######## slot_sensor_conditioner ########
--- src/rtl/slot_sensor_conditioner.sv ---
// Slot sensor conditioner: per-slot 2-FF synchroniser, debounce FSM, arrive/depart pulses and occupancy counts.
// Optional PARK_TALLY_EN adds a saturating total_entries counter of accepted arrivals.
module slot_sensor_conditioner #(
    parameter int NUM_SLOTS  = 4,
    parameter int DEB_CYCLES = 1000000,
    localparam int CNT_W     = $clog2(NUM_SLOTS + 1)
) (
    input  logic                 clock,
    input  logic                 rst,
    input  logic [NUM_SLOTS-1:0] slots_raw,
    output logic [NUM_SLOTS-1:0] slots_clean,
    output logic [NUM_SLOTS-1:0] arrive,
    output logic [NUM_SLOTS-1:0] depart,
    output logic [CNT_W-1:0]     occ_count,
    output logic [CNT_W-1:0]     free_count,
    output logic                 full,
    output logic                 empty
`ifdef PARK_TALLY_EN
    ,
    output logic [7:0]           total_entries
`endif
);

    localparam int DEB_W = $clog2(DEB_CYCLES);
    localparam logic [DEB_W-1:0] CNT_LAST = DEB_W'(DEB_CYCLES - 1);

    typedef enum logic [1:0] {
        S_EMPTY    = 2'd0,
        S_ARRIVING = 2'd1,
        S_OCCUPIED = 2'd2,
        S_LEAVING  = 2'd3
    } state_t;

    function automatic logic [CNT_W-1:0] popcount(input logic [NUM_SLOTS-1:0] v);
        logic [CNT_W-1:0] acc;
        acc = {CNT_W{1'b0}};
        for (int k = 0; k < NUM_SLOTS; k++) begin
            acc = acc + CNT_W'(v[k]);
        end
        return acc;
    endfunction

    state_t               state_q [NUM_SLOTS];
    logic [DEB_W-1:0]     cnt_q   [NUM_SLOTS];
    logic [NUM_SLOTS-1:0] sync1_q;
    logic [NUM_SLOTS-1:0] sync2_q;
    logic [NUM_SLOTS-1:0] clean_q;
    logic [NUM_SLOTS-1:0] arrive_q;
    logic [NUM_SLOTS-1:0] depart_q;
    logic [CNT_W-1:0]     occ_s;

    // Synchroniser and per-slot debounce FSMs; a glitch that ends before the count completes returns silently.
    always_ff @(posedge clock or posedge rst) begin
        if (rst) begin
            sync1_q  <= {NUM_SLOTS{1'b0}};
            sync2_q  <= {NUM_SLOTS{1'b0}};
            clean_q  <= {NUM_SLOTS{1'b0}};
            arrive_q <= {NUM_SLOTS{1'b0}};
            depart_q <= {NUM_SLOTS{1'b0}};
            for (int i = 0; i < NUM_SLOTS; i++) begin
                state_q[i] <= S_EMPTY;
                cnt_q[i]   <= {DEB_W{1'b0}};
            end
        end else begin
            sync1_q  <= slots_raw;
            sync2_q  <= sync1_q;
            arrive_q <= {NUM_SLOTS{1'b0}};
            depart_q <= {NUM_SLOTS{1'b0}};
            for (int i = 0; i < NUM_SLOTS; i++) begin
                case (state_q[i])
                    S_EMPTY: begin
                        if (sync2_q[i]) begin
                            state_q[i] <= S_ARRIVING;
                            cnt_q[i]   <= {DEB_W{1'b0}};
                        end
                    end
                    S_ARRIVING: begin
                        if (!sync2_q[i]) begin
                            state_q[i] <= S_EMPTY;
                        end else if (cnt_q[i] == CNT_LAST) begin
                            state_q[i]  <= S_OCCUPIED;
                            clean_q[i]  <= 1'b1;
                            arrive_q[i] <= 1'b1;
                        end else begin
                            cnt_q[i] <= cnt_q[i] + DEB_W'(1);
                        end
                    end
                    S_OCCUPIED: begin
                        if (!sync2_q[i]) begin
                            state_q[i] <= S_LEAVING;
                            cnt_q[i]   <= {DEB_W{1'b0}};
                        end
                    end
                    S_LEAVING: begin
                        if (sync2_q[i]) begin
                            state_q[i] <= S_OCCUPIED;
                        end else if (cnt_q[i] == CNT_LAST) begin
                            state_q[i]  <= S_EMPTY;
                            clean_q[i]  <= 1'b0;
                            depart_q[i] <= 1'b1;
                        end else begin
                            cnt_q[i] <= cnt_q[i] + DEB_W'(1);
                        end
                    end
                    default: begin
                        state_q[i] <= S_EMPTY;
                        cnt_q[i]   <= {DEB_W{1'b0}};
                    end
                endcase
            end
        end
    end

    // Counts are derived from registered occupancy bits only, so they never glitch.
    always_comb begin
        occ_s = popcount(clean_q);
    end

    assign slots_clean = clean_q;
    assign arrive      = arrive_q;
    assign depart      = depart_q;
    assign occ_count   = occ_s;
    assign free_count  = CNT_W'(NUM_SLOTS) - occ_s;
    assign full        = (occ_s == CNT_W'(NUM_SLOTS));
    assign empty       = (occ_s == {CNT_W{1'b0}});

`ifdef PARK_TALLY_EN
    logic [7:0] tally_q;
    logic [8:0] tally_sum_s;

    // Sum is one bit wider than the tally so saturation can be detected from the carry.
    always_comb begin
        tally_sum_s = {1'b0, tally_q} + 9'(popcount(arrive_q));
    end

    // Saturating arrival tally; departures never decrement it.
    always_ff @(posedge clock or posedge rst) begin
        if (rst) begin
            tally_q <= 8'd0;
        end else if (tally_sum_s[8]) begin
            tally_q <= 8'hFF;
        end else begin
            tally_q <= tally_sum_s[7:0];
        end
    end

    assign total_entries = tally_q;
`endif

endmodule

--- config.mk ---
export PLATFORM = sky130hd
export DESIGN_NAME = slot_sensor_conditioner
export DESIGN_NICKNAME = d
export VERILOG_FILES = /design/src/rtl/slot_sensor_conditioner.sv
export SDC_FILE = /design/constraint.sdc
export NUM_CORES = 1
export LEC_CHECK = 0
export ABC_AREA = 1
export CAP_MARGIN = 30
export CORE_ASPECT_RATIO = 0.5
export CORE_MARGIN = 1.5
export CORE_UTILIZATION = 58
export DETAILED_ROUTE_END_ITERATION = 8
export GPL_TIMING_DRIVEN = 0
export PLACE_DENSITY = 0.77
export SLEW_MARGIN = 10
export SYNTH_ARGS = -nofsm -noshare
export SYNTH_HDL_FRONTEND = slang
export SYNTH_SLANG_ARGS = --single-unit
--- constraint.sdc ---
create_clock -name clock -period 4.15 [get_ports clock]
set_input_delay 0.83 -clock clock [delete_from_list [all_inputs] [get_ports clock]]
set_output_delay 0.83 -clock clock [all_outputs]
set_load 0.005 [all_outputs]
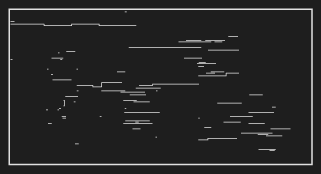
slot_sensor_conditioner: met3 routing
(2 px per µm)
main direction = horizontal
share of all routed wire = 4.0%
nets with wire on the layer = 51
wire length on this layer = 553 µm
longest straight run = 35.9 µm

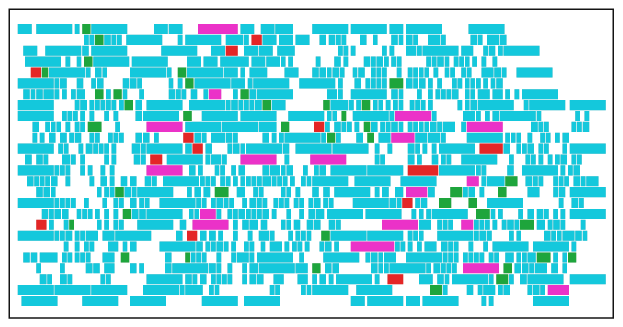
slot_sensor_conditioner: cell sizes after repair
(4 px per µm)
x2 -> green  # cells 41, share 4.4%
x3 and x4 -> red  # cells 13, share 1.4%
x6 and larger -> magenta  # cells 18, share 1.9%
x1 and smaller -> cyan  # cells 853, share 92%

==> metrics.log <==
[flow] summary of implementation run
[metrics] biggest area consumer among cell classes: multi-input combinational cells
[metrics] crit-path cells: fa_1 > ha_1 > ha_1 > inv_1 > ha_1 > ha_1 > inv_1 > clkdlybuf4s50_1
[metrics] HPWL after detailed placement: slightly above 10,000 µm
[metrics] leakage power figure: ~3.0 nW
[metrics] antenna violations before repair: 0
[metrics] Hold Slack: 0.3661 ns
[metrics] OpenROAD warning count: 27
[metrics] Rel. slew slack: between 60% and 70%
[metrics] Synth Area in Compound Gates: approximately 7.3%
[metrics] adder-cell area share of the yosys netlist: 2.098%
[metrics] Final min period: ~3.7 ns
[metrics] TritonCTS clock tree: done
[metrics] Antenna Violating Nets Remaining: 0
[metrics] Post-layout nets: 936
[metrics] critical path startpoint: slots_clean[0]$_DFFE_PP0P_
[metrics] maximum fanout encountered on the critical timing path: 3
[metrics] met3 track demand over resource in global routing: around 5.1%
[metrics] synthesized cell area: ~6300 µm²
[metrics] R2R setup slack: 2.23 ns
[metrics] number of global-route vias before repair: roughly 5,300
[metrics] clk ins delay skew pair: approximately 0.35 ns
[metrics] area share of and/or/nand/nor cells after synthesis: 38.04%
[metrics] Hold Path Sink: sync2_q[1]$_DFF_PP0_
[metrics] outcome: complete, no violations
[metrics] GRT busiest layer: met2
[metrics] post-route non-filler standard cell count: 1,065
[metrics] chip area in the Yosys report: around 6300 µm²
[metrics] antenna fix cells: 0
[metrics] design area: ~7000 µm²
[metrics] peak ir drop on the vdd network: approximately 0.00022 V
[metrics] cell family contributing the most delay on the critical path: adder cells
[metrics] launch point of the worst hold path: sync1_q[1]$_DFF_PP0_
[metrics] Switching Fraction: between 20% and 30%
[metrics] sequential cell area fraction in the yosys report: approximately 43%
[metrics] share of final layout cell area taken by non-clock buffers: about 5.7%
[metrics] launch point of the worst reg-to-reg path: cnt_q[20]$_DFFE_PP0P_
[metrics] Post-DP Area: around 6800 µm²
[metrics] part of the total power dissipated in the clock network: 42.8%
[metrics] flip-flop and latch count after synthesis: ~110
[metrics] smallest setup slack after layout: about 0.48 ns
[metrics] Req. time, crit path: between 3 and 4 ns
[metrics] post-CTS resize count: 0
[metrics] Pre-Repair DR Iteration Count: 5
[metrics] Core Density at Floorplan: 60.72%
[metrics] global-route met1 utilization: around a third
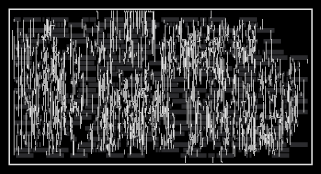
slot_sensor_conditioner: signal wires on met2
(2 px per µm) Cells faint in the background.
main direction = vertical
nets with wire on the layer = 727
share of all routed wire = 46%
longest straight run = 50.7 µm
wire length on this layer = 6,370 µm

==> cell usage after synthesis, drive strengths merged <==
cell,number
nand2,297
nor2,131
dfrtp,108
nand3,91
inv,74
o21ai,74
xor2,22
or2,18
buf,14
nand4,10
ha,9
nor3,7
a21oi,6
clkbuf,5
nand3b,5
o21bai,5
and2,2
xnor2,2
fa,1
nor2b,1
o21a,1
==> state kept, by name (all words and copies together), names as in the netlist, named ones only <==
signal / count
cnt_q: 80
arrive: 4
depart: 4
slots_clean: 4
state_q: 4
sync1_q: 4
sync2_q: 4

######## regfile_param ########
regfile_param, met3 routing:
(1 px per µm)
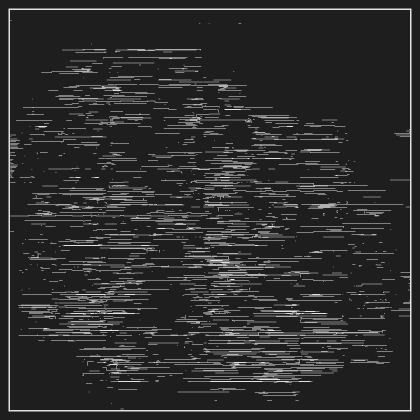
regfile_param, track usage over the die:
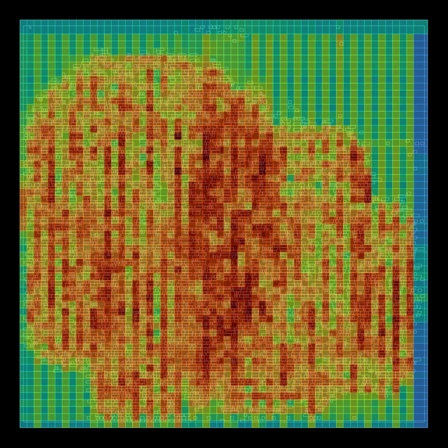
regfile_param, signal wires on met2:
(1 px per µm) Cells faint in the background.
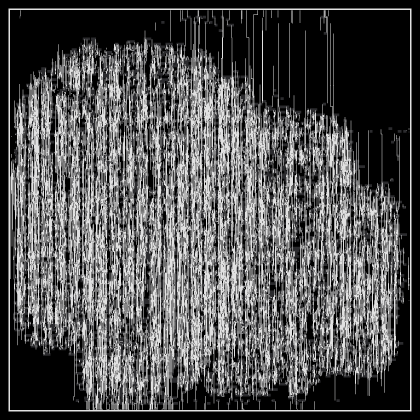
--- config.mk ---
export PLATFORM = sky130hd
export DESIGN_NAME = regfile_param
export DESIGN_NICKNAME = d
export VERILOG_FILES = /design/src/rtl/regfile_param.sv
export SDC_FILE = /design/constraint.sdc
export NUM_CORES = 2
export LEC_CHECK = 0
export CAP_MARGIN = 20
export CELL_PAD_IN_SITES_DETAIL_PLACEMENT = 0
export CELL_PAD_IN_SITES_GLOBAL_PLACEMENT = 2
export CORE_MARGIN = 3
export CORE_UTILIZATION = 36
export CTS_BUF_LIST = sky130_fd_sc_hd__clkbuf_4 sky130_fd_sc_hd__clkbuf_8
export CTS_CLUSTER_SIZE = 14
export DETAILED_ROUTE_END_ITERATION = 10
export PLACE_DENSITY = 0.85
export SETUP_SLACK_MARGIN = 0.1
export SLEW_MARGIN = 20
export SYNTH_ARGS = -nofsm -noshare
export SYNTH_HDL_FRONTEND = slang
export SYNTH_SLANG_ARGS = --single-unit
--- constraint.sdc ---
create_clock -name i_clk -period 2.5 [get_ports i_clk]
set_input_delay 0.5 -clock i_clk [delete_from_list [all_inputs] [get_ports i_clk]]
set_output_delay 0.5 -clock i_clk [all_outputs]
set_load 0.01 [all_outputs]
--- src/rtl/regfile_param.sv ---
// Parametrised register file: NUM_RD registered read ports, one write port,
// optional write-to-read bypass, optional hardwired-zero entry 0 and a
// per-register busy scoreboard (reserve at issue, clear at writeback).

// One read port: picks bypass/zero policy and registers data + busy.
module regfile_param_rdport #(
  parameter int XLEN     = 32,
  parameter int AW       = 5,
  parameter int BYPASS   = 1,
  parameter int ZERO_REG = 1
) (
  input  logic            i_clk,
  input  logic            i_rst,
  input  logic            i_en,
  input  logic [AW-1:0]   i_addr,
  input  logic [XLEN-1:0] i_reg_val,
  input  logic            i_reg_busy,
  input  logic            i_we,
  input  logic [AW-1:0]   i_wr_addr,
  input  logic [XLEN-1:0] i_wr_data,
  input  logic            i_rsv_en,
  input  logic [AW-1:0]   i_rsv_addr,
  output logic [XLEN-1:0] o_data,
  output logic            o_busy
);
  logic [XLEN-1:0] w_nxt_data;
  logic            w_nxt_busy;
  logic [XLEN-1:0] r_data;
  logic            r_busy;

  // Next read value: stored value, then same-cycle write/reserve, then zero entry.
  always_comb begin
    w_nxt_data = i_reg_val;
    w_nxt_busy = i_reg_busy;
    if (BYPASS != 0) begin
      if (i_we && (i_wr_addr == i_addr)) begin
        w_nxt_data = i_wr_data;
        w_nxt_busy = 1'b0;
      end
      // A reserve in the same cycle means a newer producer is pending.
      if (i_rsv_en && (i_rsv_addr == i_addr))
        w_nxt_busy = 1'b1;
    end
    if ((ZERO_REG != 0) && (i_addr == '0)) begin
      w_nxt_data = '0;
      w_nxt_busy = 1'b0;
    end
  end

  // Output register; holds while the port is not enabled.
  always_ff @(posedge i_clk) begin
    if (i_rst) begin
      r_data <= '0;
      r_busy <= 1'b0;
    end else if (i_en) begin
      r_data <= w_nxt_data;
      r_busy <= w_nxt_busy;
    end
  end

  assign o_data = r_data;
  assign o_busy = r_busy;
endmodule

module regfile_param #(
  parameter int XLEN     = 32,
  parameter int DEPTH    = 32,
  parameter int NUM_RD   = 2,
  parameter int BYPASS   = 1,
  parameter int ZERO_REG = 1,
  localparam int AW      = $clog2(DEPTH)
) (
  input  logic                   i_clk,
  input  logic                   i_rst,
  input  logic [NUM_RD-1:0]      i_rd_en,
  input  logic [NUM_RD*AW-1:0]   i_rd_addr,
  output logic [NUM_RD*XLEN-1:0] o_rd_data,
  output logic [NUM_RD-1:0]      o_rd_busy,
  input  logic                   i_we,
  input  logic [AW-1:0]          i_wr_addr,
  input  logic [XLEN-1:0]        i_wr_data,
  input  logic                   i_rsv_en,
  input  logic [AW-1:0]          i_rsv_addr,
  output logic [DEPTH-1:0]       o_busy_vec
);
  logic [DEPTH-1:0][XLEN-1:0]  r_regs;
  logic [DEPTH-1:0]            r_busy;
  logic [DEPTH-1:0]            w_busy;
  logic [NUM_RD-1:0][AW-1:0]   w_rd_addr;
  logic [NUM_RD-1:0][XLEN-1:0] w_rd_data;
  logic                        w_wr_ok;
  logic                        w_rsv_ok;

  // Writes and reserves aimed at a hardwired-zero entry are dropped here.
  assign w_wr_ok  = i_we     && !((ZERO_REG != 0) && (i_wr_addr  == '0));
  assign w_rsv_ok = i_rsv_en && !((ZERO_REG != 0) && (i_rsv_addr == '0));

  // Register storage, single write port.
  always_ff @(posedge i_clk) begin
    if (i_rst)        r_regs <= '0;
    else if (w_wr_ok) r_regs[i_wr_addr] <= i_wr_data;
  end

  // Scoreboard: write clears, reserve sets; reserve is last so it wins a tie.
  always_ff @(posedge i_clk) begin
    if (i_rst) begin
      r_busy <= '0;
    end else begin
      if (w_wr_ok)  r_busy[i_wr_addr]  <= 1'b0;
      if (w_rsv_ok) r_busy[i_rsv_addr] <= 1'b1;
    end
  end

  // Bit 0 is tied off outright when entry 0 is hardwired.
  assign w_busy     = (ZERO_REG != 0) ? {r_busy[DEPTH-1:1], 1'b0} : r_busy;
  assign o_busy_vec = w_busy;
  assign w_rd_addr  = i_rd_addr;
  assign o_rd_data  = w_rd_data;

  genvar g;
  generate
    for (g = 0; g < NUM_RD; g++) begin : g_rd
      regfile_param_rdport #(
        .XLEN(XLEN), .AW(AW), .BYPASS(BYPASS), .ZERO_REG(ZERO_REG)
      ) u_rd (
        .i_clk      (i_clk),
        .i_rst      (i_rst),
        .i_en       (i_rd_en[g]),
        .i_addr     (w_rd_addr[g]),
        .i_reg_val  (r_regs[w_rd_addr[g]]),
        .i_reg_busy (w_busy[w_rd_addr[g]]),
        .i_we       (w_wr_ok),
        .i_wr_addr  (i_wr_addr),
        .i_wr_data  (i_wr_data),
        .i_rsv_en   (w_rsv_ok),
        .i_rsv_addr (i_rsv_addr),
        .o_data     (w_rd_data[g]),
        .o_busy     (o_rd_busy[g])
      );
    end
  endgenerate
endmodule

==> metrics.log <==
[flow] summary of implementation run
[metrics] outcome: complete, no violations
[metrics] number of H-tree branching levels: 4
[metrics] crit-path cells: clkdlybuf4s50_1
[metrics] aggregate global routing overflow: 0
[metrics] adder-cell area share of the yosys netlist: 0%
[metrics] xor/xnor cell area share of the yosys netlist: 0.3133%
[metrics] final standard cell utilization of the core: between 40% and 50%
[metrics] combinational gate power: 3.50 mW
[metrics] synthesized cell area: approximately 56,000 µm²
[metrics] number of buffers added by the clock tree synthesis step: around 200
[metrics] routed metal-1 wire length: a little under 100,000 µm
[metrics] Worst-Margin Slew: 0.9671 ns
[metrics] fraction of layout cells with a size suffix above 1: around 22%
[metrics] mux frac, synth: 24.36%
[metrics] part of the total power dissipated in the clock network: between 40% and 50%
[metrics] clock transition at the registers of the reported paths: ~0.060 ns
Notes on 'met3 routing' of regfile_param above:
longest straight run = 102 µm
wire length on this layer = 22.9 mm

Notes on 'track usage over the die' of regfile_param above:
met2 usage: 48.29%
total global-route track usage: 30.33%
Wirelength per Cell: 28.10 µm
global-route met1 utilization: 39.53%

Notes on 'signal wires on met2' of regfile_param above:
wire length on this layer = 114 mm
nets with wire on the layer = 4,942

state kept, by name (all words and copies together) (netlist names):
name and cells:
g_rd.u_rd.o_busy 2, r_regs 1024, g_rd.u_rd.o_data 64, r_busy 31
layout make-up:
type                            instances  area [µm²]
Tap cell                             2030        2540
Multi-Input combinational cell       4625       30970
Inverter                                2       7.507
Sequential cell                      1121       22480
Clock inverter                         31       302.8
Antenna cell                            3       7.507
Clock buffer                          327        4044
Timing Repair Buffer                  708        8268
Fill cell                           14880       84540
timing repair:
item / CTS / global route
buffers inserted: 0 / 0
endpoints found under the setup margin: 95 / 0
resized: 121 / 0

######## ring_sequencer_n ########
$ cat config.mk
export PLATFORM = sky130hd
export DESIGN_NAME = ring_sequencer_n
export DESIGN_NICKNAME = d
export VERILOG_FILES = /design/src/rtl/ring_sequencer_n.sv
export SDC_FILE = /design/constraint.sdc
export NUM_CORES = 1
export LEC_CHECK = 0
export CAP_MARGIN = 20
export CORE_MARGIN = 2
export CORE_UTILIZATION = 27
export DETAILED_ROUTE_END_ITERATION = 8
export GPL_TIMING_DRIVEN = 0
export SLEW_MARGIN = 20
export SYNTH_ARGS = -nofsm -noshare
export SYNTH_HDL_FRONTEND = slang
export SYNTH_SLANG_ARGS = --single-unit
$ cat constraint.sdc
create_clock -name CLK -period 2.15 [get_ports CLK]
set_clock_uncertainty 0.15 [all_clocks]
set_input_delay 0.3225 -clock CLK [delete_from_list [all_inputs] [get_ports CLK]]
set_output_delay 0.3225 -clock CLK [all_outputs]
set_load 0.005 [all_outputs]
$ cat src/rtl/ring_sequencer_n.sv
// Parametrised one-hot ring / Johnson shift sequencer with run-time mode, direction,
// hold, parallel load and single-edge correction of illegal states back to HOME.
module ring_sequencer_n #(
  parameter int WIDTH = 4
) (
  input  logic             CLK,
  input  logic             RST,
  input  logic             EN,
  input  logic             DIR,
  input  logic             MODE,
  input  logic             LOAD,
  input  logic [WIDTH-1:0] LOAD_VAL,
  output logic [WIDTH-1:0] O,
  output logic             WRAP,
  output logic             FAULT
);

  // Edge priority | effect
  // RST           | O = HOME, flags cleared
  // LOAD          | O = LOAD_VAL verbatim, flags cleared
  // illegal O     | O = HOME, FAULT pulse
  // EN            | O = next(MODE, DIR), WRAP pulse on reaching HOME
  // otherwise     | hold, flags cleared

  logic [WIDTH-1:0] homeVal;
  logic [WIDTH-1:0] ringNext;
  logic [WIDTH-1:0] johnsonNext;
  logic [WIDTH-1:0] advanceVal;
  logic [WIDTH-1:0] nextO;
  logic [WIDTH-2:0] diffBits;
  logic             ringLegal;
  logic             johnsonLegal;
  logic             stateLegal;
  logic             nextWrap;
  logic             nextFault;

  function automatic logic atMostOne(input logic [WIDTH-1:0] v);
    return (v & (v - WIDTH'(1))) == '0;
  endfunction

  always_comb begin
    homeVal = MODE ? '0 : WIDTH'(1);
  end

  // A Johnson pattern has at most one boundary between its run of ones and zeros.
  always_comb begin
    diffBits     = O[WIDTH-2:0] ^ O[WIDTH-1:1];
    ringLegal    = (O != '0) && atMostOne(O);
    johnsonLegal = atMostOne({1'b0, diffBits});
    stateLegal   = MODE ? johnsonLegal : ringLegal;
  end

  always_comb begin
    ringNext    = DIR ? {O[0], O[WIDTH-1:1]}  : {O[WIDTH-2:0], O[WIDTH-1]};
    johnsonNext = DIR ? {~O[0], O[WIDTH-1:1]} : {O[WIDTH-2:0], ~O[WIDTH-1]};
    advanceVal  = MODE ? johnsonNext : ringNext;
  end

  always_comb begin
    nextO     = O;
    nextWrap  = 1'b0;
    nextFault = 1'b0;
    if (LOAD) begin
      nextO = LOAD_VAL;
    end else if (!stateLegal) begin
      nextO     = homeVal;
      nextFault = 1'b1;
    end else if (EN) begin
      nextO    = advanceVal;
      nextWrap = (advanceVal == homeVal);
    end
  end

  always_ff @(posedge CLK) begin
    if (RST) begin
      O     <= homeVal;
      WRAP  <= 1'b0;
      FAULT <= 1'b0;
    end else begin
      O     <= nextO;
      WRAP  <= nextWrap;
      FAULT <= nextFault;
    end
  end

endmodule

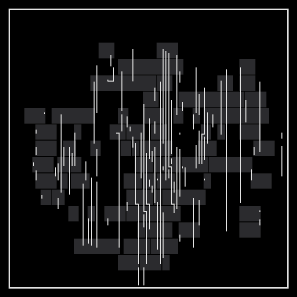
ring_sequencer_n: signal wires on met2
(6 px per µm) Cells faint in the background.
nets with wire on the layer = 68
longest straight run = 30.3 µm
main direction = vertical

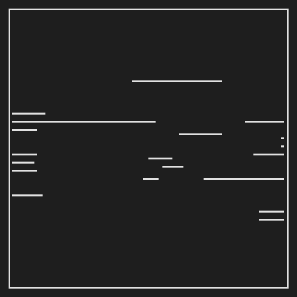
ring_sequencer_n: met3 routing
(6 px per µm)
longest straight run = 23.7 µm
share of all routed wire = 9.5%
main direction = horizontal
wire length on this layer = 112 µm

-- flip-flops by register name, indices dropped and copies added, names as in the netlist --
| signal | cells |
|---|---|
| FAULT | 1 |
| O | 4 |
| WRAP | 1 |
-- power by group through the flow --
stage / Clock, mW / Sequential, mW / Combinational [mW]
6_report: 0.106 / 0.152 / 0.234
5_1_grt: 0.117 / 0.153 / 0.258
4_1_cts: 0.109 / 0.151 / 0.216
3_5_place_dp: 0 / 0.168 / 0.167
3_3_place_gp: 0 / 0.167 / 0.167
2_1_floorplan: 0 / 0.162 / 0.108
==> metrics.log <==
[flow] summary of implementation run
[metrics] outcome: complete, no violations
[metrics] share of the final layout cell area in sequential cells: between 20 and 25%
[metrics] global-route met1 utilization: a little over an eighth
[metrics] worst setup path endpoint: O[1]$_SDFFCE_PP0P_
[metrics] top layer used by detailed routing: met3
[metrics] net count after synthesis: 65
[metrics] Wirelength per Cell: 12.33 µm
[metrics] number of clock buffers in the layout: 3
[metrics] Post-Place Cells: just under 90
[metrics] sequential power share: between 30 and 40%
[metrics] Flops: 6
[metrics] Core Density at Floorplan: about 28%
[metrics] R2R setup slack: around 0.056 ns
[metrics] flip-flop and latch area: 160.2 µm²
[metrics] peak ir drop on the vdd network: approximately 0.00023 V
[metrics] worst reg-to-reg path cell count: 6
[metrics] number of distinct standard cells referenced by the synthesized netlist: 26
[metrics] maximum fanout encountered on the critical timing path: 5
[metrics] Commonest Layout Cell: sky130_fd_sc_hd__clkdlybuf4s50_1
[metrics] leading area contributor after synthesis: sky130_fd_sc_hd__edfxtp_1
[metrics] share of final layout cell area taken by non-clock buffers: between 20% and 30%
[metrics] number of buffers added by the clock tree synthesis step: 3
[metrics] Synth Area in Compound Gates: between 10% and 20%
[metrics] Post-layout nets: slightly below 90
[metrics] buffer type at the clock tree root: sky130_fd_sc_hd__clkbuf_4
[metrics] CTS Buffer Depth: 2
[metrics] post-route fraction of the period consumed by the critical path: between 90% and 100%

######## alu_seg_display ########
alu_seg_display, signal wires on met2:
(4 px per µm) Cells faint in the background.
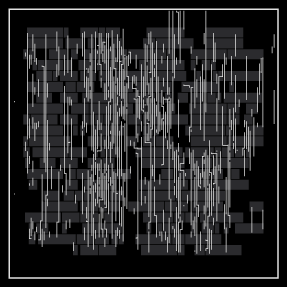
--- src/rtl/alu_seg_display.sv ---
// alu_seg_display: latches an ALU result/opcode pair and scans it onto a
// 4-digit common-anode seven-segment display as "op. _ hi lo".
module alu_seg_display #(
  parameter int RES_W       = 8,
  parameter int REFRESH_DIV = 50000,
  parameter bit BLANK_LZ    = 1'b1
) (
  input  logic             clk,
  input  logic             rst,
  input  logic [RES_W-1:0] result_in,
  input  logic [2:0]       opcode_in,
  input  logic             load,
  input  logic             freeze,
  output logic [3:0]       an,
  output logic [6:0]       seg,
  output logic             dp
);

  localparam int PW = $clog2(REFRESH_DIV);
  localparam logic [PW-1:0] PRESC_MAX = PW'(REFRESH_DIV - 1);

  typedef enum logic [1:0] {
    DIGIT_RES_LO = 2'd0,
    DIGIT_RES_HI = 2'd1,
    DIGIT_BLANK  = 2'd2,
    DIGIT_OP     = 2'd3
  } digit_t;

  logic [7:0]    held_res;
  logic [2:0]    held_op;
  logic [PW-1:0] presc;
  logic          wrap;
  digit_t        digit;
  digit_t        digit_next;
  logic [3:0]    an_next;
  logic [6:0]    seg_next;
  logic          dp_next;

  function automatic logic [6:0] hex7(input logic [3:0] v);
    logic [6:0] s;
    case (v)
      4'h0: s = 7'h40;
      4'h1: s = 7'h79;
      4'h2: s = 7'h24;
      4'h3: s = 7'h30;
      4'h4: s = 7'h19;
      4'h5: s = 7'h12;
      4'h6: s = 7'h02;
      4'h7: s = 7'h78;
      4'h8: s = 7'h00;
      4'h9: s = 7'h10;
      4'hA: s = 7'h08;
      4'hB: s = 7'h03;
      4'hC: s = 7'h46;
      4'hD: s = 7'h21;
      4'hE: s = 7'h06;
      default: s = 7'h0E;
    endcase
    return s;
  endfunction

  // Freeze only gates capture; the scan keeps running regardless.
  always_ff @(posedge clk or negedge rst) begin
    if (!rst) begin
      held_res <= 8'h00;
      held_op  <= 3'd0;
    end else if (load && !freeze) begin
      held_res <= 8'(result_in);
      held_op  <= opcode_in;
    end
  end

  assign wrap = (presc == PRESC_MAX);

  always_ff @(posedge clk or negedge rst) begin
    if (!rst) begin
      presc <= '0;
    end else if (wrap) begin
      presc <= '0;
    end else begin
      presc <= presc + 1'b1;
    end
  end

  assign digit_next = wrap ? digit_t'(digit + 2'd1) : digit;

  always_ff @(posedge clk or negedge rst) begin
    if (!rst) begin
      digit <= DIGIT_RES_LO;
    end else begin
      digit <= digit_next;
    end
  end

  // Decode from the upcoming digit so anode and content switch on the same
  // edge as the scan index; held values are the pre-edge ones.
  always_comb begin
    an_next  = 4'b1111;
    seg_next = 7'h7F;
    dp_next  = 1'b1;
    case (digit_next)
      DIGIT_RES_LO: begin
        an_next  = 4'b1110;
        seg_next = hex7(held_res[3:0]);
      end
      DIGIT_RES_HI: begin
        an_next = 4'b1101;
        if (!(BLANK_LZ && (held_res[7:4] == 4'h0))) begin
          seg_next = hex7(held_res[7:4]);
        end
      end
      DIGIT_BLANK: begin
        an_next = 4'b1011;
      end
      default: begin
        an_next  = 4'b0111;
        seg_next = hex7({1'b0, held_op});
        dp_next  = 1'b0;
      end
    endcase
  end

  always_ff @(posedge clk or negedge rst) begin
    if (!rst) begin
      an  <= 4'b1111;
      seg <= 7'h7F;
      dp  <= 1'b1;
    end else begin
      an  <= an_next;
      seg <= seg_next;
      dp  <= dp_next;
    end
  end

endmodule

--- config.mk ---
export PLATFORM = sky130hd
export DESIGN_NAME = alu_seg_display
export DESIGN_NICKNAME = d
export VERILOG_FILES = /design/src/rtl/alu_seg_display.sv
export SDC_FILE = /design/constraint.sdc
export NUM_CORES = 1
export LEC_CHECK = 0
export CORE_MARGIN = 3
export CORE_UTILIZATION = 65
export CTS_BUF_LIST = sky130_fd_sc_hd__clkbuf_4
export CTS_CLUSTER_DIAMETER = 100
export DETAILED_ROUTE_END_ITERATION = 7
export DONT_BUFFER_PORTS = 1
export PLACE_DENSITY = 0.77
export SLEW_MARGIN = 10
export SYNTH_ARGS = -nofsm -noshare
export SYNTH_HDL_FRONTEND = slang
export SYNTH_SLANG_ARGS = --single-unit
--- constraint.sdc ---
create_clock -name clk -period 2 [get_ports clk]
set_input_delay 0.3 -clock clk [delete_from_list [all_inputs] [get_ports clk]]
set_output_delay 0.3 -clock clk [all_outputs]
set_load 0.005 [all_outputs]
==> metrics.log <==
[flow] summary of implementation run
[metrics] Antenna Violating Nets Remaining: 0
[metrics] type of the worst min-delay path: in2reg
[metrics] worst reg-to-reg path cell count: 6
[metrics] Flops: just over 40
[metrics] post-route non-filler standard cell count: 288
[metrics] Worst Setup Path Type: reg2reg
[metrics] part of the total power dissipated in the clock network: roughly a third
[metrics] Req. time, crit path: ~2.3 ns
[metrics] yosys synthesis warning count: 0
[metrics] final estimated routing congestion in global placement: between 0.8 and 0.9
[metrics] top cells, area: sky130_fd_sc_hd__dfrtp_1 (30%), sky130_fd_sc_hd__dfstp_2 (13%), sky130_fd_sc_hd__ha_1 (10%), sky130_fd_sc_hd__nand2_1 (3.9%), sky130_fd_sc_hd__o21ai_0 (3.7%)
[metrics] multi-input logic area: approximately 1300 µm²
[metrics] number of distinct standard cells referenced by the synthesized netlist: about 46
[metrics] Post-Place Cells: between 200 and 300
[metrics] Worst-Margin Slew: 0.5069 ns
[metrics] crit-path cells: ha_2 > and3_2 > nand4_1 > or3_1 > o31ai_1 > a221oi_2
[metrics] Clock group: between 0.6 and 0.7 mW
[metrics] Critical Path Stages: 6
[metrics] register ranked first by flip-flop count: presc
[metrics] row count: 21
[metrics] Critical R2R Capture: seg[0]$_DFF_PN1_
[metrics] outcome: complete, no violations
[metrics] total global-route track usage: a little under a quarter
[metrics] number of H-tree branching levels: 2
[metrics] top-level I/O count: 27
[metrics] Pre-Repair DR Iteration Count: 4
[metrics] clock transition at the registers of the reported paths: between 0.1 and 0.15 ns
[metrics] HPWL after detailed placement: between 3000 and 4000 µm
[metrics] buffer type at the clock tree root: sky130_fd_sc_hd__clkbuf_4
[metrics] Core Density at Floorplan: 69.87%
[metrics] largest stage delay on the critical path: approximately 0.48 ns
[metrics] average via count per standard cell: between 6 and 7
[metrics] R2R setup slack: about 0.11 ns
[metrics] maximum fanout encountered on the critical timing path: 7
[metrics] OpenROAD warning count: roughly 42
[metrics] Final Hold Fails: 0
Notes on 'signal wires on met2' of alu_seg_display above:
share of all routed wire = 51%
main direction = vertical

[per-layer routing]
layer	GRT usage, %	vias up	part of all wire, %
met5	0	-	0
met4	9.391	0	2.2
met3	6.745	11	4.5
met2	39.60	53	51
met1	28.28	835	42
li1	-	834	-
[per-stage QoR]
| stage | area, µm² | TNS, ns | worst slack, ns |
|---|---|---|---|
| global placement | 2426 | 0 | 0.1293 |
| CTS | 2565 | 0 | 0.03478 |
| finish | 2589 | 0 | 0.1125 |
| floorplan | 2405 | 0 | 0.1659 |
| detailed placement | 2426 | 0 | 0.005298 |
| global route | 2589 | -0.002828 | -0.002828 |

######## burst_err_channel_flat ########
burst_err_channel_flat, met3 routing:
(2 px per µm)
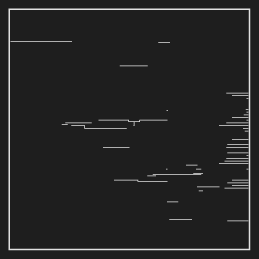
### config.mk
export PLATFORM = sky130hd
export DESIGN_NAME = burst_err_channel_flat
export DESIGN_NICKNAME = d
export VERILOG_FILES = /design/src/rtl/burst_err_channel_if.sv /design/src/rtl/burst_err_channel.sv /design/src/flat_wrapper.sv
export SDC_FILE = /design/constraint.sdc
export NUM_CORES = 1
export LEC_CHECK = 0
export CAP_MARGIN = 20
export CORE_MARGIN = 8
export CORE_UTILIZATION = 45
export DETAILED_ROUTE_END_ITERATION = 6
export GPL_TIMING_DRIVEN = 1
export HOLD_SLACK_MARGIN = 0.06
export PLACE_DENSITY = 0.71
export REMOVE_ABC_BUFFERS = 1
export SLEW_MARGIN = 20
export SYNTH_ARGS = -nofsm -noshare
export SYNTH_HDL_FRONTEND = slang
export SYNTH_SLANG_ARGS = --single-unit
### constraint.sdc
create_clock -name clk -period 5.4 [get_ports clk]
set_input_delay 1.08 -clock clk [delete_from_list [all_inputs] [get_ports clk]]
set_output_delay 1.08 -clock clk [all_outputs]
set_load 0.005 [all_outputs]
### src/rtl/burst_err_channel_if.sv
// rtl/burst_err_channel_if.sv - symbol stream into and out of the error-injecting channel
interface burst_err_channel_if #(
    parameter int W = 2
);
    logic         valid_i;
    logic [W-1:0] d_i;
    logic [1:0]   mode_i;
    logic         valid_o;
    logic [W-1:0] d_o;
    logic [W-1:0] err_mask_o;

    modport master (
        output valid_i, d_i, mode_i,
        input  valid_o, d_o, err_mask_o
    );

    modport slave (
        input  valid_i, d_i, mode_i,
        output valid_o, d_o, err_mask_o
    );
endinterface

### src/rtl/burst_err_channel.sv
// rtl/burst_err_channel.sv - LFSR-driven random/burst/forced bit-error channel with saturating counters
module burst_err_channel #(
    parameter int          W      = 2,
    parameter int          N      = 5,
    parameter int          BURST  = 2,
    parameter int          WINDOW = 256,
    parameter logic [15:0] SEED   = 16'hACE1
) (
    input  logic               clk,
    input  logic               rst,
    burst_err_channel_if.slave ch,
    output logic [15:0]        inj_ct_o,
    output logic [15:0]        bad_bit_ct_o,
    output logic               window_done_o
);
    typedef enum logic {S_IDLE = 1'b0, S_BURST = 1'b1} state_t;

    localparam logic [15:0] POLY     = 16'hB400;
    localparam logic [15:0] TRIG_MSK = 16'((1 << N) - 1);
    localparam logic [31:0] WIN      = 32'(WINDOW);
    localparam logic [7:0]  REM_INIT = 8'(BURST - 1);
    localparam logic        MULTI    = (BURST > 1);

    state_t       r_state;
    state_t       w_state_nx;
    logic [7:0]   r_rem;
    logic [7:0]   w_rem_nx;
    logic [15:0]  r_lfsr;
    logic [15:0]  w_lfsr_nx;
    logic [31:0]  r_sym_ct;
    logic         r_valid_o;
    logic         r_window_done;
    logic [W-1:0] r_d_o;
    logic [W-1:0] r_mask;
    logic [15:0]  r_inj_ct;
    logic [15:0]  r_bad_ct;
    logic         w_accept;
    logic         w_trig;
    logic         w_in_win;
    logic         w_inject;
    logic [W-1:0] w_cand_raw;
    logic [W-1:0] w_cand;
    logic [W-1:0] w_mask;
    logic [3:0]   w_pop;
    logic [16:0]  w_bad_sum;

    assign w_accept  = ch.valid_i;
    assign w_trig    = (r_lfsr & TRIG_MSK) == TRIG_MSK;
    assign w_in_win  = r_sym_ct < WIN;
    assign w_lfsr_nx = r_lfsr[0] ? ((r_lfsr >> 1) ^ POLY) : (r_lfsr >> 1);

    // Candidate mask taps the LFSR just above the trigger bits, wrapping around bit 15.
    genvar gi;
    generate
        for (gi = 0; gi < W; gi++) begin : g_cand
            assign w_cand_raw[gi] = r_lfsr[(N + gi) % 16];
        end
    endgenerate

    assign w_cand = (w_cand_raw == '0) ? W'(1) : w_cand_raw;

    always_ff @(posedge clk or negedge rst) begin
        if (!rst) begin
            r_state <= S_IDLE;
            r_rem   <= '0;
        end else begin
            r_state <= w_state_nx;
            r_rem   <= w_rem_nx;
        end
    end

    always_comb begin
        w_state_nx = r_state;
        w_rem_nx   = r_rem;
        w_inject   = 1'b0;
        if (w_accept) begin
            if (!w_in_win) begin
                w_state_nx = S_IDLE;
                w_rem_nx   = '0;
            end else begin
                case (ch.mode_i)
                    2'b11: begin
                        w_inject   = 1'b1;
                        w_state_nx = S_IDLE;
                        w_rem_nx   = '0;
                    end
                    2'b10: begin
                        // A trigger seen mid-burst is ignored: the burst neither restarts nor extends.
                        if (r_state == S_BURST) begin
                            w_inject = 1'b1;
                            w_rem_nx = r_rem - 8'd1;
                            if (r_rem == 8'd1) begin
                                w_state_nx = S_IDLE;
                            end
                        end else if (w_trig) begin
                            w_inject = 1'b1;
                            if (MULTI) begin
                                w_state_nx = S_BURST;
                                w_rem_nx   = REM_INIT;
                            end
                        end
                    end
                    2'b01: begin
                        if (r_state == S_BURST) begin
                            w_state_nx = S_IDLE;
                            w_rem_nx   = '0;
                        end else begin
                            w_inject = w_trig;
                        end
                    end
                    default: begin
                        w_state_nx = S_IDLE;
                        w_rem_nx   = '0;
                    end
                endcase
            end
        end
    end

    always_comb begin
        w_mask = w_inject ? w_cand : '0;
        w_pop  = '0;
        for (int i = 0; i < W; i++) begin
            w_pop = w_pop + {3'b000, w_mask[i]};
        end
        w_bad_sum = {1'b0, r_bad_ct} + {13'd0, w_pop};
    end

    always_ff @(posedge clk or negedge rst) begin
        if (!rst) begin
            r_valid_o     <= 1'b0;
            r_d_o         <= '0;
            r_mask        <= '0;
            r_lfsr        <= SEED;
            r_sym_ct      <= '0;
            r_window_done <= 1'b0;
            r_inj_ct      <= '0;
            r_bad_ct      <= '0;
        end else begin
            r_valid_o <= w_accept;
            if (w_accept) begin
                r_d_o         <= ch.d_i ^ w_mask;
                r_mask        <= w_mask;
                r_lfsr        <= w_lfsr_nx;
                r_window_done <= !w_in_win;
                if (r_sym_ct != 32'hFFFF_FFFF) begin
                    r_sym_ct <= r_sym_ct + 32'd1;
                end
                if (w_inject) begin
                    if (r_inj_ct != 16'hFFFF) begin
                        r_inj_ct <= r_inj_ct + 16'd1;
                    end
                    r_bad_ct <= w_bad_sum[16] ? 16'hFFFF : w_bad_sum[15:0];
                end
            end else begin
                r_mask <= '0;
            end
        end
    end

    assign ch.valid_o    = r_valid_o;
    assign ch.d_o        = r_d_o;
    assign ch.err_mask_o = r_mask;
    assign inj_ct_o      = r_inj_ct;
    assign bad_bit_ct_o  = r_bad_ct;
    assign window_done_o = r_window_done;
endmodule

### src/flat_wrapper.sv
// flat-port wrapper written by rule: the top's interface ports become plain ports
module burst_err_channel_flat 
#(
    parameter int          W      = 2,
    parameter int          N      = 5,
    parameter int          BURST  = 2,
    parameter int          WINDOW = 256,
    parameter logic [15:0] SEED   = 16'hACE1
)
  (clk, rst, inj_ct_o, bad_bit_ct_o, window_done_o, ch_valid_i, ch_d_i, ch_mode_i, ch_valid_o, ch_d_o, ch_err_mask_o);
  burst_err_channel_if #(.W(W)) ch_i ();
  input  logic clk;
  input  logic rst;
  output logic [15:0] inj_ct_o;
  output logic [15:0] bad_bit_ct_o;
  output logic window_done_o;
  input wire logic [$bits(ch_i.valid_i)-1:0] ch_valid_i;
  input wire logic [$bits(ch_i.d_i)-1:0] ch_d_i;
  input wire logic [$bits(ch_i.mode_i)-1:0] ch_mode_i;
  output wire logic [$bits(ch_i.valid_o)-1:0] ch_valid_o;
  output wire logic [$bits(ch_i.d_o)-1:0] ch_d_o;
  output wire logic [$bits(ch_i.err_mask_o)-1:0] ch_err_mask_o;
  assign ch_i.valid_i = ch_valid_i;
  assign ch_i.d_i = ch_d_i;
  assign ch_i.mode_i = ch_mode_i;
  assign ch_valid_o = ch_i.valid_o;
  assign ch_d_o = ch_i.d_o;
  assign ch_err_mask_o = ch_i.err_mask_o;
  burst_err_channel #(.W(W), .N(N), .BURST(BURST), .WINDOW(WINDOW), .SEED(SEED)) u_core (.clk(clk), .rst(rst), .ch(ch_i), .inj_ct_o(inj_ct_o), .bad_bit_ct_o(bad_bit_ct_o), .window_done_o(window_done_o));
endmodule
==> metrics.log <==
[flow] summary of implementation run
[metrics] unrepaired setup endpoints after global routing: false
[metrics] TritonCTS clock tree: done
[metrics] Worst-Margin Slew: roughly 1.0 ns
[metrics] Syn Inst Count: 468
[metrics] Die Size: 14,250 µm²
[metrics] Clock group: about 0.43 mW
[metrics] max reg flops: 32
[metrics] first-pass GRT wire length: around 17,000 µm
[metrics] post-CTS resize count: 0
[metrics] outcome: complete, no violations
[metrics] number of cells in the yosys synthesis report: ~470
[metrics] Well-Tap Cells: approximately 140
[metrics] buffer type at the clock tree root: sky130_fd_sc_hd__clkbuf_8
[metrics] count of buffers inserted at the top-level ports: approximately 44
[metrics] number of fill cells: 928
[metrics] share of the final layout cell area in sequential cells: between 40% and 50%
[metrics] crit-path cells: clkdlybuf4s50_1 > buf_4 > and3_1 > and4_1 > ha_1 > ha_1 > inv_1 > fa_1 > and4b_1 > nand2_1 > or2_2 > a41oi_1
[metrics] Clock buffers and inverters, area share: ~3.3%
[metrics] Largest Pwr Group: registers
[metrics] number of buffers added by the clock tree synthesis step: 9
[metrics] Antenna Violating Nets Remaining: 0
[metrics] worst setup path endpoint: u_core.bad_bit_ct_o[4]$_DFFE_PN0P_
[metrics] Max stage delay cell, worst path: sky130_fd_sc_hd__clkdlybuf4s50_1
[metrics] Non-clock inverters: 17
[metrics] R2R setup slack: 1.54 ns
Notes on 'met3 routing' of burst_err_channel_flat above:
wire length on this layer = 430 µm
share of all routed wire = 4.5%
longest straight run = 30.4 µm
nets with wire on the layer = 41
main direction = horizontal

==> metal layers <==
metal / track usage (%) / up-vias / part of all wire (%)
met1: 19.37 / 1785 / 47
met2: 21.74 / 60 / 47
li1: - / 1783 / -
met5: 0 / - / 0
met3: 3.448 / 7 / 4.4
met4: 5.308 / 0 / 0.90
==> metrics by stage <==
step | power [mW] | hold WS [ns] | cells
after floorplan | 1.038 | 0.4521 | 450
after global placement | 1.103 | 0.4795 | 633
after detailed placement | 1.113 | 0.4807 | 633
after CTS | 1.546 | 0.4976 | 649
after global routing | 1.619 | 0.5142 | 649
final | 1.525 | 0.4960 | 649

######## cycle_count_display ########
[src/rtl/cycle_count_display.sv]
// Captures a 32-bit cycle count on the rising edge of done_in and shows it in decimal on six 7-segment digits.
// Define CYCLE_DISP_LZB_EN to blank leading zero digits (hex0 always shows its numeral).
module cycle_count_display (
    input  logic        clk,
    input  logic        rst,
    input  logic        done_in,
    input  logic [31:0] total_cycles_in,
    output logic [6:0]  hex0,
    output logic [6:0]  hex1,
    output logic [6:0]  hex2,
    output logic [6:0]  hex3,
    output logic [6:0]  hex4,
    output logic [6:0]  hex5,
    output logic        busy,
    output logic        valid
);

    typedef enum logic [1:0] {IDLE, CONVERT, LOAD} state_t;

    state_t      state, state_nxt;
    logic        done_q;
    logic        trigger;
    logic        ovf;
    logic [4:0]  iter_cnt;
    logic [19:0] bin;
    logic [23:0] bcd;
    logic [23:0] bcd_adj;
    logic [6:0]  hex_q   [6];
    logic [6:0]  seg_nxt [6];

    function automatic logic [6:0] seg7(input logic [3:0] d);
        case (d)
            4'd0:    seg7 = 7'h40;
            4'd1:    seg7 = 7'h79;
            4'd2:    seg7 = 7'h24;
            4'd3:    seg7 = 7'h30;
            4'd4:    seg7 = 7'h19;
            4'd5:    seg7 = 7'h12;
            4'd6:    seg7 = 7'h02;
            4'd7:    seg7 = 7'h78;
            4'd8:    seg7 = 7'h00;
            4'd9:    seg7 = 7'h10;
            default: seg7 = 7'h7F;
        endcase
    endfunction

    assign trigger = done_in & ~done_q & (state == IDLE);

    always_ff @(posedge clk or posedge rst) begin
        if (rst) state <= IDLE;
        else     state <= state_nxt;
    end

    always_comb begin
        state_nxt = state;
        case (state)
            IDLE:    if (trigger) state_nxt = CONVERT;
            CONVERT: if (iter_cnt == 5'd19) state_nxt = LOAD;
            LOAD:    state_nxt = IDLE;
            default: state_nxt = IDLE;
        endcase
    end

    // Double-dabble correction: any nibble >= 5 would carry past 9 after the shift.
    always_comb begin
        bcd_adj = bcd;
        for (int i = 0; i < 6; i++) begin
            if (bcd[4*i +: 4] >= 4'd5) bcd_adj[4*i +: 4] = bcd[4*i +: 4] + 4'd3;
        end
    end

    always_comb begin
`ifdef CYCLE_DISP_LZB_EN
        logic leading;
        leading = 1'b1;
`endif
        for (int i = 5; i >= 0; i--) begin
            seg_nxt[i] = seg7(bcd[4*i +: 4]);
`ifdef CYCLE_DISP_LZB_EN
            if (leading && (bcd[4*i +: 4] == 4'd0) && (i != 0)) seg_nxt[i] = 7'h7F;
            else leading = 1'b0;
`endif
            if (ovf) seg_nxt[i] = 7'h3F;
        end
    end

    always_ff @(posedge clk or posedge rst) begin
        if (rst) begin
            done_q   <= 1'b0;
            busy     <= 1'b0;
            valid    <= 1'b0;
            ovf      <= 1'b0;
            iter_cnt <= 5'd0;
            bin      <= 20'd0;
            bcd      <= 24'd0;
            for (int i = 0; i < 6; i++) hex_q[i] <= 7'h7F;
        end else begin
            done_q <= done_in;
            case (state)
                IDLE: begin
                    if (trigger) begin
                        bin      <= total_cycles_in[19:0];
                        bcd      <= 24'd0;
                        ovf      <= (total_cycles_in > 32'd999999);
                        busy     <= 1'b1;
                        valid    <= 1'b0;
                        iter_cnt <= 5'd0;
                    end
                end
                CONVERT: begin
                    {bcd, bin} <= {bcd_adj[22:0], bin, 1'b0};
                    iter_cnt   <= iter_cnt + 5'd1;
                end
                LOAD: begin
                    for (int i = 0; i < 6; i++) hex_q[i] <= seg_nxt[i];
                    valid <= 1'b1;
                    busy  <= 1'b0;
                end
                default: ;
            endcase
        end
    end

    assign hex0 = hex_q[0];
    assign hex1 = hex_q[1];
    assign hex2 = hex_q[2];
    assign hex3 = hex_q[3];
    assign hex4 = hex_q[4];
    assign hex5 = hex_q[5];

endmodule

[config.mk]
export PLATFORM = sky130hd
export DESIGN_NAME = cycle_count_display
export DESIGN_NICKNAME = d
export VERILOG_FILES = /design/src/rtl/cycle_count_display.sv
export SDC_FILE = /design/constraint.sdc
export NUM_CORES = 1
export LEC_CHECK = 0
export ABC_AREA = 1
export CORE_UTILIZATION = 54
export DETAILED_ROUTE_END_ITERATION = 6
export PLACE_DENSITY = 0.82
export SETUP_SLACK_MARGIN = 0.1
export SLEW_MARGIN = 40
export SYNTH_ARGS = -nofsm -noshare
export SYNTH_HDL_FRONTEND = slang
export SYNTH_SLANG_ARGS = --single-unit
export TNS_END_PERCENT = 30
[constraint.sdc]
create_clock -name clk -period 4.1 [get_ports clk]
set_input_delay 0.82 -clock clk [delete_from_list [all_inputs] [get_ports clk]]
set_output_delay 0.82 -clock clk [all_outputs]
set_load 0.02 [all_outputs]
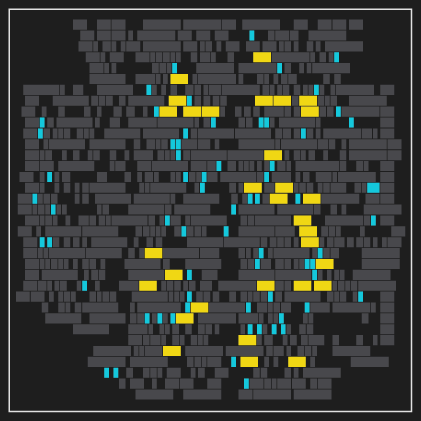
cycle_count_display: logic cells by family
(4 px per µm)
inv cells -> cyan  # cells 66, most used inv_1
fa/ha/maj cells -> yellow  # cells 31, most used ha_1

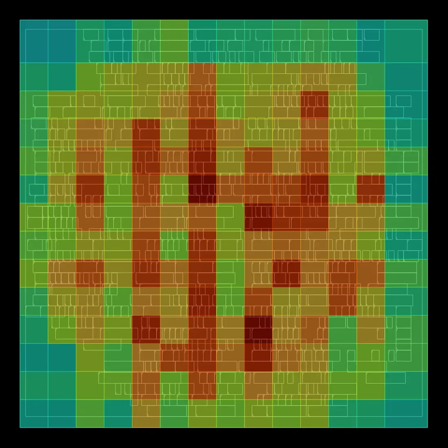
cycle_count_display: track usage over the die
final standard cell utilization of the core: 68.03%
GRT busiest layer: met2
total global-route track usage: 24.79%

==> metrics.log <==
[flow] summary of implementation run
[metrics] aggregate global routing overflow: 0
[metrics] amount of wire on met3 after detailed routing: roughly 520 µm
[metrics] Post-layout nets: roughly 770
[metrics] Dominant combinational family: simple AND/OR/NAND/NOR gates
[metrics] share of the final layout cell area in sequential cells: around 39%
[metrics] buffer type at the clock tree root: sky130_fd_sc_hd__clkbuf_8
[metrics] internal power contribution: about 2.9 mW
[metrics] Commonest Layout Cell: sky130_fd_sc_hd__nand2_1
[metrics] HPWL after detailed placement: about 8100 µm
[metrics] switching power: between 2 and 2.5 mW
[metrics] Max stage delay cell, worst path: sky130_fd_sc_hd__clkdlybuf4s50_1
[metrics] Syn Inst Count: about 640
[metrics] global-route met1 utilization: a little under a third
[metrics] top-level I/O count: approximately 79
[metrics] die width: around 100 µm
[metrics] share of final layout cell area taken by non-clock buffers: about an eighth
[metrics] Wirelength per Cell: between 10 and 15 µm
[metrics] part of the total power dissipated in the clock network: 14.5%
[metrics] design area: between 6000 and 7000 µm²
[metrics] number of signal-net buffers in the layout: a little over 80
[metrics] commonest cells after routing, fill and taps aside: sky130_fd_sc_hd__nand2_1 (130), sky130_fd_sc_hd__clkdlybuf4s50_1 (78), sky130_fd_sc_hd__nor2_1 (67), sky130_fd_sc_hd__a21oi_1 (58), sky130_fd_sc_hd__nand3_1 (56)
[metrics] Largest Pwr Group: combinational logic
[metrics] worst setup path endpoint: hex4[2]
[metrics] top layer used by detailed routing: met4
[metrics] detailed route wirelength on metal2: roughly 5800 µm
[metrics] clk ins delay skew pair: 0.37 ns
[metrics] Flops: 97
[metrics] outcome: complete, no violations
[metrics] Req. time, crit path: 3.28 ns
[metrics] TritonCTS clock tree: done
[metrics] drt drc: 0
[metrics] sequential power: 1.81 mW
-- registers in the layout, indices dropped and copies added, names as in the netlist --
| register | cells |
|---|---|
| iter_cnt | 5 |
| bin | 20 |
| hex0 | 7 |
| hex2 | 7 |
| hex3 | 7 |
| valid | 1 |
| hex5 | 7 |
| busy | 1 |
| hex4 | 7 |
| bcd | 24 |
| done_q | 1 |
| ovf | 1 |
| hex1 | 7 |
| state | 2 |

######## ld_st_byte_sequencer ########
ld_st_byte_sequencer, cell sizes after repair:
(3 px per µm)
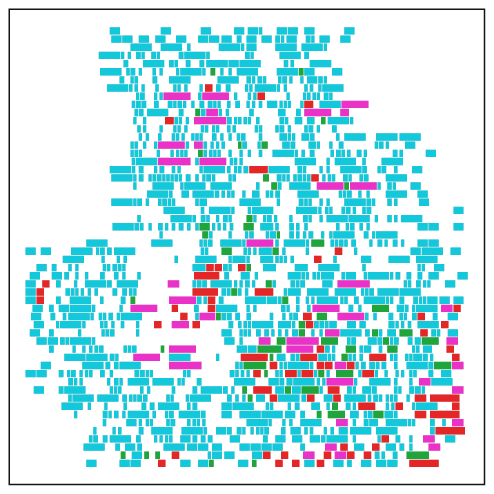
ld_st_byte_sequencer, logic cells by family:
(3 px per µm)
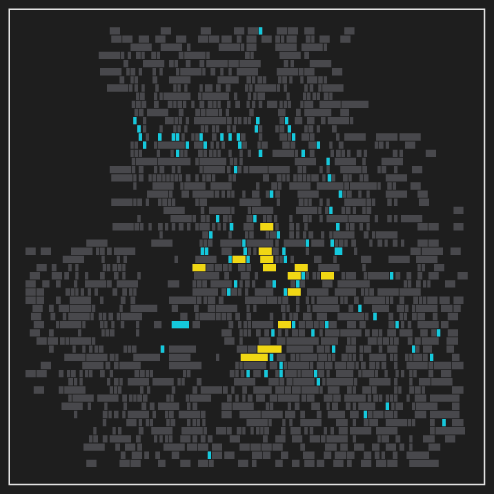
ld_st_byte_sequencer, met3 routing:
(2 px per µm)
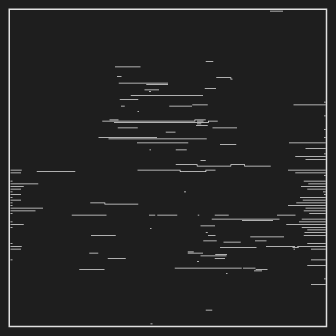
### config.mk
export PLATFORM = sky130hd
export DESIGN_NAME = ld_st_byte_sequencer
export DESIGN_NICKNAME = d
export VERILOG_FILES = /design/src/rtl/ld_st_byte_sequencer.sv
export SDC_FILE = /design/constraint.sdc
export NUM_CORES = 1
export LEC_CHECK = 0
export ABC_AREA = 1
export CAP_MARGIN = 20
export CELL_PAD_IN_SITES_DETAIL_PLACEMENT = 0
export CELL_PAD_IN_SITES_GLOBAL_PLACEMENT = 1
export CORE_MARGIN = 5
export CORE_UTILIZATION = 32
export DETAILED_ROUTE_END_ITERATION = 12
export GPL_TIMING_DRIVEN = 0
export PLACE_DENSITY = 0.87
export SETUP_SLACK_MARGIN = 0.02
export SLEW_MARGIN = 0
export SYNTH_ARGS = -nofsm -noshare
export SYNTH_HDL_FRONTEND = slang
export SYNTH_SLANG_ARGS = --single-unit
### constraint.sdc
create_clock -name clk -period 2.81 [get_ports clk]
set_input_delay 0.7025 -clock clk [delete_from_list [all_inputs] [get_ports clk]]
set_output_delay 0.7025 -clock clk [all_outputs]
set_load 0.05 [all_outputs]
### src/rtl/ld_st_byte_sequencer.sv
// ld_st_byte_sequencer: sequences RISC-V loads/stores over a byte-wide registered-read memory port
module ld_st_byte_sequencer #(
    parameter int DATA_WIDTH    = 32,
    parameter int ADDRESS_WIDTH = 32
) (
    input  logic                     clk,
    input  logic                     rst,
    input  logic                     req_valid,
    output logic                     req_ready,
    input  logic                     req_we,
    input  logic [2:0]               req_funct3,
    input  logic [ADDRESS_WIDTH-1:0] req_addr,
    input  logic [DATA_WIDTH-1:0]    req_wdata,
    output logic [ADDRESS_WIDTH-1:0] mem_addr,
    output logic                     mem_we,
    output logic [7:0]               mem_wdata,
    input  logic [7:0]               mem_rdata,
    output logic                     resp_valid,
    input  logic                     resp_ready,
    output logic [DATA_WIDTH-1:0]    resp_data,
    output logic                     resp_err
);
    typedef enum logic [1:0] {IDLE, ACCESS, LAST, RESP} state_t;
    state_t                   r_state, w_next;
    logic                     r_we;
    logic [2:0]               r_f3;
    logic [ADDRESS_WIDTH-1:0] r_addr;
    logic [DATA_WIDTH-1:0]    r_wdata, r_data, r_resp_data, w_full, w_ext;
    logic [1:0]               r_k, w_last_k, w_prev_k;
    logic                     r_err, w_accept, w_ok;
    assign w_ok = (req_funct3[1:0] != 2'b11)
                  && (req_we ? !req_funct3[2] : !(req_funct3[2] && req_funct3[1]))
                  && (req_funct3[1:0] == 2'b01 ? !req_addr[0] :
                      req_funct3[1:0] == 2'b10 ? req_addr[1:0] == 2'b00 : 1'b1);
    assign req_ready  = r_state == IDLE;
    assign w_accept   = req_valid && req_ready;
    assign w_last_k   = r_f3[1:0] == 2'b00 ? 2'd0 : r_f3[1:0] == 2'b01 ? 2'd1 : 2'd3;
    assign w_prev_k   = r_k - 2'd1;
    assign mem_addr   = r_addr + ADDRESS_WIDTH'(r_k);
    assign resp_valid = r_state == RESP;
    assign resp_data  = r_resp_data;
    assign resp_err   = r_err;
    // Merge the final read byte and apply the funct3-selected extension
    always_comb begin
        w_full = r_data;
        w_full[{r_k, 3'b000} +: 8] = mem_rdata;
        w_ext = r_f3 == 3'b000 ? {{(DATA_WIDTH-8){w_full[7]}}, w_full[7:0]} :
                r_f3 == 3'b001 ? {{(DATA_WIDTH-16){w_full[15]}}, w_full[15:0]} :
                r_f3 == 3'b100 ? {{(DATA_WIDTH-8){1'b0}}, w_full[7:0]} :
                r_f3 == 3'b101 ? {{(DATA_WIDTH-16){1'b0}}, w_full[15:0]} : w_full;
    end
    // Next-state and memory-port drive; a write strobe is dropped the moment reset asserts
    always_comb begin
        w_next    = r_state;
        mem_we    = 1'b0;
        mem_wdata = 8'h00;
        case (r_state)
            IDLE:   if (req_valid) w_next = w_ok ? ACCESS : RESP;
            ACCESS: begin
                mem_we    = r_we && !rst;
                mem_wdata = mem_we ? r_wdata[{r_k, 3'b000} +: 8] : 8'h00;
                if (r_k == w_last_k) w_next = LAST;
            end
            LAST:   w_next = RESP;
            RESP:   if (resp_ready) w_next = IDLE;
        endcase
    end
    // State, request latches, byte assembly and response registers
    always_ff @(posedge clk) begin
        if (rst) begin
            r_state     <= IDLE;
            r_we        <= 1'b0;
            r_f3        <= 3'b000;
            r_addr      <= '0;
            r_wdata     <= '0;
            r_k         <= 2'd0;
            r_data      <= '0;
            r_resp_data <= '0;
            r_err       <= 1'b0;
        end else begin
            r_state <= w_next;
            if (w_accept) begin
                r_we        <= req_we;
                r_f3        <= req_funct3;
                r_wdata     <= req_wdata;
                r_data      <= '0;
                r_resp_data <= '0;
                r_err       <= !w_ok;
                if (w_ok) begin
                    r_addr <= req_addr;
                    r_k    <= 2'd0;
                end
            end
            if (r_state == ACCESS) begin
                if (r_k != 2'd0) r_data[{w_prev_k, 3'b000} +: 8] <= mem_rdata;
                if (r_k != w_last_k) r_k <= r_k + 2'd1;
            end
            if (r_state == LAST) r_resp_data <= r_we ? '0 : w_ext;
        end
    end
endmodule

==> metrics.log <==
[flow] summary of implementation run
[metrics] die boundary height: 157.9 µm
[metrics] adder-cell area share of the yosys netlist: 2.430%
[metrics] worst setup path endpoint: mem_addr[24]
[metrics] synthesized cell area: about 7000 µm²
[metrics] yosys synthesis warning count: 0
[metrics] flip-flop and latch count after synthesis: about 140
[metrics] violations in the final reports: setup timing
[metrics] worst reg-to-reg path cell count: 13
[metrics] unrepaired setup endpoints after global routing: true
[metrics] Die Size: 24,940 µm²
[metrics] antenna fix cells: 0
[metrics] Top FF cell, synth: sky130_fd_sc_hd__dfxtp_1
[metrics] final setup violation count: 24
[metrics] largest net degree at the start of global routing: 17
[metrics] total global-route track usage: 18.57%
[metrics] logic share of the area: roughly two fifths
[metrics] # clock sinks: about 140
[metrics] outcome: finished with violations
[metrics] smallest setup slack after layout: -0.4327 ns
[metrics] Hold Path Depth: 2
[metrics] xor/xnor cell area share of the yosys netlist: under 10%
[metrics] Setup TNS Final: -5.639 ns
[metrics] Commonest Layout Cell: sky130_fd_sc_hd__nand2_1
[metrics] critical path startpoint: r_k[0]$_SDFF_PP0_
[metrics] final standard cell utilization of the core: 46.02%
[metrics] Post-DP Area: 9079 µm²
[metrics] critical path data arrival time: ~2.5 ns
[metrics] Clock group: 2.50 mW
About 'cell sizes after repair' of ld_st_byte_sequencer:
x3 and x4 -> red  # cells 70, share 5.5%
x6 and larger -> magenta  # cells 43, share 3.4%
x2 -> green  # cells 59, share 4.6%
x1 and smaller -> cyan  # cells 1,105, share 87%

About 'logic cells by family' of ld_st_byte_sequencer:
inv cells -> cyan  # cells 78, most used inv_1
fa/ha/maj cells -> yellow  # cells 13, most used ha_1, where center

About 'met3 routing' of ld_st_byte_sequencer:
wire length on this layer = 1,310 µm
nets with wire on the layer = 115
share of all routed wire = 5.7%
main direction = horizontal

## cell families after synthesis
group	Yosys count
xor gates and xnor gates	30
and+or+nand+nor	560
AOI/OAI and AO/OA	203
adders and majority gates	13
buffers and inverters	126
DFF	137
## routing by layer
metal	GRT usage, %	up-vias	share of wire, %
met5	0	-	0
met4	5.524	0	1.9
met3	3.034	31	5.7
met2	31.39	199	47
met1	24.45	3436	45
li1	-	3801	-
## repair_timing
item,in CTS,in global routing
buffers inserted,12,10
setup endpoints to repair,72,45
pin swaps,8,8
resized,257,26
hold buffers,0,0

######## updown_mod_counter ########
<file path="config.mk">
export PLATFORM = sky130hd
export DESIGN_NAME = updown_mod_counter
export DESIGN_NICKNAME = d
export VERILOG_FILES = /design/src/rtl/counter_pkg.sv /design/src/rtl/tick_prescaler.sv /design/src/rtl/updown_mod_counter.sv
export SDC_FILE = /design/constraint.sdc
export NUM_CORES = 1
export LEC_CHECK = 0
export ABC_AREA = 1
export CELL_PAD_IN_SITES_DETAIL_PLACEMENT = 0
export CELL_PAD_IN_SITES_GLOBAL_PLACEMENT = 2
export CORE_MARGIN = 2
export CORE_UTILIZATION = 25
export CTS_CLUSTER_DIAMETER = 50
export CTS_CLUSTER_SIZE = 28
export DETAILED_ROUTE_END_ITERATION = 10
export PLACE_DENSITY = 0.8
export SLEW_MARGIN = 20
export SYNTH_ARGS = -nofsm -noshare
export SYNTH_HDL_FRONTEND = slang
export SYNTH_HIERARCHICAL = 1
export SYNTH_SLANG_ARGS = --single-unit
</file>
<file path="constraint.sdc">
create_clock -name clk -period 1.8 [get_ports clk]
set_input_delay 0.18 -clock clk [delete_from_list [all_inputs] [get_ports clk]]
set_output_delay 0.18 -clock clk [all_outputs]
set_load 0.03 [all_outputs]
</file>
<file path="src/rtl/counter_pkg.sv">
// counter_pkg
//   Shared types and constants for the up/down modulo counter.
//   cnt_state_t : RUN/HALT state of the one-shot FSM.
//   CNT_UP/CNT_DN : encodings of the up_dn input.
package counter_pkg;

  typedef enum logic {
    CNT_RUN  = 1'b0,
    CNT_HALT = 1'b1
  } cnt_state_t;

  localparam logic CNT_UP = 1'b1;
  localparam logic CNT_DN = 1'b0;

endpackage : counter_pkg

</file>
<file path="src/rtl/tick_prescaler.sv">
// tick_prescaler
//   Clock-enable divider. While en is high the internal count psc advances
//   once per cycle; tick is asserted (combinationally) on the enabled cycle
//   where psc equals div, and psc returns to 0 on that edge.
// Ports
//   clk  in  1           clock
//   rstn in  1           synchronous active-low reset (psc -> 0)
//   en   in  1           enable; en=0 freezes psc and suppresses tick
//   clr  in  1           synchronous clear of psc
//   div  in  PRESCALE_W  divide value; one tick every div+1 enabled cycles
//   tick out 1           qualified count strobe for the current cycle
module tick_prescaler #(
  parameter int PRESCALE_W = 4
) (
  input  logic                  clk,
  input  logic                  rstn,
  input  logic                  en,
  input  logic                  clr,
  input  logic [PRESCALE_W-1:0] div,
  output logic                  tick
);

  logic [PRESCALE_W-1:0] psc_reg;
  logic [PRESCALE_W-1:0] psc_next;

  assign tick = en && (psc_reg == div);

  always_comb begin
    psc_next = psc_reg;
    if (clr) begin
      psc_next = '0;
    end else if (en) begin
      // ">=" also covers div having been lowered below the current count:
      // psc then restarts from 0 on the next enabled cycle without a tick.
      if (psc_reg >= div) begin
        psc_next = '0;
      end else begin
        psc_next = psc_reg + 1'b1;
      end
    end
  end

  always_ff @(posedge clk) begin
    if (!rstn) begin
      psc_reg <= '0;
    end else begin
      psc_reg <= psc_next;
    end
  end

endmodule : tick_prescaler

</file>
<file path="src/rtl/updown_mod_counter.sv">
// updown_mod_counter
//   Parametrised up/down modulo counter (range 0..MOD-1) with prescaled
//   clock enable, parallel load (clamped to MOD-1), synchronous clear,
//   wrap or one-shot mode, a registered terminal-count pulse and optional
//   value capture.
//   Optional feature macro: COUNTER_CAPTURE_EN (adds the cap_val register;
//   without it cap is ignored and cap_val is tied to 0).
// Parameters: WIDTH sets the counter width (1..32), the modulus parameter
//   selects the count range (2 up to 2**WIDTH), PRESCALE_W sizes presc_div.
// Ports
//   clk       in  1           clock
//   rstn      in  1           synchronous active-low reset
//   en        in  1           count enable (gates prescaler and counter)
//   up_dn     in  1           1 = up, 0 = down
//   oneshot   in  1           1 = halt at terminal value, 0 = wrap
//   clr       in  1           synchronous clear to 0
//   load      in  1           synchronous parallel load
//   load_val  in  WIDTH       load value (clamped to MOD-1)
//   presc_div in  PRESCALE_W  count once every presc_div+1 enabled cycles
//   cap       in  1           capture strobe
//   out       out WIDTH       current count
//   tc        out 1           one-cycle terminal-count pulse
//   done      out 1           high while halted in one-shot mode
//   cap_val   out WIDTH       captured count
module updown_mod_counter
  import counter_pkg::*;
#(
  parameter int              WIDTH      = 8,
  parameter longint unsigned MOD        = 256,
  parameter int              PRESCALE_W = 4
) (
  input  logic                  clk,
  input  logic                  rstn,
  input  logic                  en,
  input  logic                  up_dn,
  input  logic                  oneshot,
  input  logic                  clr,
  input  logic                  load,
  input  logic [WIDTH-1:0]      load_val,
  input  logic [PRESCALE_W-1:0] presc_div,
  input  logic                  cap,
  output logic [WIDTH-1:0]      out,
  output logic                  tc,
  output logic                  done,
  output logic [WIDTH-1:0]      cap_val
);

  localparam logic [WIDTH-1:0] MAXV = WIDTH'(MOD - 1);

  logic             tick;
  logic [WIDTH-1:0] out_reg, out_next;
  logic             tc_reg, tc_next;
  logic             done_reg, done_next;
  cnt_state_t       state_reg, state_next;

  // load and clr both restart the prescaler phase.
  tick_prescaler #(
    .PRESCALE_W(PRESCALE_W)
  ) u_presc (
    .clk (clk),
    .rstn(rstn),
    .en  (en),
    .clr (clr | load),
    .div (presc_div),
    .tick(tick)
  );

  always_comb begin
    out_next   = out_reg;
    tc_next    = 1'b0;
    state_next = state_reg;
    if (clr) begin
      out_next   = '0;
      state_next = CNT_RUN;
    end else if (load) begin
      out_next   = (load_val > MAXV) ? MAXV : load_val;
      state_next = CNT_RUN;
    end else if (tick && (state_reg == CNT_RUN)) begin
      if (up_dn == CNT_UP) begin
        if (out_reg == MAXV) begin
          tc_next = 1'b1;
          // One-shot holds at the terminal value instead of wrapping.
          if (oneshot) state_next = CNT_HALT;
          else         out_next   = '0;
        end else begin
          out_next = out_reg + 1'b1;
        end
      end else begin
        if (out_reg == '0) begin
          tc_next = 1'b1;
          if (oneshot) state_next = CNT_HALT;
          else         out_next   = MAXV;
        end else begin
          out_next = out_reg - 1'b1;
        end
      end
    end
    done_next = (state_next == CNT_HALT);
  end

  always_ff @(posedge clk) begin
    if (!rstn) begin
      out_reg   <= '0;
      tc_reg    <= 1'b0;
      done_reg  <= 1'b0;
      state_reg <= CNT_RUN;
    end else begin
      out_reg   <= out_next;
      tc_reg    <= tc_next;
      done_reg  <= done_next;
      state_reg <= state_next;
    end
  end

  assign out  = out_reg;
  assign tc   = tc_reg;
  assign done = done_reg;

`ifdef COUNTER_CAPTURE_EN
  // Captures the pre-update count; only reset clears it (clr/load do not).
  logic [WIDTH-1:0] cap_val_reg;

  always_ff @(posedge clk) begin
    if (!rstn) begin
      cap_val_reg <= '0;
    end else if (cap) begin
      cap_val_reg <= out_reg;
    end
  end

  assign cap_val = cap_val_reg;
`else
  logic unused_cap;
  assign unused_cap = cap;
  assign cap_val    = '0;
`endif

endmodule : updown_mod_counter

</file>
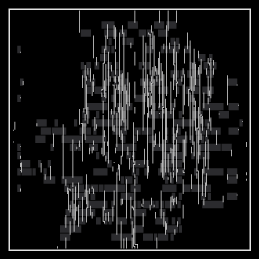
updown_mod_counter: signal wires on met2
(3 px per µm) Cells faint in the background.
wire length on this layer = 1,770 µm
nets with wire on the layer = 225

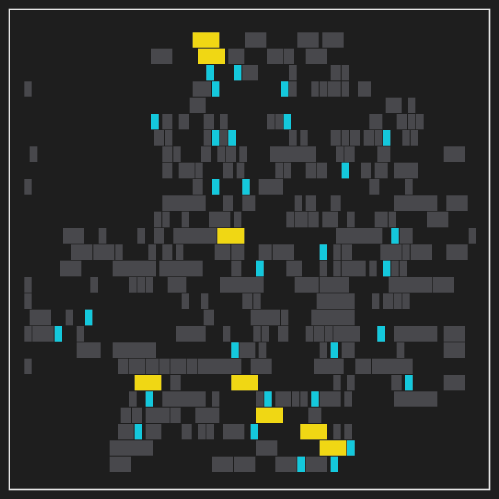
updown_mod_counter: logic cells by family
(6 px per µm)
fa/ha/maj cells -> yellow  # cells 8, most used ha_1
inv cells -> cyan  # cells 30, most used inv_1

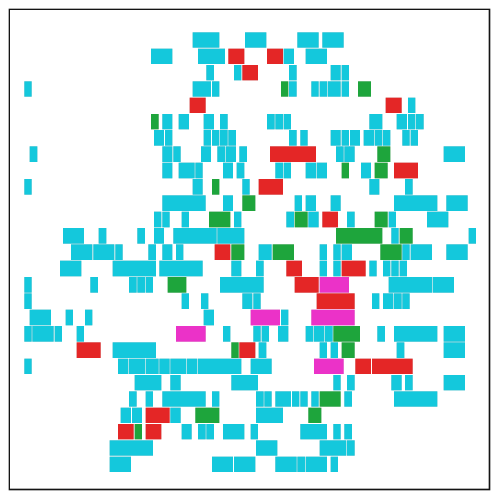
updown_mod_counter: cell sizes after repair
(6 px per µm)
x1 and smaller -> cyan  # cells 216, share 81%
x6 and larger -> magenta  # cells 5, share 1.9%
x3 and x4 -> red  # cells 21, share 7.9%
x2 -> green  # cells 24, share 9.0%

[cell families (layout without fill, tap and decap cells)]
| kind of cell | count (synthesis) | in the layout | synth area share [%] |
|---|---|---|---|
| xor gates and xnor gates | 1 | 1 | 0.6099 |
| other | 1 | 8 | 0.2611 |
| buffers and inverters | 43 | 74 | 14.81 |
| adders and majority gates | 8 | 8 | 6.969 |
| and+or+nand+nor | 132 | 132 | 46.78 |
| DFF | 14 | 14 | 19.51 |
| AOI/OAI and AO/OA | 29 | 29 | 11.06 |
==> metrics.log <==
[flow] summary of implementation run
[metrics] outcome: complete, no violations
[metrics] number of cells in the yosys synthesis report: between 200 and 250
[metrics] top layer used by detailed routing: met4
[metrics] largest stage delay on the critical path: about 0.75 ns
[metrics] post-CTS resize count: 0
[metrics] type of the worst min-delay path: reg2reg
[metrics] share of final layout cell area taken by non-clock buffers: 19.38%
[metrics] number of global-route vias before repair: 1,422
[metrics] launch point of the worst hold path: state_reg$_SDFFE_PP0P_
[metrics] Post-DP Area: roughly 1800 µm²
[metrics] clock transition at the registers of the reported paths: roughly 0.070 ns
[metrics] crit-path cells: clkdlybuf4s50_1
[metrics] clk ins delay skew pair: approximately 0.25 ns
[metrics] routed metal-1 wire length: 2054 µm
[metrics] top cells by count: sky130_fd_sc_hd__nand2_1 (52), sky130_fd_sc_hd__nor2_1 (33), sky130_fd_sc_hd__inv_1 (24)
[metrics] buffer and inverter count on the worst path: 1
[metrics] startpoint type of the worst setup path: register
[metrics] Well-Tap Cells: between 70 and 80
[metrics] Max stage delay cell, worst path: sky130_fd_sc_hd__clkdlybuf4s50_1
[metrics] worst setup path endpoint: out[4]
[metrics] Switching Fraction: a little over a third
[metrics] met3 track demand over resource in global routing: about 2.3%
[metrics] Hold Slack: a little under 0.5 ns
[metrics] OpenROAD warning count: 29
[metrics] number of violations reported at the end of detailed-routing iteration 0: between 50 and 60
[metrics] Final Max Slew Viols: 0
[metrics] amount of wire on met3 after detailed routing: roughly 110 µm
[metrics] sequential power share: roughly 34%
[metrics] Clock group: roughly 0.32 mW
[metrics] total number of multi-input combinational cells: around 180
[metrics] async set-reset flop share out of synthesis: 0%
[metrics] number of signal-net buffers in the layout: 40
[metrics] antenna fix cells: 0
[metrics] Syn Inst Count: roughly 230
[metrics] maximum fanout encountered on the critical timing path: 8
[metrics] post-route fraction of the period consumed by the critical path: between 90 and 100%
[metrics] most common cell in the synthesized netlist: sky130_fd_sc_hd__nand2_1
[metrics] die boundary height: 79.80 µm
[metrics] Largest Pwr Group: registers
[metrics] leakage power figure: between 0.9 and 1 nW
[metrics] Worst Setup Path Type: reg2out
[metrics] largest net degree at the start of global routing: 13
[metrics] top-level I/O count: 38
[metrics] buffer type at the clock tree root: sky130_fd_sc_hd__clkbuf_8
[metrics] final standard cell utilization of the core: 34.49%

######## dmi_access_ctrl ########
dmi_access_ctrl, signal wires on met2:
(2 px per µm) Cells faint in the background.
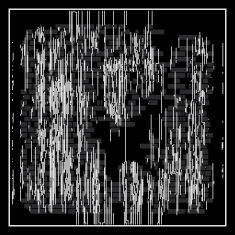
dmi_access_ctrl, met3 routing:
(2 px per µm)
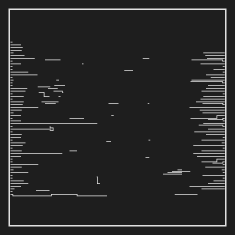
<file path="src/rtl/dbg_dmi_pkg.sv">
// Shared DMI op codes, DM register addresses and the
// DTM-side access sequencer state encoding.
package dbg_dmi_pkg;

    localparam logic [1:0] OP_NOP = 2'd0;
    localparam logic [1:0] OP_RD  = 2'd1;
    localparam logic [1:0] OP_WR  = 2'd2;
    localparam logic [1:0] OP_RSV = 2'd3;

    localparam logic [1:0] RSP_OK   = 2'd0;
    localparam logic [1:0] RSP_FAIL = 2'd2;
    localparam logic [1:0] RSP_BUSY = 2'd3;

    localparam logic [6:0] ADDR_DATA0     = 7'h04;
    localparam logic [6:0] ADDR_DMCONTROL = 7'h10;
    localparam logic [6:0] ADDR_DMSTATUS  = 7'h11;
    localparam logic [6:0] ADDR_COMMAND   = 7'h17;
    localparam logic [6:0] ADDR_SBDATA0   = 7'h3C;

    typedef enum logic [1:0] {
        ST_IDLE  = 2'd0,
        ST_ISSUE = 2'd1,
        ST_WAIT  = 2'd2
    } dmi_state_e;

    function automatic logic op_is_access(input logic [1:0] op);
        return (op == OP_RD) || (op == OP_WR);
    endfunction

endpackage

</file>
<file path="src/rtl/dmi_access_ctrl.sv">
// DTM-side DMI access sequencer: one DM access per request,
// registered strobes, sticky busy/failed response state.
module dmi_access_ctrl
    import dbg_dmi_pkg::*;
#(
    parameter int unsigned READ_LAT = 2
) (
    input  logic        CLK,
    input  logic        RST_N,
    input  logic        REQ_VALID,
    input  logic [1:0]  REQ_OP,
    input  logic [6:0]  REQ_AD,
    input  logic [31:0] REQ_DATA,
    input  logic        DMIRESET,
    input  logic        DMIHARDRESET,
    output logic [1:0]  RSP_OP,
    output logic [31:0] RSP_DATA,
    output logic        BUSY,
    output logic        DMI_CS,
    output logic        DMI_WR,
    output logic        DMI_RD,
    output logic [6:0]  DMI_AD,
    output logic [31:0] DMI_DI,
    input  logic [31:0] DMI_DO
);

    localparam logic [2:0] CNT_INIT = 3'(READ_LAT - 1);

    dmi_state_e  state_q, state_d;
    logic [2:0]  cnt_q, cnt_d;
    logic [1:0]  err_q, err_d;
    logic        is_rd_q, is_rd_d;
    logic        busy_q, busy_d;
    logic [1:0]  rsp_op_q, rsp_op_d;
    logic [31:0] rsp_data_q, rsp_data_d;
    logic        cs_q, cs_d;
    logic        wr_q, wr_d;
    logic        rd_q, rd_d;
    logic [6:0]  ad_q, ad_d;
    logic [31:0] di_q, di_d;
    logic [1:0]  err_clr;

    always_comb begin
        state_d    = state_q;
        cnt_d      = cnt_q;
        is_rd_d    = is_rd_q;
        rsp_op_d   = rsp_op_q;
        rsp_data_d = rsp_data_q;
        ad_d       = ad_q;
        di_d       = di_q;
        cs_d       = 1'b0;
        wr_d       = 1'b0;
        rd_d       = 1'b0;
        err_clr    = DMIRESET ? RSP_OK : err_q;
        err_d      = err_clr;

        if (DMIHARDRESET) begin
            state_d    = ST_IDLE;
            cnt_d      = 3'd0;
            err_d      = RSP_OK;
            rsp_op_d   = RSP_OK;
            rsp_data_d = 32'd0;
        end else begin
            // a request arriving mid-access is dropped but poisons the response
            if (state_q != ST_IDLE && REQ_VALID && err_clr == RSP_OK) begin
                err_d = RSP_BUSY;
            end
            unique case (state_q)
                ST_IDLE: begin
                    if (REQ_VALID) begin
                        if (err_clr != RSP_OK) begin
                            rsp_op_d = err_clr;
                        end else if (op_is_access(REQ_OP)) begin
                            ad_d    = REQ_AD;
                            is_rd_d = (REQ_OP == OP_RD);
                            cs_d    = 1'b1;
                            rd_d    = (REQ_OP == OP_RD);
                            wr_d    = (REQ_OP == OP_WR);
                            if (REQ_OP == OP_WR) begin
                                di_d = REQ_DATA;
                            end
                            state_d = ST_ISSUE;
                        end else if (REQ_OP == OP_NOP) begin
                            rsp_op_d = RSP_OK;
                        end else begin
                            err_d    = RSP_FAIL;
                            rsp_op_d = RSP_FAIL;
                        end
                    end
                end
                ST_ISSUE: begin
                    state_d = ST_WAIT;
                    cnt_d   = CNT_INIT;
                end
                ST_WAIT: begin
                    cnt_d = cnt_q - 3'd1;
                    if (cnt_q == 3'd0) begin
                        state_d  = ST_IDLE;
                        cnt_d    = 3'd0;
                        rsp_op_d = err_d;
                        if (is_rd_q) begin
                            rsp_data_d = DMI_DO;
                        end
                    end
                end
                default: begin
                    state_d = ST_IDLE;
                    cnt_d   = 3'd0;
                end
            endcase
        end
        busy_d = (state_d != ST_IDLE);
    end

    always_ff @(posedge CLK or negedge RST_N) begin
        if (!RST_N) begin
            state_q    <= ST_IDLE;
            cnt_q      <= 3'd0;
            err_q      <= RSP_OK;
            is_rd_q    <= 1'b0;
            busy_q     <= 1'b0;
            rsp_op_q   <= RSP_OK;
            rsp_data_q <= 32'd0;
            cs_q       <= 1'b0;
            wr_q       <= 1'b0;
            rd_q       <= 1'b0;
            ad_q       <= 7'd0;
            di_q       <= 32'd0;
        end else begin
            state_q    <= state_d;
            cnt_q      <= cnt_d;
            err_q      <= err_d;
            is_rd_q    <= is_rd_d;
            busy_q     <= busy_d;
            rsp_op_q   <= rsp_op_d;
            rsp_data_q <= rsp_data_d;
            cs_q       <= cs_d;
            wr_q       <= wr_d;
            rd_q       <= rd_d;
            ad_q       <= ad_d;
            di_q       <= di_d;
        end
    end

    assign RSP_OP   = rsp_op_q;
    assign RSP_DATA = rsp_data_q;
    assign BUSY     = busy_q;
    assign DMI_CS   = cs_q;
    assign DMI_WR   = wr_q;
    assign DMI_RD   = rd_q;
    assign DMI_AD   = ad_q;
    assign DMI_DI   = di_q;

endmodule
</file>
<file path="config.mk">
export PLATFORM = sky130hd
export DESIGN_NAME = dmi_access_ctrl
export DESIGN_NICKNAME = d
export VERILOG_FILES = /design/src/rtl/dbg_dmi_pkg.sv /design/src/rtl/dmi_access_ctrl.sv
export SDC_FILE = /design/constraint.sdc
export NUM_CORES = 1
export LEC_CHECK = 0
export ABC_AREA = 1
export CORE_MARGIN = 5
export CORE_UTILIZATION = 39
export DETAILED_ROUTE_END_ITERATION = 7
export PLACE_DENSITY = 0.74
export SYNTH_ARGS = -nofsm -noshare
export SYNTH_HDL_FRONTEND = slang
export SYNTH_SLANG_ARGS = --single-unit
</file>
<file path="constraint.sdc">
create_clock -name CLK -period 1.5 [get_ports CLK]
set_input_delay 0.45 -clock CLK [delete_from_list [all_inputs] [get_ports CLK]]
set_output_delay 0.45 -clock CLK [all_outputs]
set_load 0.01 [all_outputs]
</file>
==> metrics.log <==
[flow] summary of implementation run
[metrics] maximum fanout encountered on the critical timing path: 8
[metrics] top cells, area: sky130_fd_sc_hd__dfrtp_1 (57%), sky130_fd_sc_hd__nand2_1 (11%), sky130_fd_sc_hd__o21ai_0 (8.4%), sky130_fd_sc_hd__nand3_1 (5.3%), sky130_fd_sc_hd__inv_1 (5.2%)
[metrics] Req. time, crit path: roughly 1.8 ns
[metrics] Final Hold Fails: 0
[metrics] sequential power share: between 40% and 50%
[metrics] Rel. slew slack: around three quarters
[metrics] most common cell in the synthesized netlist: sky130_fd_sc_hd__nand2_1
[metrics] number of signal-net buffers in the layout: about 220
[metrics] worst setup path endpoint: DMI_DI[10]$_DFFE_PN0P_
[metrics] critical path startpoint: REQ_OP[1]
[metrics] OpenROAD warning count: 35
[metrics] Critical R2R Capture: DMI_DI[10]$_DFFE_PN0P_
[metrics] largest clock skew in the final design: roughly 0.011 ns
[metrics] yosys synthesis warning count: 0
[metrics] synthesized cell area: 3709 µm²
[metrics] CTS Hold Buffers Added: 0
[metrics] Worst Setup Path Type: in2reg
[metrics] Final min period: roughly 1.6 ns
[metrics] biggest area consumer among cell classes: buffers
[metrics] final standard cell utilization of the core: roughly 70%
[metrics] Post-DP Area: between 5000 and 6000 µm²
[metrics] final total power: ~7.0 mW
[metrics] drt drc: 0
[metrics] Die Size: between 10,000 and 15,000 µm²
[metrics] top cells by count: sky130_fd_sc_hd__nand2_1 (111), sky130_fd_sc_hd__dfrtp_1 (85), sky130_fd_sc_hd__o21ai_0 (62)
[metrics] average via count per standard cell: between 4 and 5
[metrics] xor/xnor cell area share of the yosys netlist: less than 1%
[metrics] worst-case setup slack after placement: -0.6178 ns
[metrics] number of buffers added by the clock tree synthesis step: 9
[metrics] final setup violation count: 38
[metrics] area of the placeable core: ~9200 µm²
[metrics] sequential power: 3.06 mW
[metrics] Syn-to-layout area delta: 77.23%
[metrics] outcome: finished with violations
[metrics] violations in the final reports: setup timing
[metrics] critical path data arrival time: 1.85 ns
[metrics] total vias in the final route: around 3,700
[metrics] clk ins delay skew pair: roughly 0.35 ns
[metrics] multi-input logic area: ~1600 µm²
[metrics] Worst-Margin Slew: a little under 0.4 ns
[metrics] power density normalized to cell area: approximately 1100 nW/µm²
[metrics] chip area in the Yosys report: about 3700 µm²
[metrics] smallest setup slack after layout: -0.07226 ns
[metrics] Post-layout nets: approximately 720
About 'signal wires on met2' of dmi_access_ctrl:
longest straight run = 37.7 µm
share of all routed wire = 48%
wire length on this layer = 5,820 µm

About 'met3 routing' of dmi_access_ctrl:
share of all routed wire = 8.0%
nets with wire on the layer = 127
main direction = horizontal
longest straight run = 43.0 µm

state kept, by name (all words and copies together) (netlist names):
name      flops
DMI_RD        1
DMI_WR        1
DMI_DI       32
BUSY          1
RSP_OP        2
cnt_q         3
RSP_DATA     32
err_q         2
DMI_AD        7
DMI_CS        1
state_q       2
is_rd_q       1
layer usage:
layer / routed length (µm) / track usage (%)
met1: 5157 / 27.44
met4: 128 / 5.861
met5: 0 / 0
met2: 5820 / 34.72
met3: 959 / 5.999

######## rtc_display_reader ########
rtc_display_reader, cell sizes after repair:
(4 px per µm)
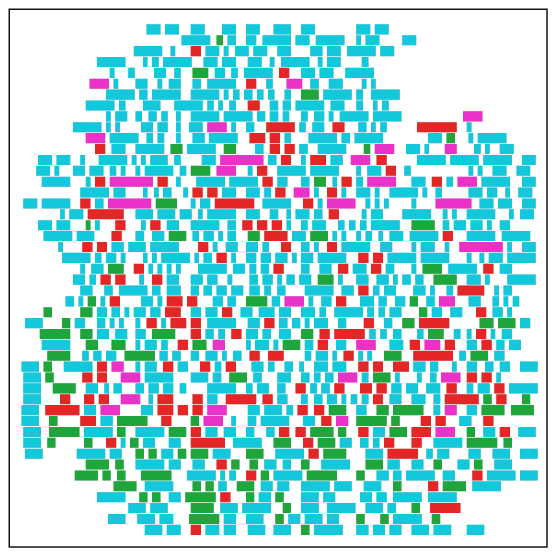
rtc_display_reader, signal wires on met2:
(2 px per µm) Cells faint in the background.
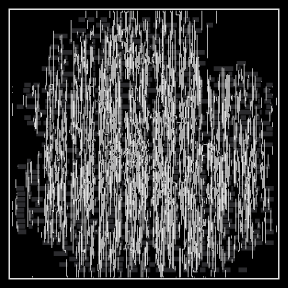
rtc_display_reader, logic cells by family:
(4 px per µm)
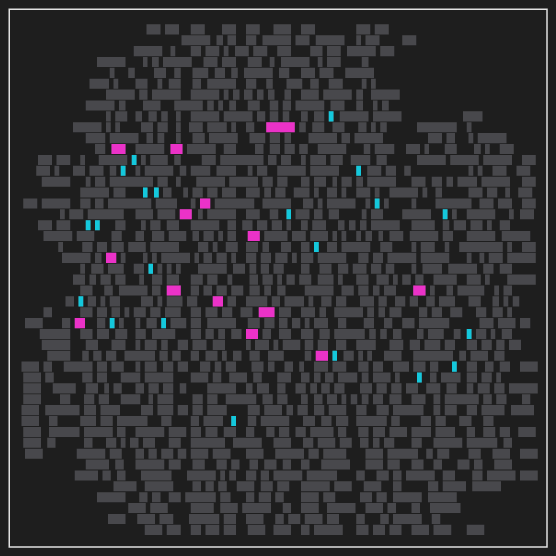
[config.mk]
export PLATFORM = sky130hd
export DESIGN_NAME = rtc_display_reader
export DESIGN_NICKNAME = d
export VERILOG_FILES = /design/src/rtl/rtc_display_reader.sv
export SDC_FILE = /design/constraint.sdc
export NUM_CORES = 1
export LEC_CHECK = 0
export CELL_PAD_IN_SITES_DETAIL_PLACEMENT = 1
export CELL_PAD_IN_SITES_GLOBAL_PLACEMENT = 1
export CORE_MARGIN = 2
export CORE_UTILIZATION = 39
export CTS_BUF_LIST = sky130_fd_sc_hd__clkbuf_8
export DETAILED_ROUTE_END_ITERATION = 8
export PLACE_DENSITY = 0.82
export SYNTH_ARGS = -nofsm -noshare
export SYNTH_HDL_FRONTEND = slang
export SYNTH_SLANG_ARGS = --single-unit
[constraint.sdc]
create_clock -name clk -period 3.1 [get_ports clk]
set_input_delay 0.62 -clock clk [delete_from_list [all_inputs] [get_ports clk]]
set_output_delay 0.62 -clock clk [all_outputs]
set_load 0.05 [all_outputs]
[src/rtl/rtc_display_reader.sv]
// Seven-segment bus monitor: filters the six RTC digit patterns, decodes them to BCD and
// checks that each committed time is exactly one second after the previous one.
module rtc_display_reader #(
  parameter int STABLE_CYCLES = 4,
  parameter int ERR_CNT_W     = 8
) (
  input  logic                 clk,
  input  logic                 rst,
  input  logic [41:0]          sev_seg,
  input  logic                 chk_en,
  output logic [23:0]          time_bcd,
  output logic                 valid,
  output logic                 upd,
  output logic                 pat_err,
  output logic                 range_err,
  output logic                 seq_err,
  output logic [ERR_CNT_W-1:0] err_cnt
);

  localparam logic [7:0] STAB_MAX = 8'(STABLE_CYCLES);
  localparam logic [7:0] STAB_PRE = 8'(STABLE_CYCLES - 1);

  typedef enum logic {SYNC = 1'b0, TRACK = 1'b1} state_e;

  // state_q is the observable FSM state for bound checkers
  state_e state_q, state_d, cur_state;

  logic [41:0]          samp_q;
  logic [7:0]           stab_cnt_q, stab_cnt_d;
  logic                 chk_q;
  logic [23:0]          time_q, time_d, exp_q, exp_d;
  logic                 valid_q, valid_d;
  logic                 upd_q, upd_d, pat_err_q, pat_err_d;
  logic                 range_err_q, range_err_d, seq_err_q, seq_err_d;
  logic [ERR_CNT_W-1:0] err_cnt_q, err_cnt_d;

  logic        same, commit, chk_rise, pat_bad, range_bad, any_err;
  logic [23:0] dec_bcd;

  // Returns {bad, bcd}; segments are active-low gfedcba.
  function automatic logic [4:0] seg_decode(input logic [6:0] seg);
    case (seg)
      7'b1000000: seg_decode = 5'h00;
      7'b1111001: seg_decode = 5'h01;
      7'b0100100: seg_decode = 5'h02;
      7'b0110000: seg_decode = 5'h03;
      7'b0011001: seg_decode = 5'h04;
      7'b0010010: seg_decode = 5'h05;
      7'b0000010: seg_decode = 5'h06;
      7'b1111000: seg_decode = 5'h07;
      7'b0000000: seg_decode = 5'h08;
      7'b0010000: seg_decode = 5'h09;
      default:    seg_decode = 5'h10;
    endcase
  endfunction

  function automatic logic [23:0] bcd_succ(input logic [23:0] t);
    logic [3:0] s0, s1, m0, m1, h0, h1;
    {h1, h0, m1, m0, s1, s0} = t;
    if (s0 != 4'd9) s0 = s0 + 4'd1;
    else begin
      s0 = 4'd0;
      if (s1 != 4'd5) s1 = s1 + 4'd1;
      else begin
        s1 = 4'd0;
        if (m0 != 4'd9) m0 = m0 + 4'd1;
        else begin
          m0 = 4'd0;
          if (m1 != 4'd5) m1 = m1 + 4'd1;
          else begin
            m1 = 4'd0;
            if (h1 == 4'd2 && h0 == 4'd3) begin
              h1 = 4'd0;
              h0 = 4'd0;
            end else if (h0 == 4'd9) begin
              h0 = 4'd0;
              h1 = h1 + 4'd1;
            end else h0 = h0 + 4'd1;
          end
        end
      end
    end
    return {h1, h0, m1, m0, s1, s0};
  endfunction

  // At a commit sev_seg equals samp_q, so decoding the register keeps the path short.
  always_comb begin : decode
    logic [4:0] d;
    d       = '0;
    dec_bcd = '0;
    pat_bad = 1'b0;
    for (int i = 0; i < 6; i++) begin
      d                 = seg_decode(samp_q[7*i +: 7]);
      dec_bcd[4*i +: 4] = d[3:0];
      pat_bad           = pat_bad | d[4];
    end
  end

  assign range_bad = (dec_bcd[7:4] > 4'd5) || (dec_bcd[15:12] > 4'd5) ||
                     (dec_bcd[23:20] > 4'd2) ||
                     (dec_bcd[23:20] == 4'd2 && dec_bcd[19:16] > 4'd3);

  assign same       = (sev_seg == samp_q);
  assign commit     = same && (stab_cnt_q == STAB_PRE);
  assign stab_cnt_d = !same ? 8'd0 : (stab_cnt_q == STAB_MAX) ? STAB_MAX : stab_cnt_q + 8'd1;
  assign chk_rise   = chk_en & ~chk_q;

  always_ff @(posedge clk) begin
    if (rst) begin
      state_q     <= SYNC;
      samp_q      <= '1;
      stab_cnt_q  <= '0;
      chk_q       <= 1'b0;
      time_q      <= '0;
      exp_q       <= '0;
      valid_q     <= 1'b0;
      upd_q       <= 1'b0;
      pat_err_q   <= 1'b0;
      range_err_q <= 1'b0;
      seq_err_q   <= 1'b0;
      err_cnt_q   <= '0;
    end else begin
      state_q     <= state_d;
      samp_q      <= sev_seg;
      stab_cnt_q  <= stab_cnt_d;
      chk_q       <= chk_en;
      time_q      <= time_d;
      exp_q       <= exp_d;
      valid_q     <= valid_d;
      upd_q       <= upd_d;
      pat_err_q   <= pat_err_d;
      range_err_q <= range_err_d;
      seq_err_q   <= seq_err_d;
      err_cnt_q   <= err_cnt_d;
    end
  end

  // A chk_en rising edge forces SYNC before any same-cycle commit is evaluated.
  always_comb begin
    cur_state = chk_rise ? SYNC : state_q;
    state_d   = cur_state;
    if (commit) state_d = (pat_bad || range_bad) ? SYNC : TRACK;
  end

  always_comb begin
    time_d      = time_q;
    exp_d       = exp_q;
    valid_d     = chk_rise ? 1'b0 : valid_q;
    upd_d       = 1'b0;
    pat_err_d   = 1'b0;
    range_err_d = 1'b0;
    seq_err_d   = 1'b0;
    if (commit) begin
      upd_d = 1'b1;
      if (pat_bad) begin
        pat_err_d = 1'b1;
        valid_d   = 1'b0;
      end else if (range_bad) begin
        range_err_d = 1'b1;
        time_d      = dec_bcd;
        valid_d     = 1'b0;
      end else begin
        time_d    = dec_bcd;
        exp_d     = bcd_succ(dec_bcd);
        valid_d   = 1'b1;
        seq_err_d = (cur_state == TRACK) && chk_en && (dec_bcd != exp_q);
      end
    end
    any_err   = pat_err_d | range_err_d | seq_err_d;
    err_cnt_d = (any_err && err_cnt_q != '1) ? err_cnt_q + ERR_CNT_W'(1) : err_cnt_q;
  end

  assign time_bcd  = time_q;
  assign valid     = valid_q;
  assign upd       = upd_q;
  assign pat_err   = pat_err_q;
  assign range_err = range_err_q;
  assign seq_err   = seq_err_q;
  assign err_cnt   = err_cnt_q;

endmodule

==> metrics.log <==
[flow] summary of implementation run
[metrics] Req. time, crit path: 3.45 ns
[metrics] Hold Path Sink: samp_q[6]$_SDFF_PP1_
[metrics] total vias in the final route: ~6,700
[metrics] final setup violation count: 4
[metrics] clk ins delay skew pair: about 0.46 ns
[metrics] net count after synthesis: between 800 and 900
[metrics] Dominant combinational family: simple AND/OR/NAND/NOR gates
[metrics] number of violations reported at the end of detailed-routing iteration 0: 410
[metrics] outcome: finished with violations
[metrics] number of cells in the yosys synthesis report: between 700 and 800
[metrics] leakage power figure: slightly below 4 nW
[metrics] worst-case setup slack after placement: -0.7634 ns
[metrics] fraction of layout cells with a size suffix above 1: 30.60%
[metrics] Top FF cell, synth: sky130_fd_sc_hd__dfxtp_1
[metrics] violations in the final reports: setup timing
[metrics] multi-input logic area: between 4000 and 5000 µm²
[metrics] post-route fraction of the period consumed by the critical path: 101.8%
[metrics] count of buffers inserted at the top-level ports: between 80 and 90
[metrics] smallest setup slack after layout: -0.05678 ns
[metrics] share of final layout cell area taken by non-clock buffers: 19.79%
[metrics] leading area contributor after synthesis: sky130_fd_sc_hd__dfxtp_1
About 'cell sizes after repair' of rtc_display_reader:
x1 and smaller -> cyan  # cells 660, share 69%
x3 and x4 -> red  # cells 143, share 15%
x6 and larger -> magenta  # cells 34, share 3.6%
x2 -> green  # cells 114, share 12%

About 'signal wires on met2' of rtc_display_reader:
wire length on this layer = 12,600 µm
main direction = vertical
share of all routed wire = 51%
nets with wire on the layer = 943

About 'logic cells by family' of rtc_display_reader:
inv cells -> cyan  # cells 21, most used inv_1
non-inverting ao/oa cells -> magenta  # cells 14

state kept, by name (all words and copies together), names as in the netlist:
register	count
chk_q	1
err_cnt	8
exp_q	24
pat_err	1
range_err	1
samp_q	42
seq_err	1
stab_cnt_q	8
state_q	1
time_bcd	24
upd	1
valid	1
power breakdown:
part	internal (mW)	switching, mW
clock	0.909	0.708
sequential	1.48	0.0451
combinational	0.184	0.218
kinds of logic after synthesis:
group / count (synthesis)
flops: 113
xor+xnor: 78
buf+inv: 74
mux: 36
compound gates: 111
fa+ha+maj: 7
simple gates: 354

######## running_line_ctrl ########
Running_line_ctrl, cell sizes after repair:
(4 px per µm)
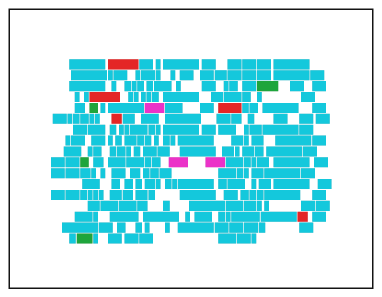
Running_line_ctrl, met3 routing:
(3 px per µm)
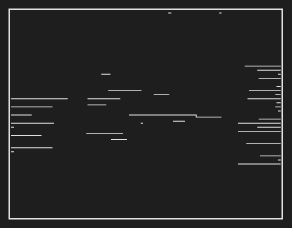
==> src/rtl/running_line_pkg.sv <==
// Shared types and default geometry for the running-line scroll controller.
package running_line_pkg;

  // Default display and font geometry.
  localparam int unsigned DEF_CORDW   = 10;
  localparam int unsigned DEF_H_RES   = 640;
  localparam int unsigned DEF_V_RES   = 480;
  localparam int unsigned DEF_LINE_Y  = 224;
  localparam int unsigned DEF_FONT_W  = 8;
  localparam int unsigned DEF_FONT_H  = 8;
  localparam int unsigned DEF_SCALE   = 4;
  localparam int unsigned DEF_MSG_LEN = 64;

  // Derived widths for the default geometry.
  localparam int unsigned OW  = $clog2(DEF_MSG_LEN * DEF_FONT_W);
  localparam int unsigned CAW = $clog2(DEF_MSG_LEN);
  localparam int unsigned GCW = $clog2(DEF_FONT_W);
  localparam int unsigned GRW = $clog2(DEF_FONT_H);

  typedef enum logic [1:0] {
    StIdle  = 2'd0,
    StRun   = 2'd1,
    StPause = 2'd2
  } rl_state_e;

endpackage

==> src/rtl/line_pixel_map.sv <==
// Registered raster-to-glyph mapping: turns sx/sy/de plus scroll offset into
// message ROM address and glyph coordinates, one cycle behind the raster.
module line_pixel_map
  import running_line_pkg::*;
#(
  parameter int unsigned CORDW   = DEF_CORDW,
  parameter int unsigned LINE_Y  = DEF_LINE_Y,
  parameter int unsigned FONT_W  = DEF_FONT_W,
  parameter int unsigned FONT_H  = DEF_FONT_H,
  parameter int unsigned SCALE   = DEF_SCALE,
  parameter int unsigned MSG_LEN = DEF_MSG_LEN,
  localparam int unsigned OffW   = $clog2(MSG_LEN * FONT_W),
  localparam int unsigned CaW    = $clog2(MSG_LEN),
  localparam int unsigned GcW    = $clog2(FONT_W),
  localparam int unsigned GrW    = $clog2(FONT_H)
) (
  input  logic             clk_pix,
  input  logic             rst_n,
  input  logic [CORDW-1:0] sx,
  input  logic [CORDW-1:0] sy,
  input  logic             de,
  input  logic             active,
  input  logic [OffW-1:0]  offset,
  output logic [CaW-1:0]   char_addr,
  output logic [GcW-1:0]   glyph_col,
  output logic [GrW-1:0]   glyph_row,
  output logic             line_en
);

  localparam int unsigned ScaleSh = $clog2(SCALE);
  localparam int unsigned FontSh  = $clog2(FONT_W);

  logic [OffW-1:0] text_x;
  logic            band;
  logic [CaW-1:0]  char_addr_d;
  logic [GcW-1:0]  glyph_col_d;
  logic [GrW-1:0]  glyph_row_d;
  logic            line_en_d;

  // Combinational map; the offset add wraps modulo the message width by truncation.
  always_comb begin
    text_x      = OffW'(sx >> ScaleSh) + offset;
    band        = (sy >= CORDW'(LINE_Y)) && (sy < CORDW'(LINE_Y + FONT_H * SCALE));
    char_addr_d = CaW'(text_x >> FontSh);
    glyph_col_d = GcW'(text_x);
    glyph_row_d = GrW'((sy - CORDW'(LINE_Y)) >> ScaleSh);
    line_en_d   = band && de && active;
  end

  // Output registers; downstream delays syncs by one cycle to match.
  always_ff @(posedge clk_pix or negedge rst_n) begin
    if (!rst_n) begin
      char_addr <= '0;
      glyph_col <= '0;
      glyph_row <= '0;
      line_en   <= 1'b0;
    end else begin
      char_addr <= char_addr_d;
      glyph_col <= glyph_col_d;
      glyph_row <= glyph_row_d;
      line_en   <= line_en_d;
    end
  end

endmodule

==> src/rtl/running_line_ctrl.sv <==
// Scroll controller: captures commands, runs the IDLE/RUN/PAUSE FSM and the
// offset accumulator, all updated only at the frame boundary.
module running_line_ctrl
  import running_line_pkg::*;
#(
  parameter int unsigned CORDW   = DEF_CORDW,
  parameter int unsigned H_RES   = DEF_H_RES,
  parameter int unsigned V_RES   = DEF_V_RES,
  parameter int unsigned LINE_Y  = DEF_LINE_Y,
  parameter int unsigned FONT_W  = DEF_FONT_W,
  parameter int unsigned FONT_H  = DEF_FONT_H,
  parameter int unsigned SCALE   = DEF_SCALE,
  parameter int unsigned MSG_LEN = DEF_MSG_LEN,
  localparam int unsigned OffW   = $clog2(MSG_LEN * FONT_W),
  localparam int unsigned CaW    = $clog2(MSG_LEN),
  localparam int unsigned GcW    = $clog2(FONT_W),
  localparam int unsigned GrW    = $clog2(FONT_H)
) (
  input  logic             clk_pix,
  input  logic             rst_n,
  input  logic [CORDW-1:0] sx,
  input  logic [CORDW-1:0] sy,
  input  logic             de,
  input  logic             cmd_start,
  input  logic             cmd_stop,
  input  logic             cmd_pause,
  input  logic             dir,
  input  logic [3:0]       speed,
  output logic [CaW-1:0]   char_addr,
  output logic [GcW-1:0]   glyph_col,
  output logic [GrW-1:0]   glyph_row,
  output logic             line_en,
  output rl_state_e        state,
  output logic [OffW-1:0]  offset
);

  rl_state_e       state_q, state_d;
  logic [OffW-1:0] offset_q, offset_d;
  logic            pend_start_q, pend_start_d;
  logic            pend_stop_q, pend_stop_d;
  logic            pend_pause_q, pend_pause_d;
  logic            frame_tick;
  logic            do_start, do_stop, do_pause;

  assign frame_tick = (sx == CORDW'(H_RES)) && (sy == CORDW'(V_RES));

  // Pulses on the tick cycle itself are folded in so they act at that tick.
  assign do_stop  = pend_stop_q  | cmd_stop;
  assign do_start = pend_start_q | cmd_start;
  assign do_pause = pend_pause_q | cmd_pause;

  // Next state: command capture, FSM and offset advance.
  always_comb begin
    state_d      = state_q;
    offset_d     = offset_q;
    pend_start_d = do_start;
    pend_stop_d  = do_stop;
    pend_pause_d = do_pause;
    if (frame_tick) begin
      pend_start_d = 1'b0;
      pend_stop_d  = 1'b0;
      pend_pause_d = 1'b0;
      if (do_stop) begin
        state_d  = StIdle;
        offset_d = '0;
      end else if (do_start) begin
        state_d  = StRun;
        offset_d = '0;
      end else if (do_pause) begin
        // Pause in IDLE falls through unchanged.
        if (state_q == StRun) begin
          state_d = StPause;
        end else if (state_q == StPause) begin
          state_d = StRun;
        end
      end else if (state_q == StRun) begin
        offset_d = dir ? (offset_q - OffW'(speed)) : (offset_q + OffW'(speed));
      end
    end
  end

  // State, offset and pending-command registers.
  always_ff @(posedge clk_pix or negedge rst_n) begin
    if (!rst_n) begin
      state_q      <= StIdle;
      offset_q     <= '0;
      pend_start_q <= 1'b0;
      pend_stop_q  <= 1'b0;
      pend_pause_q <= 1'b0;
    end else begin
      state_q      <= state_d;
      offset_q     <= offset_d;
      pend_start_q <= pend_start_d;
      pend_stop_q  <= pend_stop_d;
      pend_pause_q <= pend_pause_d;
    end
  end

  assign state  = state_q;
  assign offset = offset_q;

  line_pixel_map #(
    .CORDW  (CORDW),
    .LINE_Y (LINE_Y),
    .FONT_W (FONT_W),
    .FONT_H (FONT_H),
    .SCALE  (SCALE),
    .MSG_LEN(MSG_LEN)
  ) u_map (
    .clk_pix  (clk_pix),
    .rst_n    (rst_n),
    .sx       (sx),
    .sy       (sy),
    .de       (de),
    .active   (state_q != StIdle),
    .offset   (offset_q),
    .char_addr(char_addr),
    .glyph_col(glyph_col),
    .glyph_row(glyph_row),
    .line_en  (line_en)
  );

endmodule

==> config.mk <==
export PLATFORM = sky130hd
export DESIGN_NAME = running_line_ctrl
export DESIGN_NICKNAME = d
export VERILOG_FILES = /design/src/rtl/running_line_pkg.sv /design/src/rtl/line_pixel_map.sv /design/src/rtl/running_line_ctrl.sv
export SDC_FILE = /design/constraint.sdc
export NUM_CORES = 1
export LEC_CHECK = 0
export ABC_CLOCK_PERIOD_IN_PS = 4580
export CAP_MARGIN = 10
export CORE_ASPECT_RATIO = 0.7
export CORE_MARGIN = 10
export CORE_UTILIZATION = 50
export DETAILED_ROUTE_END_ITERATION = 8
export PLACE_DENSITY = 0.81
export SLEW_MARGIN = 15
export SYNTH_ARGS = -nofsm -noshare
export SYNTH_HDL_FRONTEND = slang
export SYNTH_SLANG_ARGS = --single-unit
==> constraint.sdc <==
create_clock -name clk_pix -period 4.58 [get_ports clk_pix]
set_clock_uncertainty 0.05 [all_clocks]
set_input_delay 0.916 -clock clk_pix [delete_from_list [all_inputs] [get_ports clk_pix]]
set_output_delay 0.916 -clock clk_pix [all_outputs]
set_load 0.01 [all_outputs]
==> metrics.log <==
[flow] summary of implementation run
[metrics] top cells, area: sky130_fd_sc_hd__dfrtp_1 (39%), sky130_fd_sc_hd__ha_1 (14%), sky130_fd_sc_hd__o21ai_0 (4.6%), sky130_fd_sc_hd__nand2_1 (4.5%), sky130_fd_sc_hd__xnor2_1 (4.5%)
[metrics] Hold Path Sink: state[1]$_DFFE_PN0P_
[metrics] post-route non-filler standard cell count: 286
[metrics] Final Max Slew Viols: 0
[metrics] number of fill cells: ~230
[metrics] R2R setup slack: between 2 and 2.5 ns
[metrics] share of the final layout cell area in sequential cells: 28.20%
[metrics] critical path startpoint: speed[0]
[metrics] multi-input logic area: 1020 µm²
[metrics] antenna violations before repair: 0
[metrics] Critical Path Stages: 12
[metrics] Post-DP Area: around 2300 µm²
[metrics] fraction of layout cells with a size suffix above 1: 5.021%
[metrics] logic share of the area: between 40% and 50%
[metrics] mux frac, synth: 1.797%
[metrics] total setup buffers inserted after CTS: 0
[metrics] Critical R2R Capture: offset[8]$_DFFE_PN0P_
[metrics] Core Density at Floorplan: between 50% and 60%
[metrics] OpenROAD warning count: 27
[metrics] Req. time, crit path: approximately 4.7 ns
[metrics] launch point of the worst hold path: state[1]$_DFFE_PN0P_
[metrics] die width: 90.52 µm
[metrics] total number of multi-input combinational cells: 141
[metrics] area of the placeable core: about 3300 µm²
[metrics] total global-route track usage: 14.14%
[metrics] Well-Tap Cells: between 40 and 50
[metrics] sequential cell area fraction in the yosys report: 38.82%
[metrics] top cells by count: sky130_fd_sc_hd__dfrtp_1 (27), sky130_fd_sc_hd__nand2_1 (21), sky130_fd_sc_hd__ha_1 (20)
[metrics] number of clock buffers in the layout: 3
[metrics] Syn-to-layout area delta: 37.67%
[metrics] Hold Path Depth: 2
[metrics] Top FF cell, synth: sky130_fd_sc_hd__dfrtp_1
[metrics] outcome: complete, no violations
[metrics] crit-path cells: clkdlybuf4s50_1 > inv_1 > ha_1 > mux2_2 > inv_1 > ha_1 > nor2b_1 > o31a_1 > a311o_1 > a21oi_1 > xor2_1 > o21ai_0
[metrics] startpoint type of the worst setup path: primary input
[metrics] number of synthesized flops with an enable pin: 0
[metrics] Setup TNS Final: 0 ns
About 'cell sizes after repair' of running_line_ctrl:
x3 and x4 -> red  # cells 5, share 2.1%
x2 -> green  # cells 4, share 1.7%
x6 and larger -> magenta  # cells 3, share 1.3%
x1 and smaller -> cyan  # cells 227, share 95%

About 'met3 routing' of running_line_ctrl:
wire length on this layer = 295 µm
share of all routed wire = 6.8%
nets with wire on the layer = 36

power by group:
group	switching, mW	total (mW)	leakage, nW	internal, mW
clock	0.0755	0.137	0.0217	0.0617
sequential	0.00121	0.244	0.326	0.243
combinational	0.0377	0.0884	0.678	0.0507
total	0.114	0.470	1.03	0.355
registers in the layout (all words and copies together) (netlist names):
name	count
u_map.glyph_row	3
pend_pause_q	1
pend_start_q	1
u_map.line_en	1
offset	9
state	2
u_map.glyph_col	3
u_map.char_addr	6
pend_stop_q	1

######## otter_mem_arbiter_flat ########
<file path="src/rtl/otter_mem_arbiter_if.sv">
// otter_mem_arbiter_if: fetch, data and backing-memory handshake bundle around the arbiter
interface otter_mem_arbiter_if;
    logic        IF_REQ;
    logic [31:0] IF_ADDR;
    logic        IF_GNT;
    logic        IF_RVALID;
    logic [31:0] IF_RDATA;
    logic        D_REQ;
    logic        D_WE;
    logic [31:0] D_ADDR;
    logic [31:0] D_WDATA;
    logic [1:0]  D_SIZE;
    logic        D_GNT;
    logic        D_RVALID;
    logic [31:0] D_RDATA;
    logic        M_REQ;
    logic        M_WE;
    logic [31:0] M_ADDR;
    logic [31:0] M_WDATA;
    logic [1:0]  M_SIZE;
    logic        M_READY;
    logic        M_RVALID;
    logic [31:0] M_RDATA;

    modport slave (
        input  IF_REQ, IF_ADDR, D_REQ, D_WE, D_ADDR, D_WDATA, D_SIZE, M_READY, M_RVALID, M_RDATA,
        output IF_GNT, IF_RVALID, IF_RDATA, D_GNT, D_RVALID, D_RDATA, M_REQ, M_WE, M_ADDR, M_WDATA, M_SIZE
    );

    modport master (
        output IF_REQ, IF_ADDR, D_REQ, D_WE, D_ADDR, D_WDATA, D_SIZE, M_READY, M_RVALID, M_RDATA,
        input  IF_GNT, IF_RVALID, IF_RDATA, D_GNT, D_RVALID, D_RDATA, M_REQ, M_WE, M_ADDR, M_WDATA, M_SIZE
    );
endinterface

</file>
<file path="src/rtl/otter_mem_arbiter.sv">
// otter_mem_arbiter: shares one handshaked memory between OTTER fetch and data ports
module otter_mem_arbiter #(
    parameter int MAX_STREAK = 4,
    parameter int TIMEOUT    = 16
) (
    input  logic                CLK,
    input  logic                RST_N,
    otter_mem_arbiter_if.slave  bus,
    output logic                BUSY,
    output logic                ERR
);
    typedef enum logic [1:0] {IDLE, REQ, WAIT} state_t;
    state_t      state, state_nxt;
    logic        owner_d, owner_nxt;
    logic [3:0]  streak, streak_nxt;
    logic [7:0]  wait_cnt, wait_cnt_nxt;
    logic [31:0] addr_q, wdata_q;
    logic [1:0]  size_q;
    logic        we_q;
    logic        gnt_d, gnt_f, rvalid;
    logic [31:0] rdata;

    always_ff @(posedge CLK or negedge RST_N) begin
        if (!RST_N) begin
            state    <= IDLE;
            owner_d  <= 1'b0;
            streak   <= '0;
            wait_cnt <= '0;
            addr_q   <= '0;
            wdata_q  <= '0;
            size_q   <= '0;
            we_q     <= 1'b0;
        end else begin
            state    <= state_nxt;
            owner_d  <= owner_nxt;
            streak   <= streak_nxt;
            wait_cnt <= wait_cnt_nxt;
            if (gnt_d || gnt_f) begin
                addr_q  <= gnt_d ? bus.D_ADDR : bus.IF_ADDR;
                wdata_q <= bus.D_WDATA;
                size_q  <= gnt_d ? bus.D_SIZE : 2'd2;
                we_q    <= gnt_d && bus.D_WE;
            end
        end
    end

    always_comb begin
        state_nxt    = state;
        owner_nxt    = owner_d;
        streak_nxt   = streak;
        wait_cnt_nxt = wait_cnt;
        gnt_d        = 1'b0;
        gnt_f        = 1'b0;
        rvalid       = 1'b0;
        rdata        = '0;
        ERR          = 1'b0;
        unique case (state)
            IDLE: begin
                // grants are gated by RST_N so nothing leaks out while reset is held
                gnt_d = RST_N && bus.D_REQ && !(bus.IF_REQ && streak == 4'(MAX_STREAK));
                gnt_f = RST_N && bus.IF_REQ && !gnt_d;
                streak_nxt = (gnt_f || !bus.IF_REQ) ? 4'd0 :
                             (gnt_d && streak != 4'hf) ? streak + 4'd1 : streak;
                if (gnt_d || gnt_f) begin
                    state_nxt = REQ;
                    owner_nxt = gnt_d;
                end
            end
            REQ: if (bus.M_READY) begin
                rvalid       = we_q;
                state_nxt    = we_q ? IDLE : WAIT;
                wait_cnt_nxt = '0;
            end
            WAIT: if (bus.M_RVALID) begin
                rvalid    = 1'b1;
                rdata     = bus.M_RDATA;
                state_nxt = IDLE;
            end else if (TIMEOUT != 0 && wait_cnt == 8'(TIMEOUT - 1)) begin
                rvalid    = 1'b1;
                ERR       = 1'b1;
                state_nxt = IDLE;
            end else begin
                wait_cnt_nxt = wait_cnt + 8'd1;
            end
            default: state_nxt = IDLE;
        endcase
    end

    assign BUSY          = state != IDLE;
    assign bus.IF_GNT    = gnt_f;
    assign bus.D_GNT     = gnt_d;
    assign bus.IF_RVALID = rvalid && !owner_d;
    assign bus.D_RVALID  = rvalid && owner_d;
    assign bus.IF_RDATA  = bus.IF_RVALID ? rdata : '0;
    assign bus.D_RDATA   = bus.D_RVALID ? rdata : '0;
    assign bus.M_REQ     = state == REQ;
    assign bus.M_WE      = bus.M_REQ && we_q;
    assign bus.M_ADDR    = bus.M_REQ ? addr_q : '0;
    assign bus.M_WDATA   = bus.M_REQ ? wdata_q : '0;
    assign bus.M_SIZE    = bus.M_REQ ? size_q : '0;
endmodule

</file>
<file path="src/flat_wrapper.sv">
// flat-port wrapper written by rule: the top's interface ports become plain ports
module otter_mem_arbiter_flat 
#(
    parameter int MAX_STREAK = 4,
    parameter int TIMEOUT    = 16
)
  (CLK, RST_N, BUSY, ERR, bus_IF_REQ, bus_IF_ADDR, bus_D_REQ, bus_D_WE, bus_D_ADDR, bus_D_WDATA, bus_D_SIZE, bus_M_READY, bus_M_RVALID, bus_M_RDATA, bus_IF_GNT, bus_IF_RVALID, bus_IF_RDATA, bus_D_GNT, bus_D_RVALID, bus_D_RDATA, bus_M_REQ, bus_M_WE, bus_M_ADDR, bus_M_WDATA, bus_M_SIZE);
  otter_mem_arbiter_if bus_i ();
  input  logic CLK;
  input  logic RST_N;
  output logic BUSY;
  output logic ERR;
  input wire logic [$bits(bus_i.IF_REQ)-1:0] bus_IF_REQ;
  input wire logic [$bits(bus_i.IF_ADDR)-1:0] bus_IF_ADDR;
  input wire logic [$bits(bus_i.D_REQ)-1:0] bus_D_REQ;
  input wire logic [$bits(bus_i.D_WE)-1:0] bus_D_WE;
  input wire logic [$bits(bus_i.D_ADDR)-1:0] bus_D_ADDR;
  input wire logic [$bits(bus_i.D_WDATA)-1:0] bus_D_WDATA;
  input wire logic [$bits(bus_i.D_SIZE)-1:0] bus_D_SIZE;
  input wire logic [$bits(bus_i.M_READY)-1:0] bus_M_READY;
  input wire logic [$bits(bus_i.M_RVALID)-1:0] bus_M_RVALID;
  input wire logic [$bits(bus_i.M_RDATA)-1:0] bus_M_RDATA;
  output wire logic [$bits(bus_i.IF_GNT)-1:0] bus_IF_GNT;
  output wire logic [$bits(bus_i.IF_RVALID)-1:0] bus_IF_RVALID;
  output wire logic [$bits(bus_i.IF_RDATA)-1:0] bus_IF_RDATA;
  output wire logic [$bits(bus_i.D_GNT)-1:0] bus_D_GNT;
  output wire logic [$bits(bus_i.D_RVALID)-1:0] bus_D_RVALID;
  output wire logic [$bits(bus_i.D_RDATA)-1:0] bus_D_RDATA;
  output wire logic [$bits(bus_i.M_REQ)-1:0] bus_M_REQ;
  output wire logic [$bits(bus_i.M_WE)-1:0] bus_M_WE;
  output wire logic [$bits(bus_i.M_ADDR)-1:0] bus_M_ADDR;
  output wire logic [$bits(bus_i.M_WDATA)-1:0] bus_M_WDATA;
  output wire logic [$bits(bus_i.M_SIZE)-1:0] bus_M_SIZE;
  assign bus_i.IF_REQ = bus_IF_REQ;
  assign bus_i.IF_ADDR = bus_IF_ADDR;
  assign bus_i.D_REQ = bus_D_REQ;
  assign bus_i.D_WE = bus_D_WE;
  assign bus_i.D_ADDR = bus_D_ADDR;
  assign bus_i.D_WDATA = bus_D_WDATA;
  assign bus_i.D_SIZE = bus_D_SIZE;
  assign bus_i.M_READY = bus_M_READY;
  assign bus_i.M_RVALID = bus_M_RVALID;
  assign bus_i.M_RDATA = bus_M_RDATA;
  assign bus_IF_GNT = bus_i.IF_GNT;
  assign bus_IF_RVALID = bus_i.IF_RVALID;
  assign bus_IF_RDATA = bus_i.IF_RDATA;
  assign bus_D_GNT = bus_i.D_GNT;
  assign bus_D_RVALID = bus_i.D_RVALID;
  assign bus_D_RDATA = bus_i.D_RDATA;
  assign bus_M_REQ = bus_i.M_REQ;
  assign bus_M_WE = bus_i.M_WE;
  assign bus_M_ADDR = bus_i.M_ADDR;
  assign bus_M_WDATA = bus_i.M_WDATA;
  assign bus_M_SIZE = bus_i.M_SIZE;
  otter_mem_arbiter #(.MAX_STREAK(MAX_STREAK), .TIMEOUT(TIMEOUT)) u_core (.CLK(CLK), .RST_N(RST_N), .bus(bus_i), .BUSY(BUSY), .ERR(ERR));
endmodule
</file>
<file path="config.mk">
export PLATFORM = sky130hd
export DESIGN_NAME = otter_mem_arbiter_flat
export DESIGN_NICKNAME = d
export VERILOG_FILES = /design/src/rtl/otter_mem_arbiter_if.sv /design/src/rtl/otter_mem_arbiter.sv /design/src/flat_wrapper.sv
export SDC_FILE = /design/constraint.sdc
export NUM_CORES = 1
export LEC_CHECK = 0
export CORE_MARGIN = 5
export CORE_UTILIZATION = 38
export DETAILED_ROUTE_END_ITERATION = 8
export GPL_ROUTABILITY_DRIVEN = 0
export PLACE_DENSITY_LB_ADDON = 0.2
export SETUP_SLACK_MARGIN = 0.1
export SYNTH_ARGS = -nofsm -noshare
export SYNTH_HDL_FRONTEND = slang
export SYNTH_SLANG_ARGS = --single-unit
export TNS_END_PERCENT = 50
</file>
<file path="constraint.sdc">
create_clock -name CLK -period 2.5 [get_ports CLK]
set_input_delay 0.5 -clock CLK [delete_from_list [all_inputs] [get_ports CLK]]
set_output_delay 0.5 -clock CLK [all_outputs]
set_load 0.02 [all_outputs]
</file>
==> metrics.log <==
[flow] summary of implementation run
[metrics] design area: 7592 µm²
[metrics] yosys synthesis warning count: 0
[metrics] Final min period: around 2.3 ns
[metrics] post-route fraction of the period consumed by the critical path: ~93%
[metrics] # clock sinks: between 80 and 90
[metrics] final total power: between 6 and 7 mW
[metrics] post-CTS resize count: 348
[metrics] Pre-Repair DR Iteration Count: 4
[metrics] routed metal-1 wire length: 6259 µm
[metrics] TritonCTS clock tree: done
[metrics] peak ir drop on the vdd network: 0.0004830 V
[metrics] clk ins delay skew pair: roughly 0.32 ns
[metrics] Top FF cell, synth: sky130_fd_sc_hd__dfrtp_1
[metrics] startpoint type of the worst setup path: primary input
[metrics] Setup TNS Final: 0 ns
[metrics] area of the placeable core: roughly 11,000 µm²
[metrics] outcome: complete, no violations
[metrics] maximum fanout encountered on the critical timing path: 8
[metrics] Antenna Violating Nets Remaining: 0
[metrics] total vias in the final route: around 4,700
[metrics] antenna violations before repair: 0
[metrics] adder-cell area share of the yosys netlist: about 1.7%
## flip-flops by register name, summed over array words and instances, names as in the netlist
| signal | count |
|---|---|
| u_core.we_q | 1 |
| u_core.addr_q | 32 |
| u_core.wdata_q | 32 |
| u_core.wait_cnt | 8 |
| u_core.owner_d | 1 |
| u_core.state | 2 |
| u_core.streak | 4 |
| u_core.size_q | 2 |
## cell type report
type | count | area (µm²)
well taps | 143 | 178.9
fillers | 1013 | 3875
clock buffers | 10 | 239.0
inverters | 9 | 33.78
flip-flops and latches | 82 | 2052
multi-input cells | 419 | 2306
repair buffers | 308 | 2716
clock inverters | 6 | 66.31
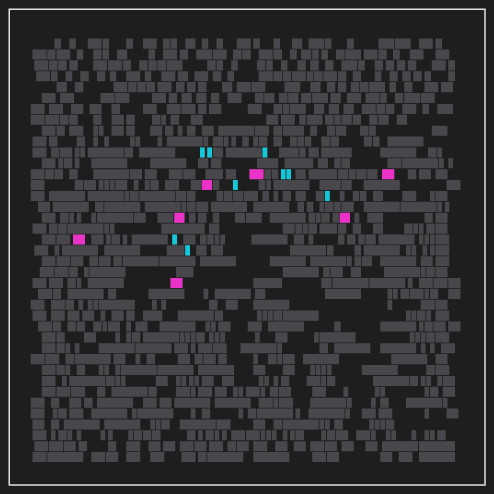
otter_mem_arbiter_flat: logic cells by family
(4 px per µm)
inv cells -> cyan  # cells 9, most used inv_1
non-inverting ao/oa cells -> magenta  # cells 7



==> notes/layouts.md <==
Pictures saved along the way, in no particular order.

Met3 routing.
image #1
(3 px per µm)
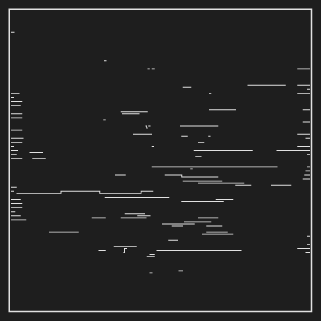
image #2
(4 px per µm)
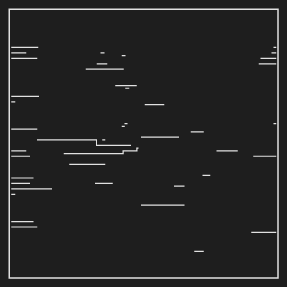
image #3
(2 px per µm)
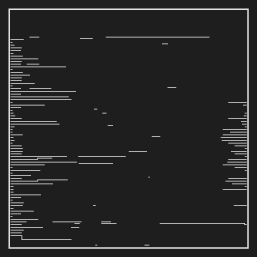
image #4
(2 px per µm)
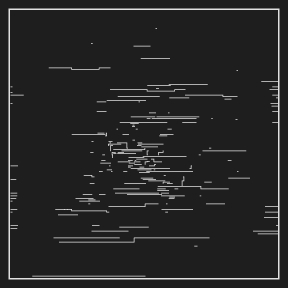
image #5
(3 px per µm)
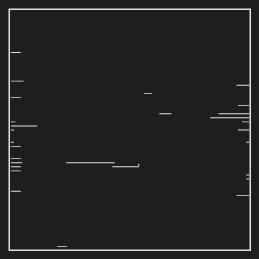
| picture | from |
|---|---|
| image #5 | updown_mod_counter |
| image #4 | rtc_display_reader |
| image #2 | alu_seg_display |
| image #3 | otter_mem_arbiter_flat |
| image #1 | cycle_count_display |

Key to image #1:
nets with wire on the layer = 74
main direction = horizontal


==> gallery <==
Cell sizes after repair.
(a)
(4 px per µm)
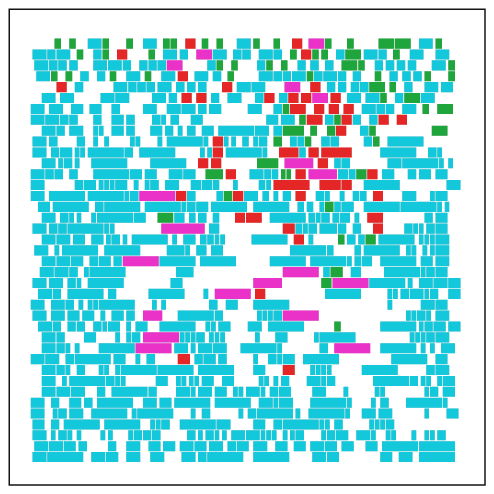
(b)
(10 px per µm)
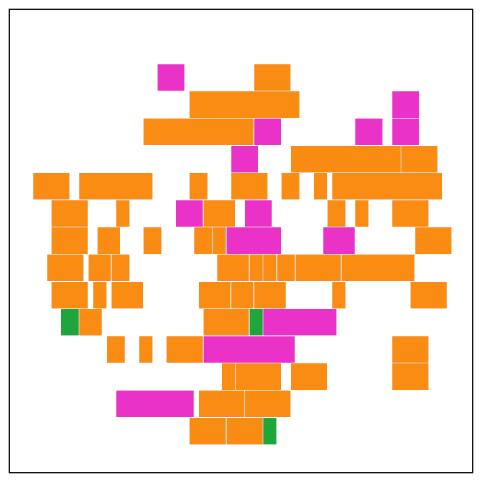
(c)
(4 px per µm)
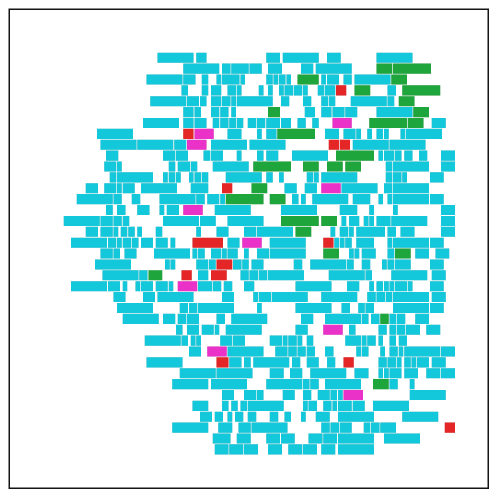
(d)
(4 px per µm)
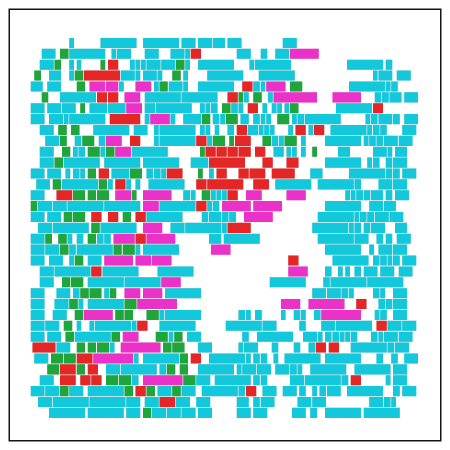
(e)
(8 px per µm)
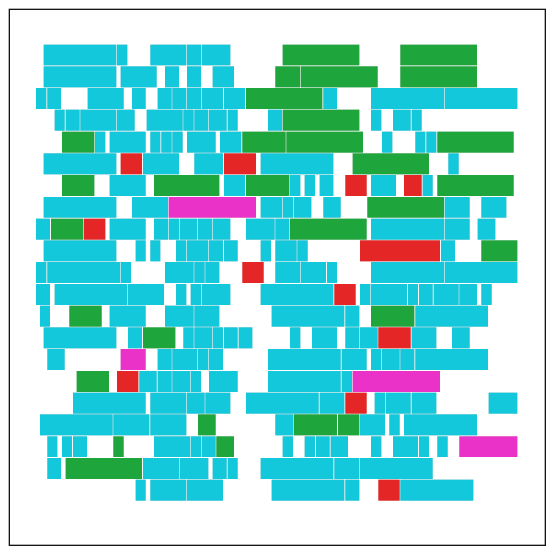
(f)
(4 px per µm)
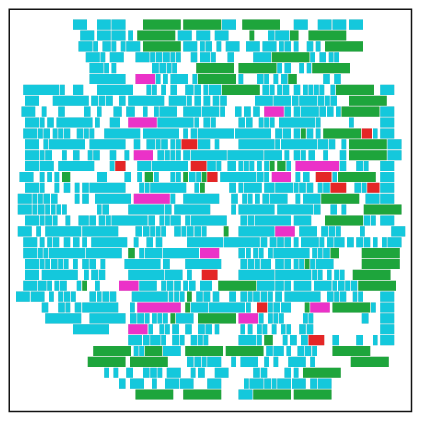
| picture | from |
|---|---|
| (f) | cycle_count_display |
| (a) | otter_mem_arbiter_flat |
| (b) | ring_sequencer_n |
| (c) | burst_err_channel_flat |
| (e) | alu_seg_display |
| (d) | dmi_access_ctrl |

Power is estimated from default activity; no workload was simulated.
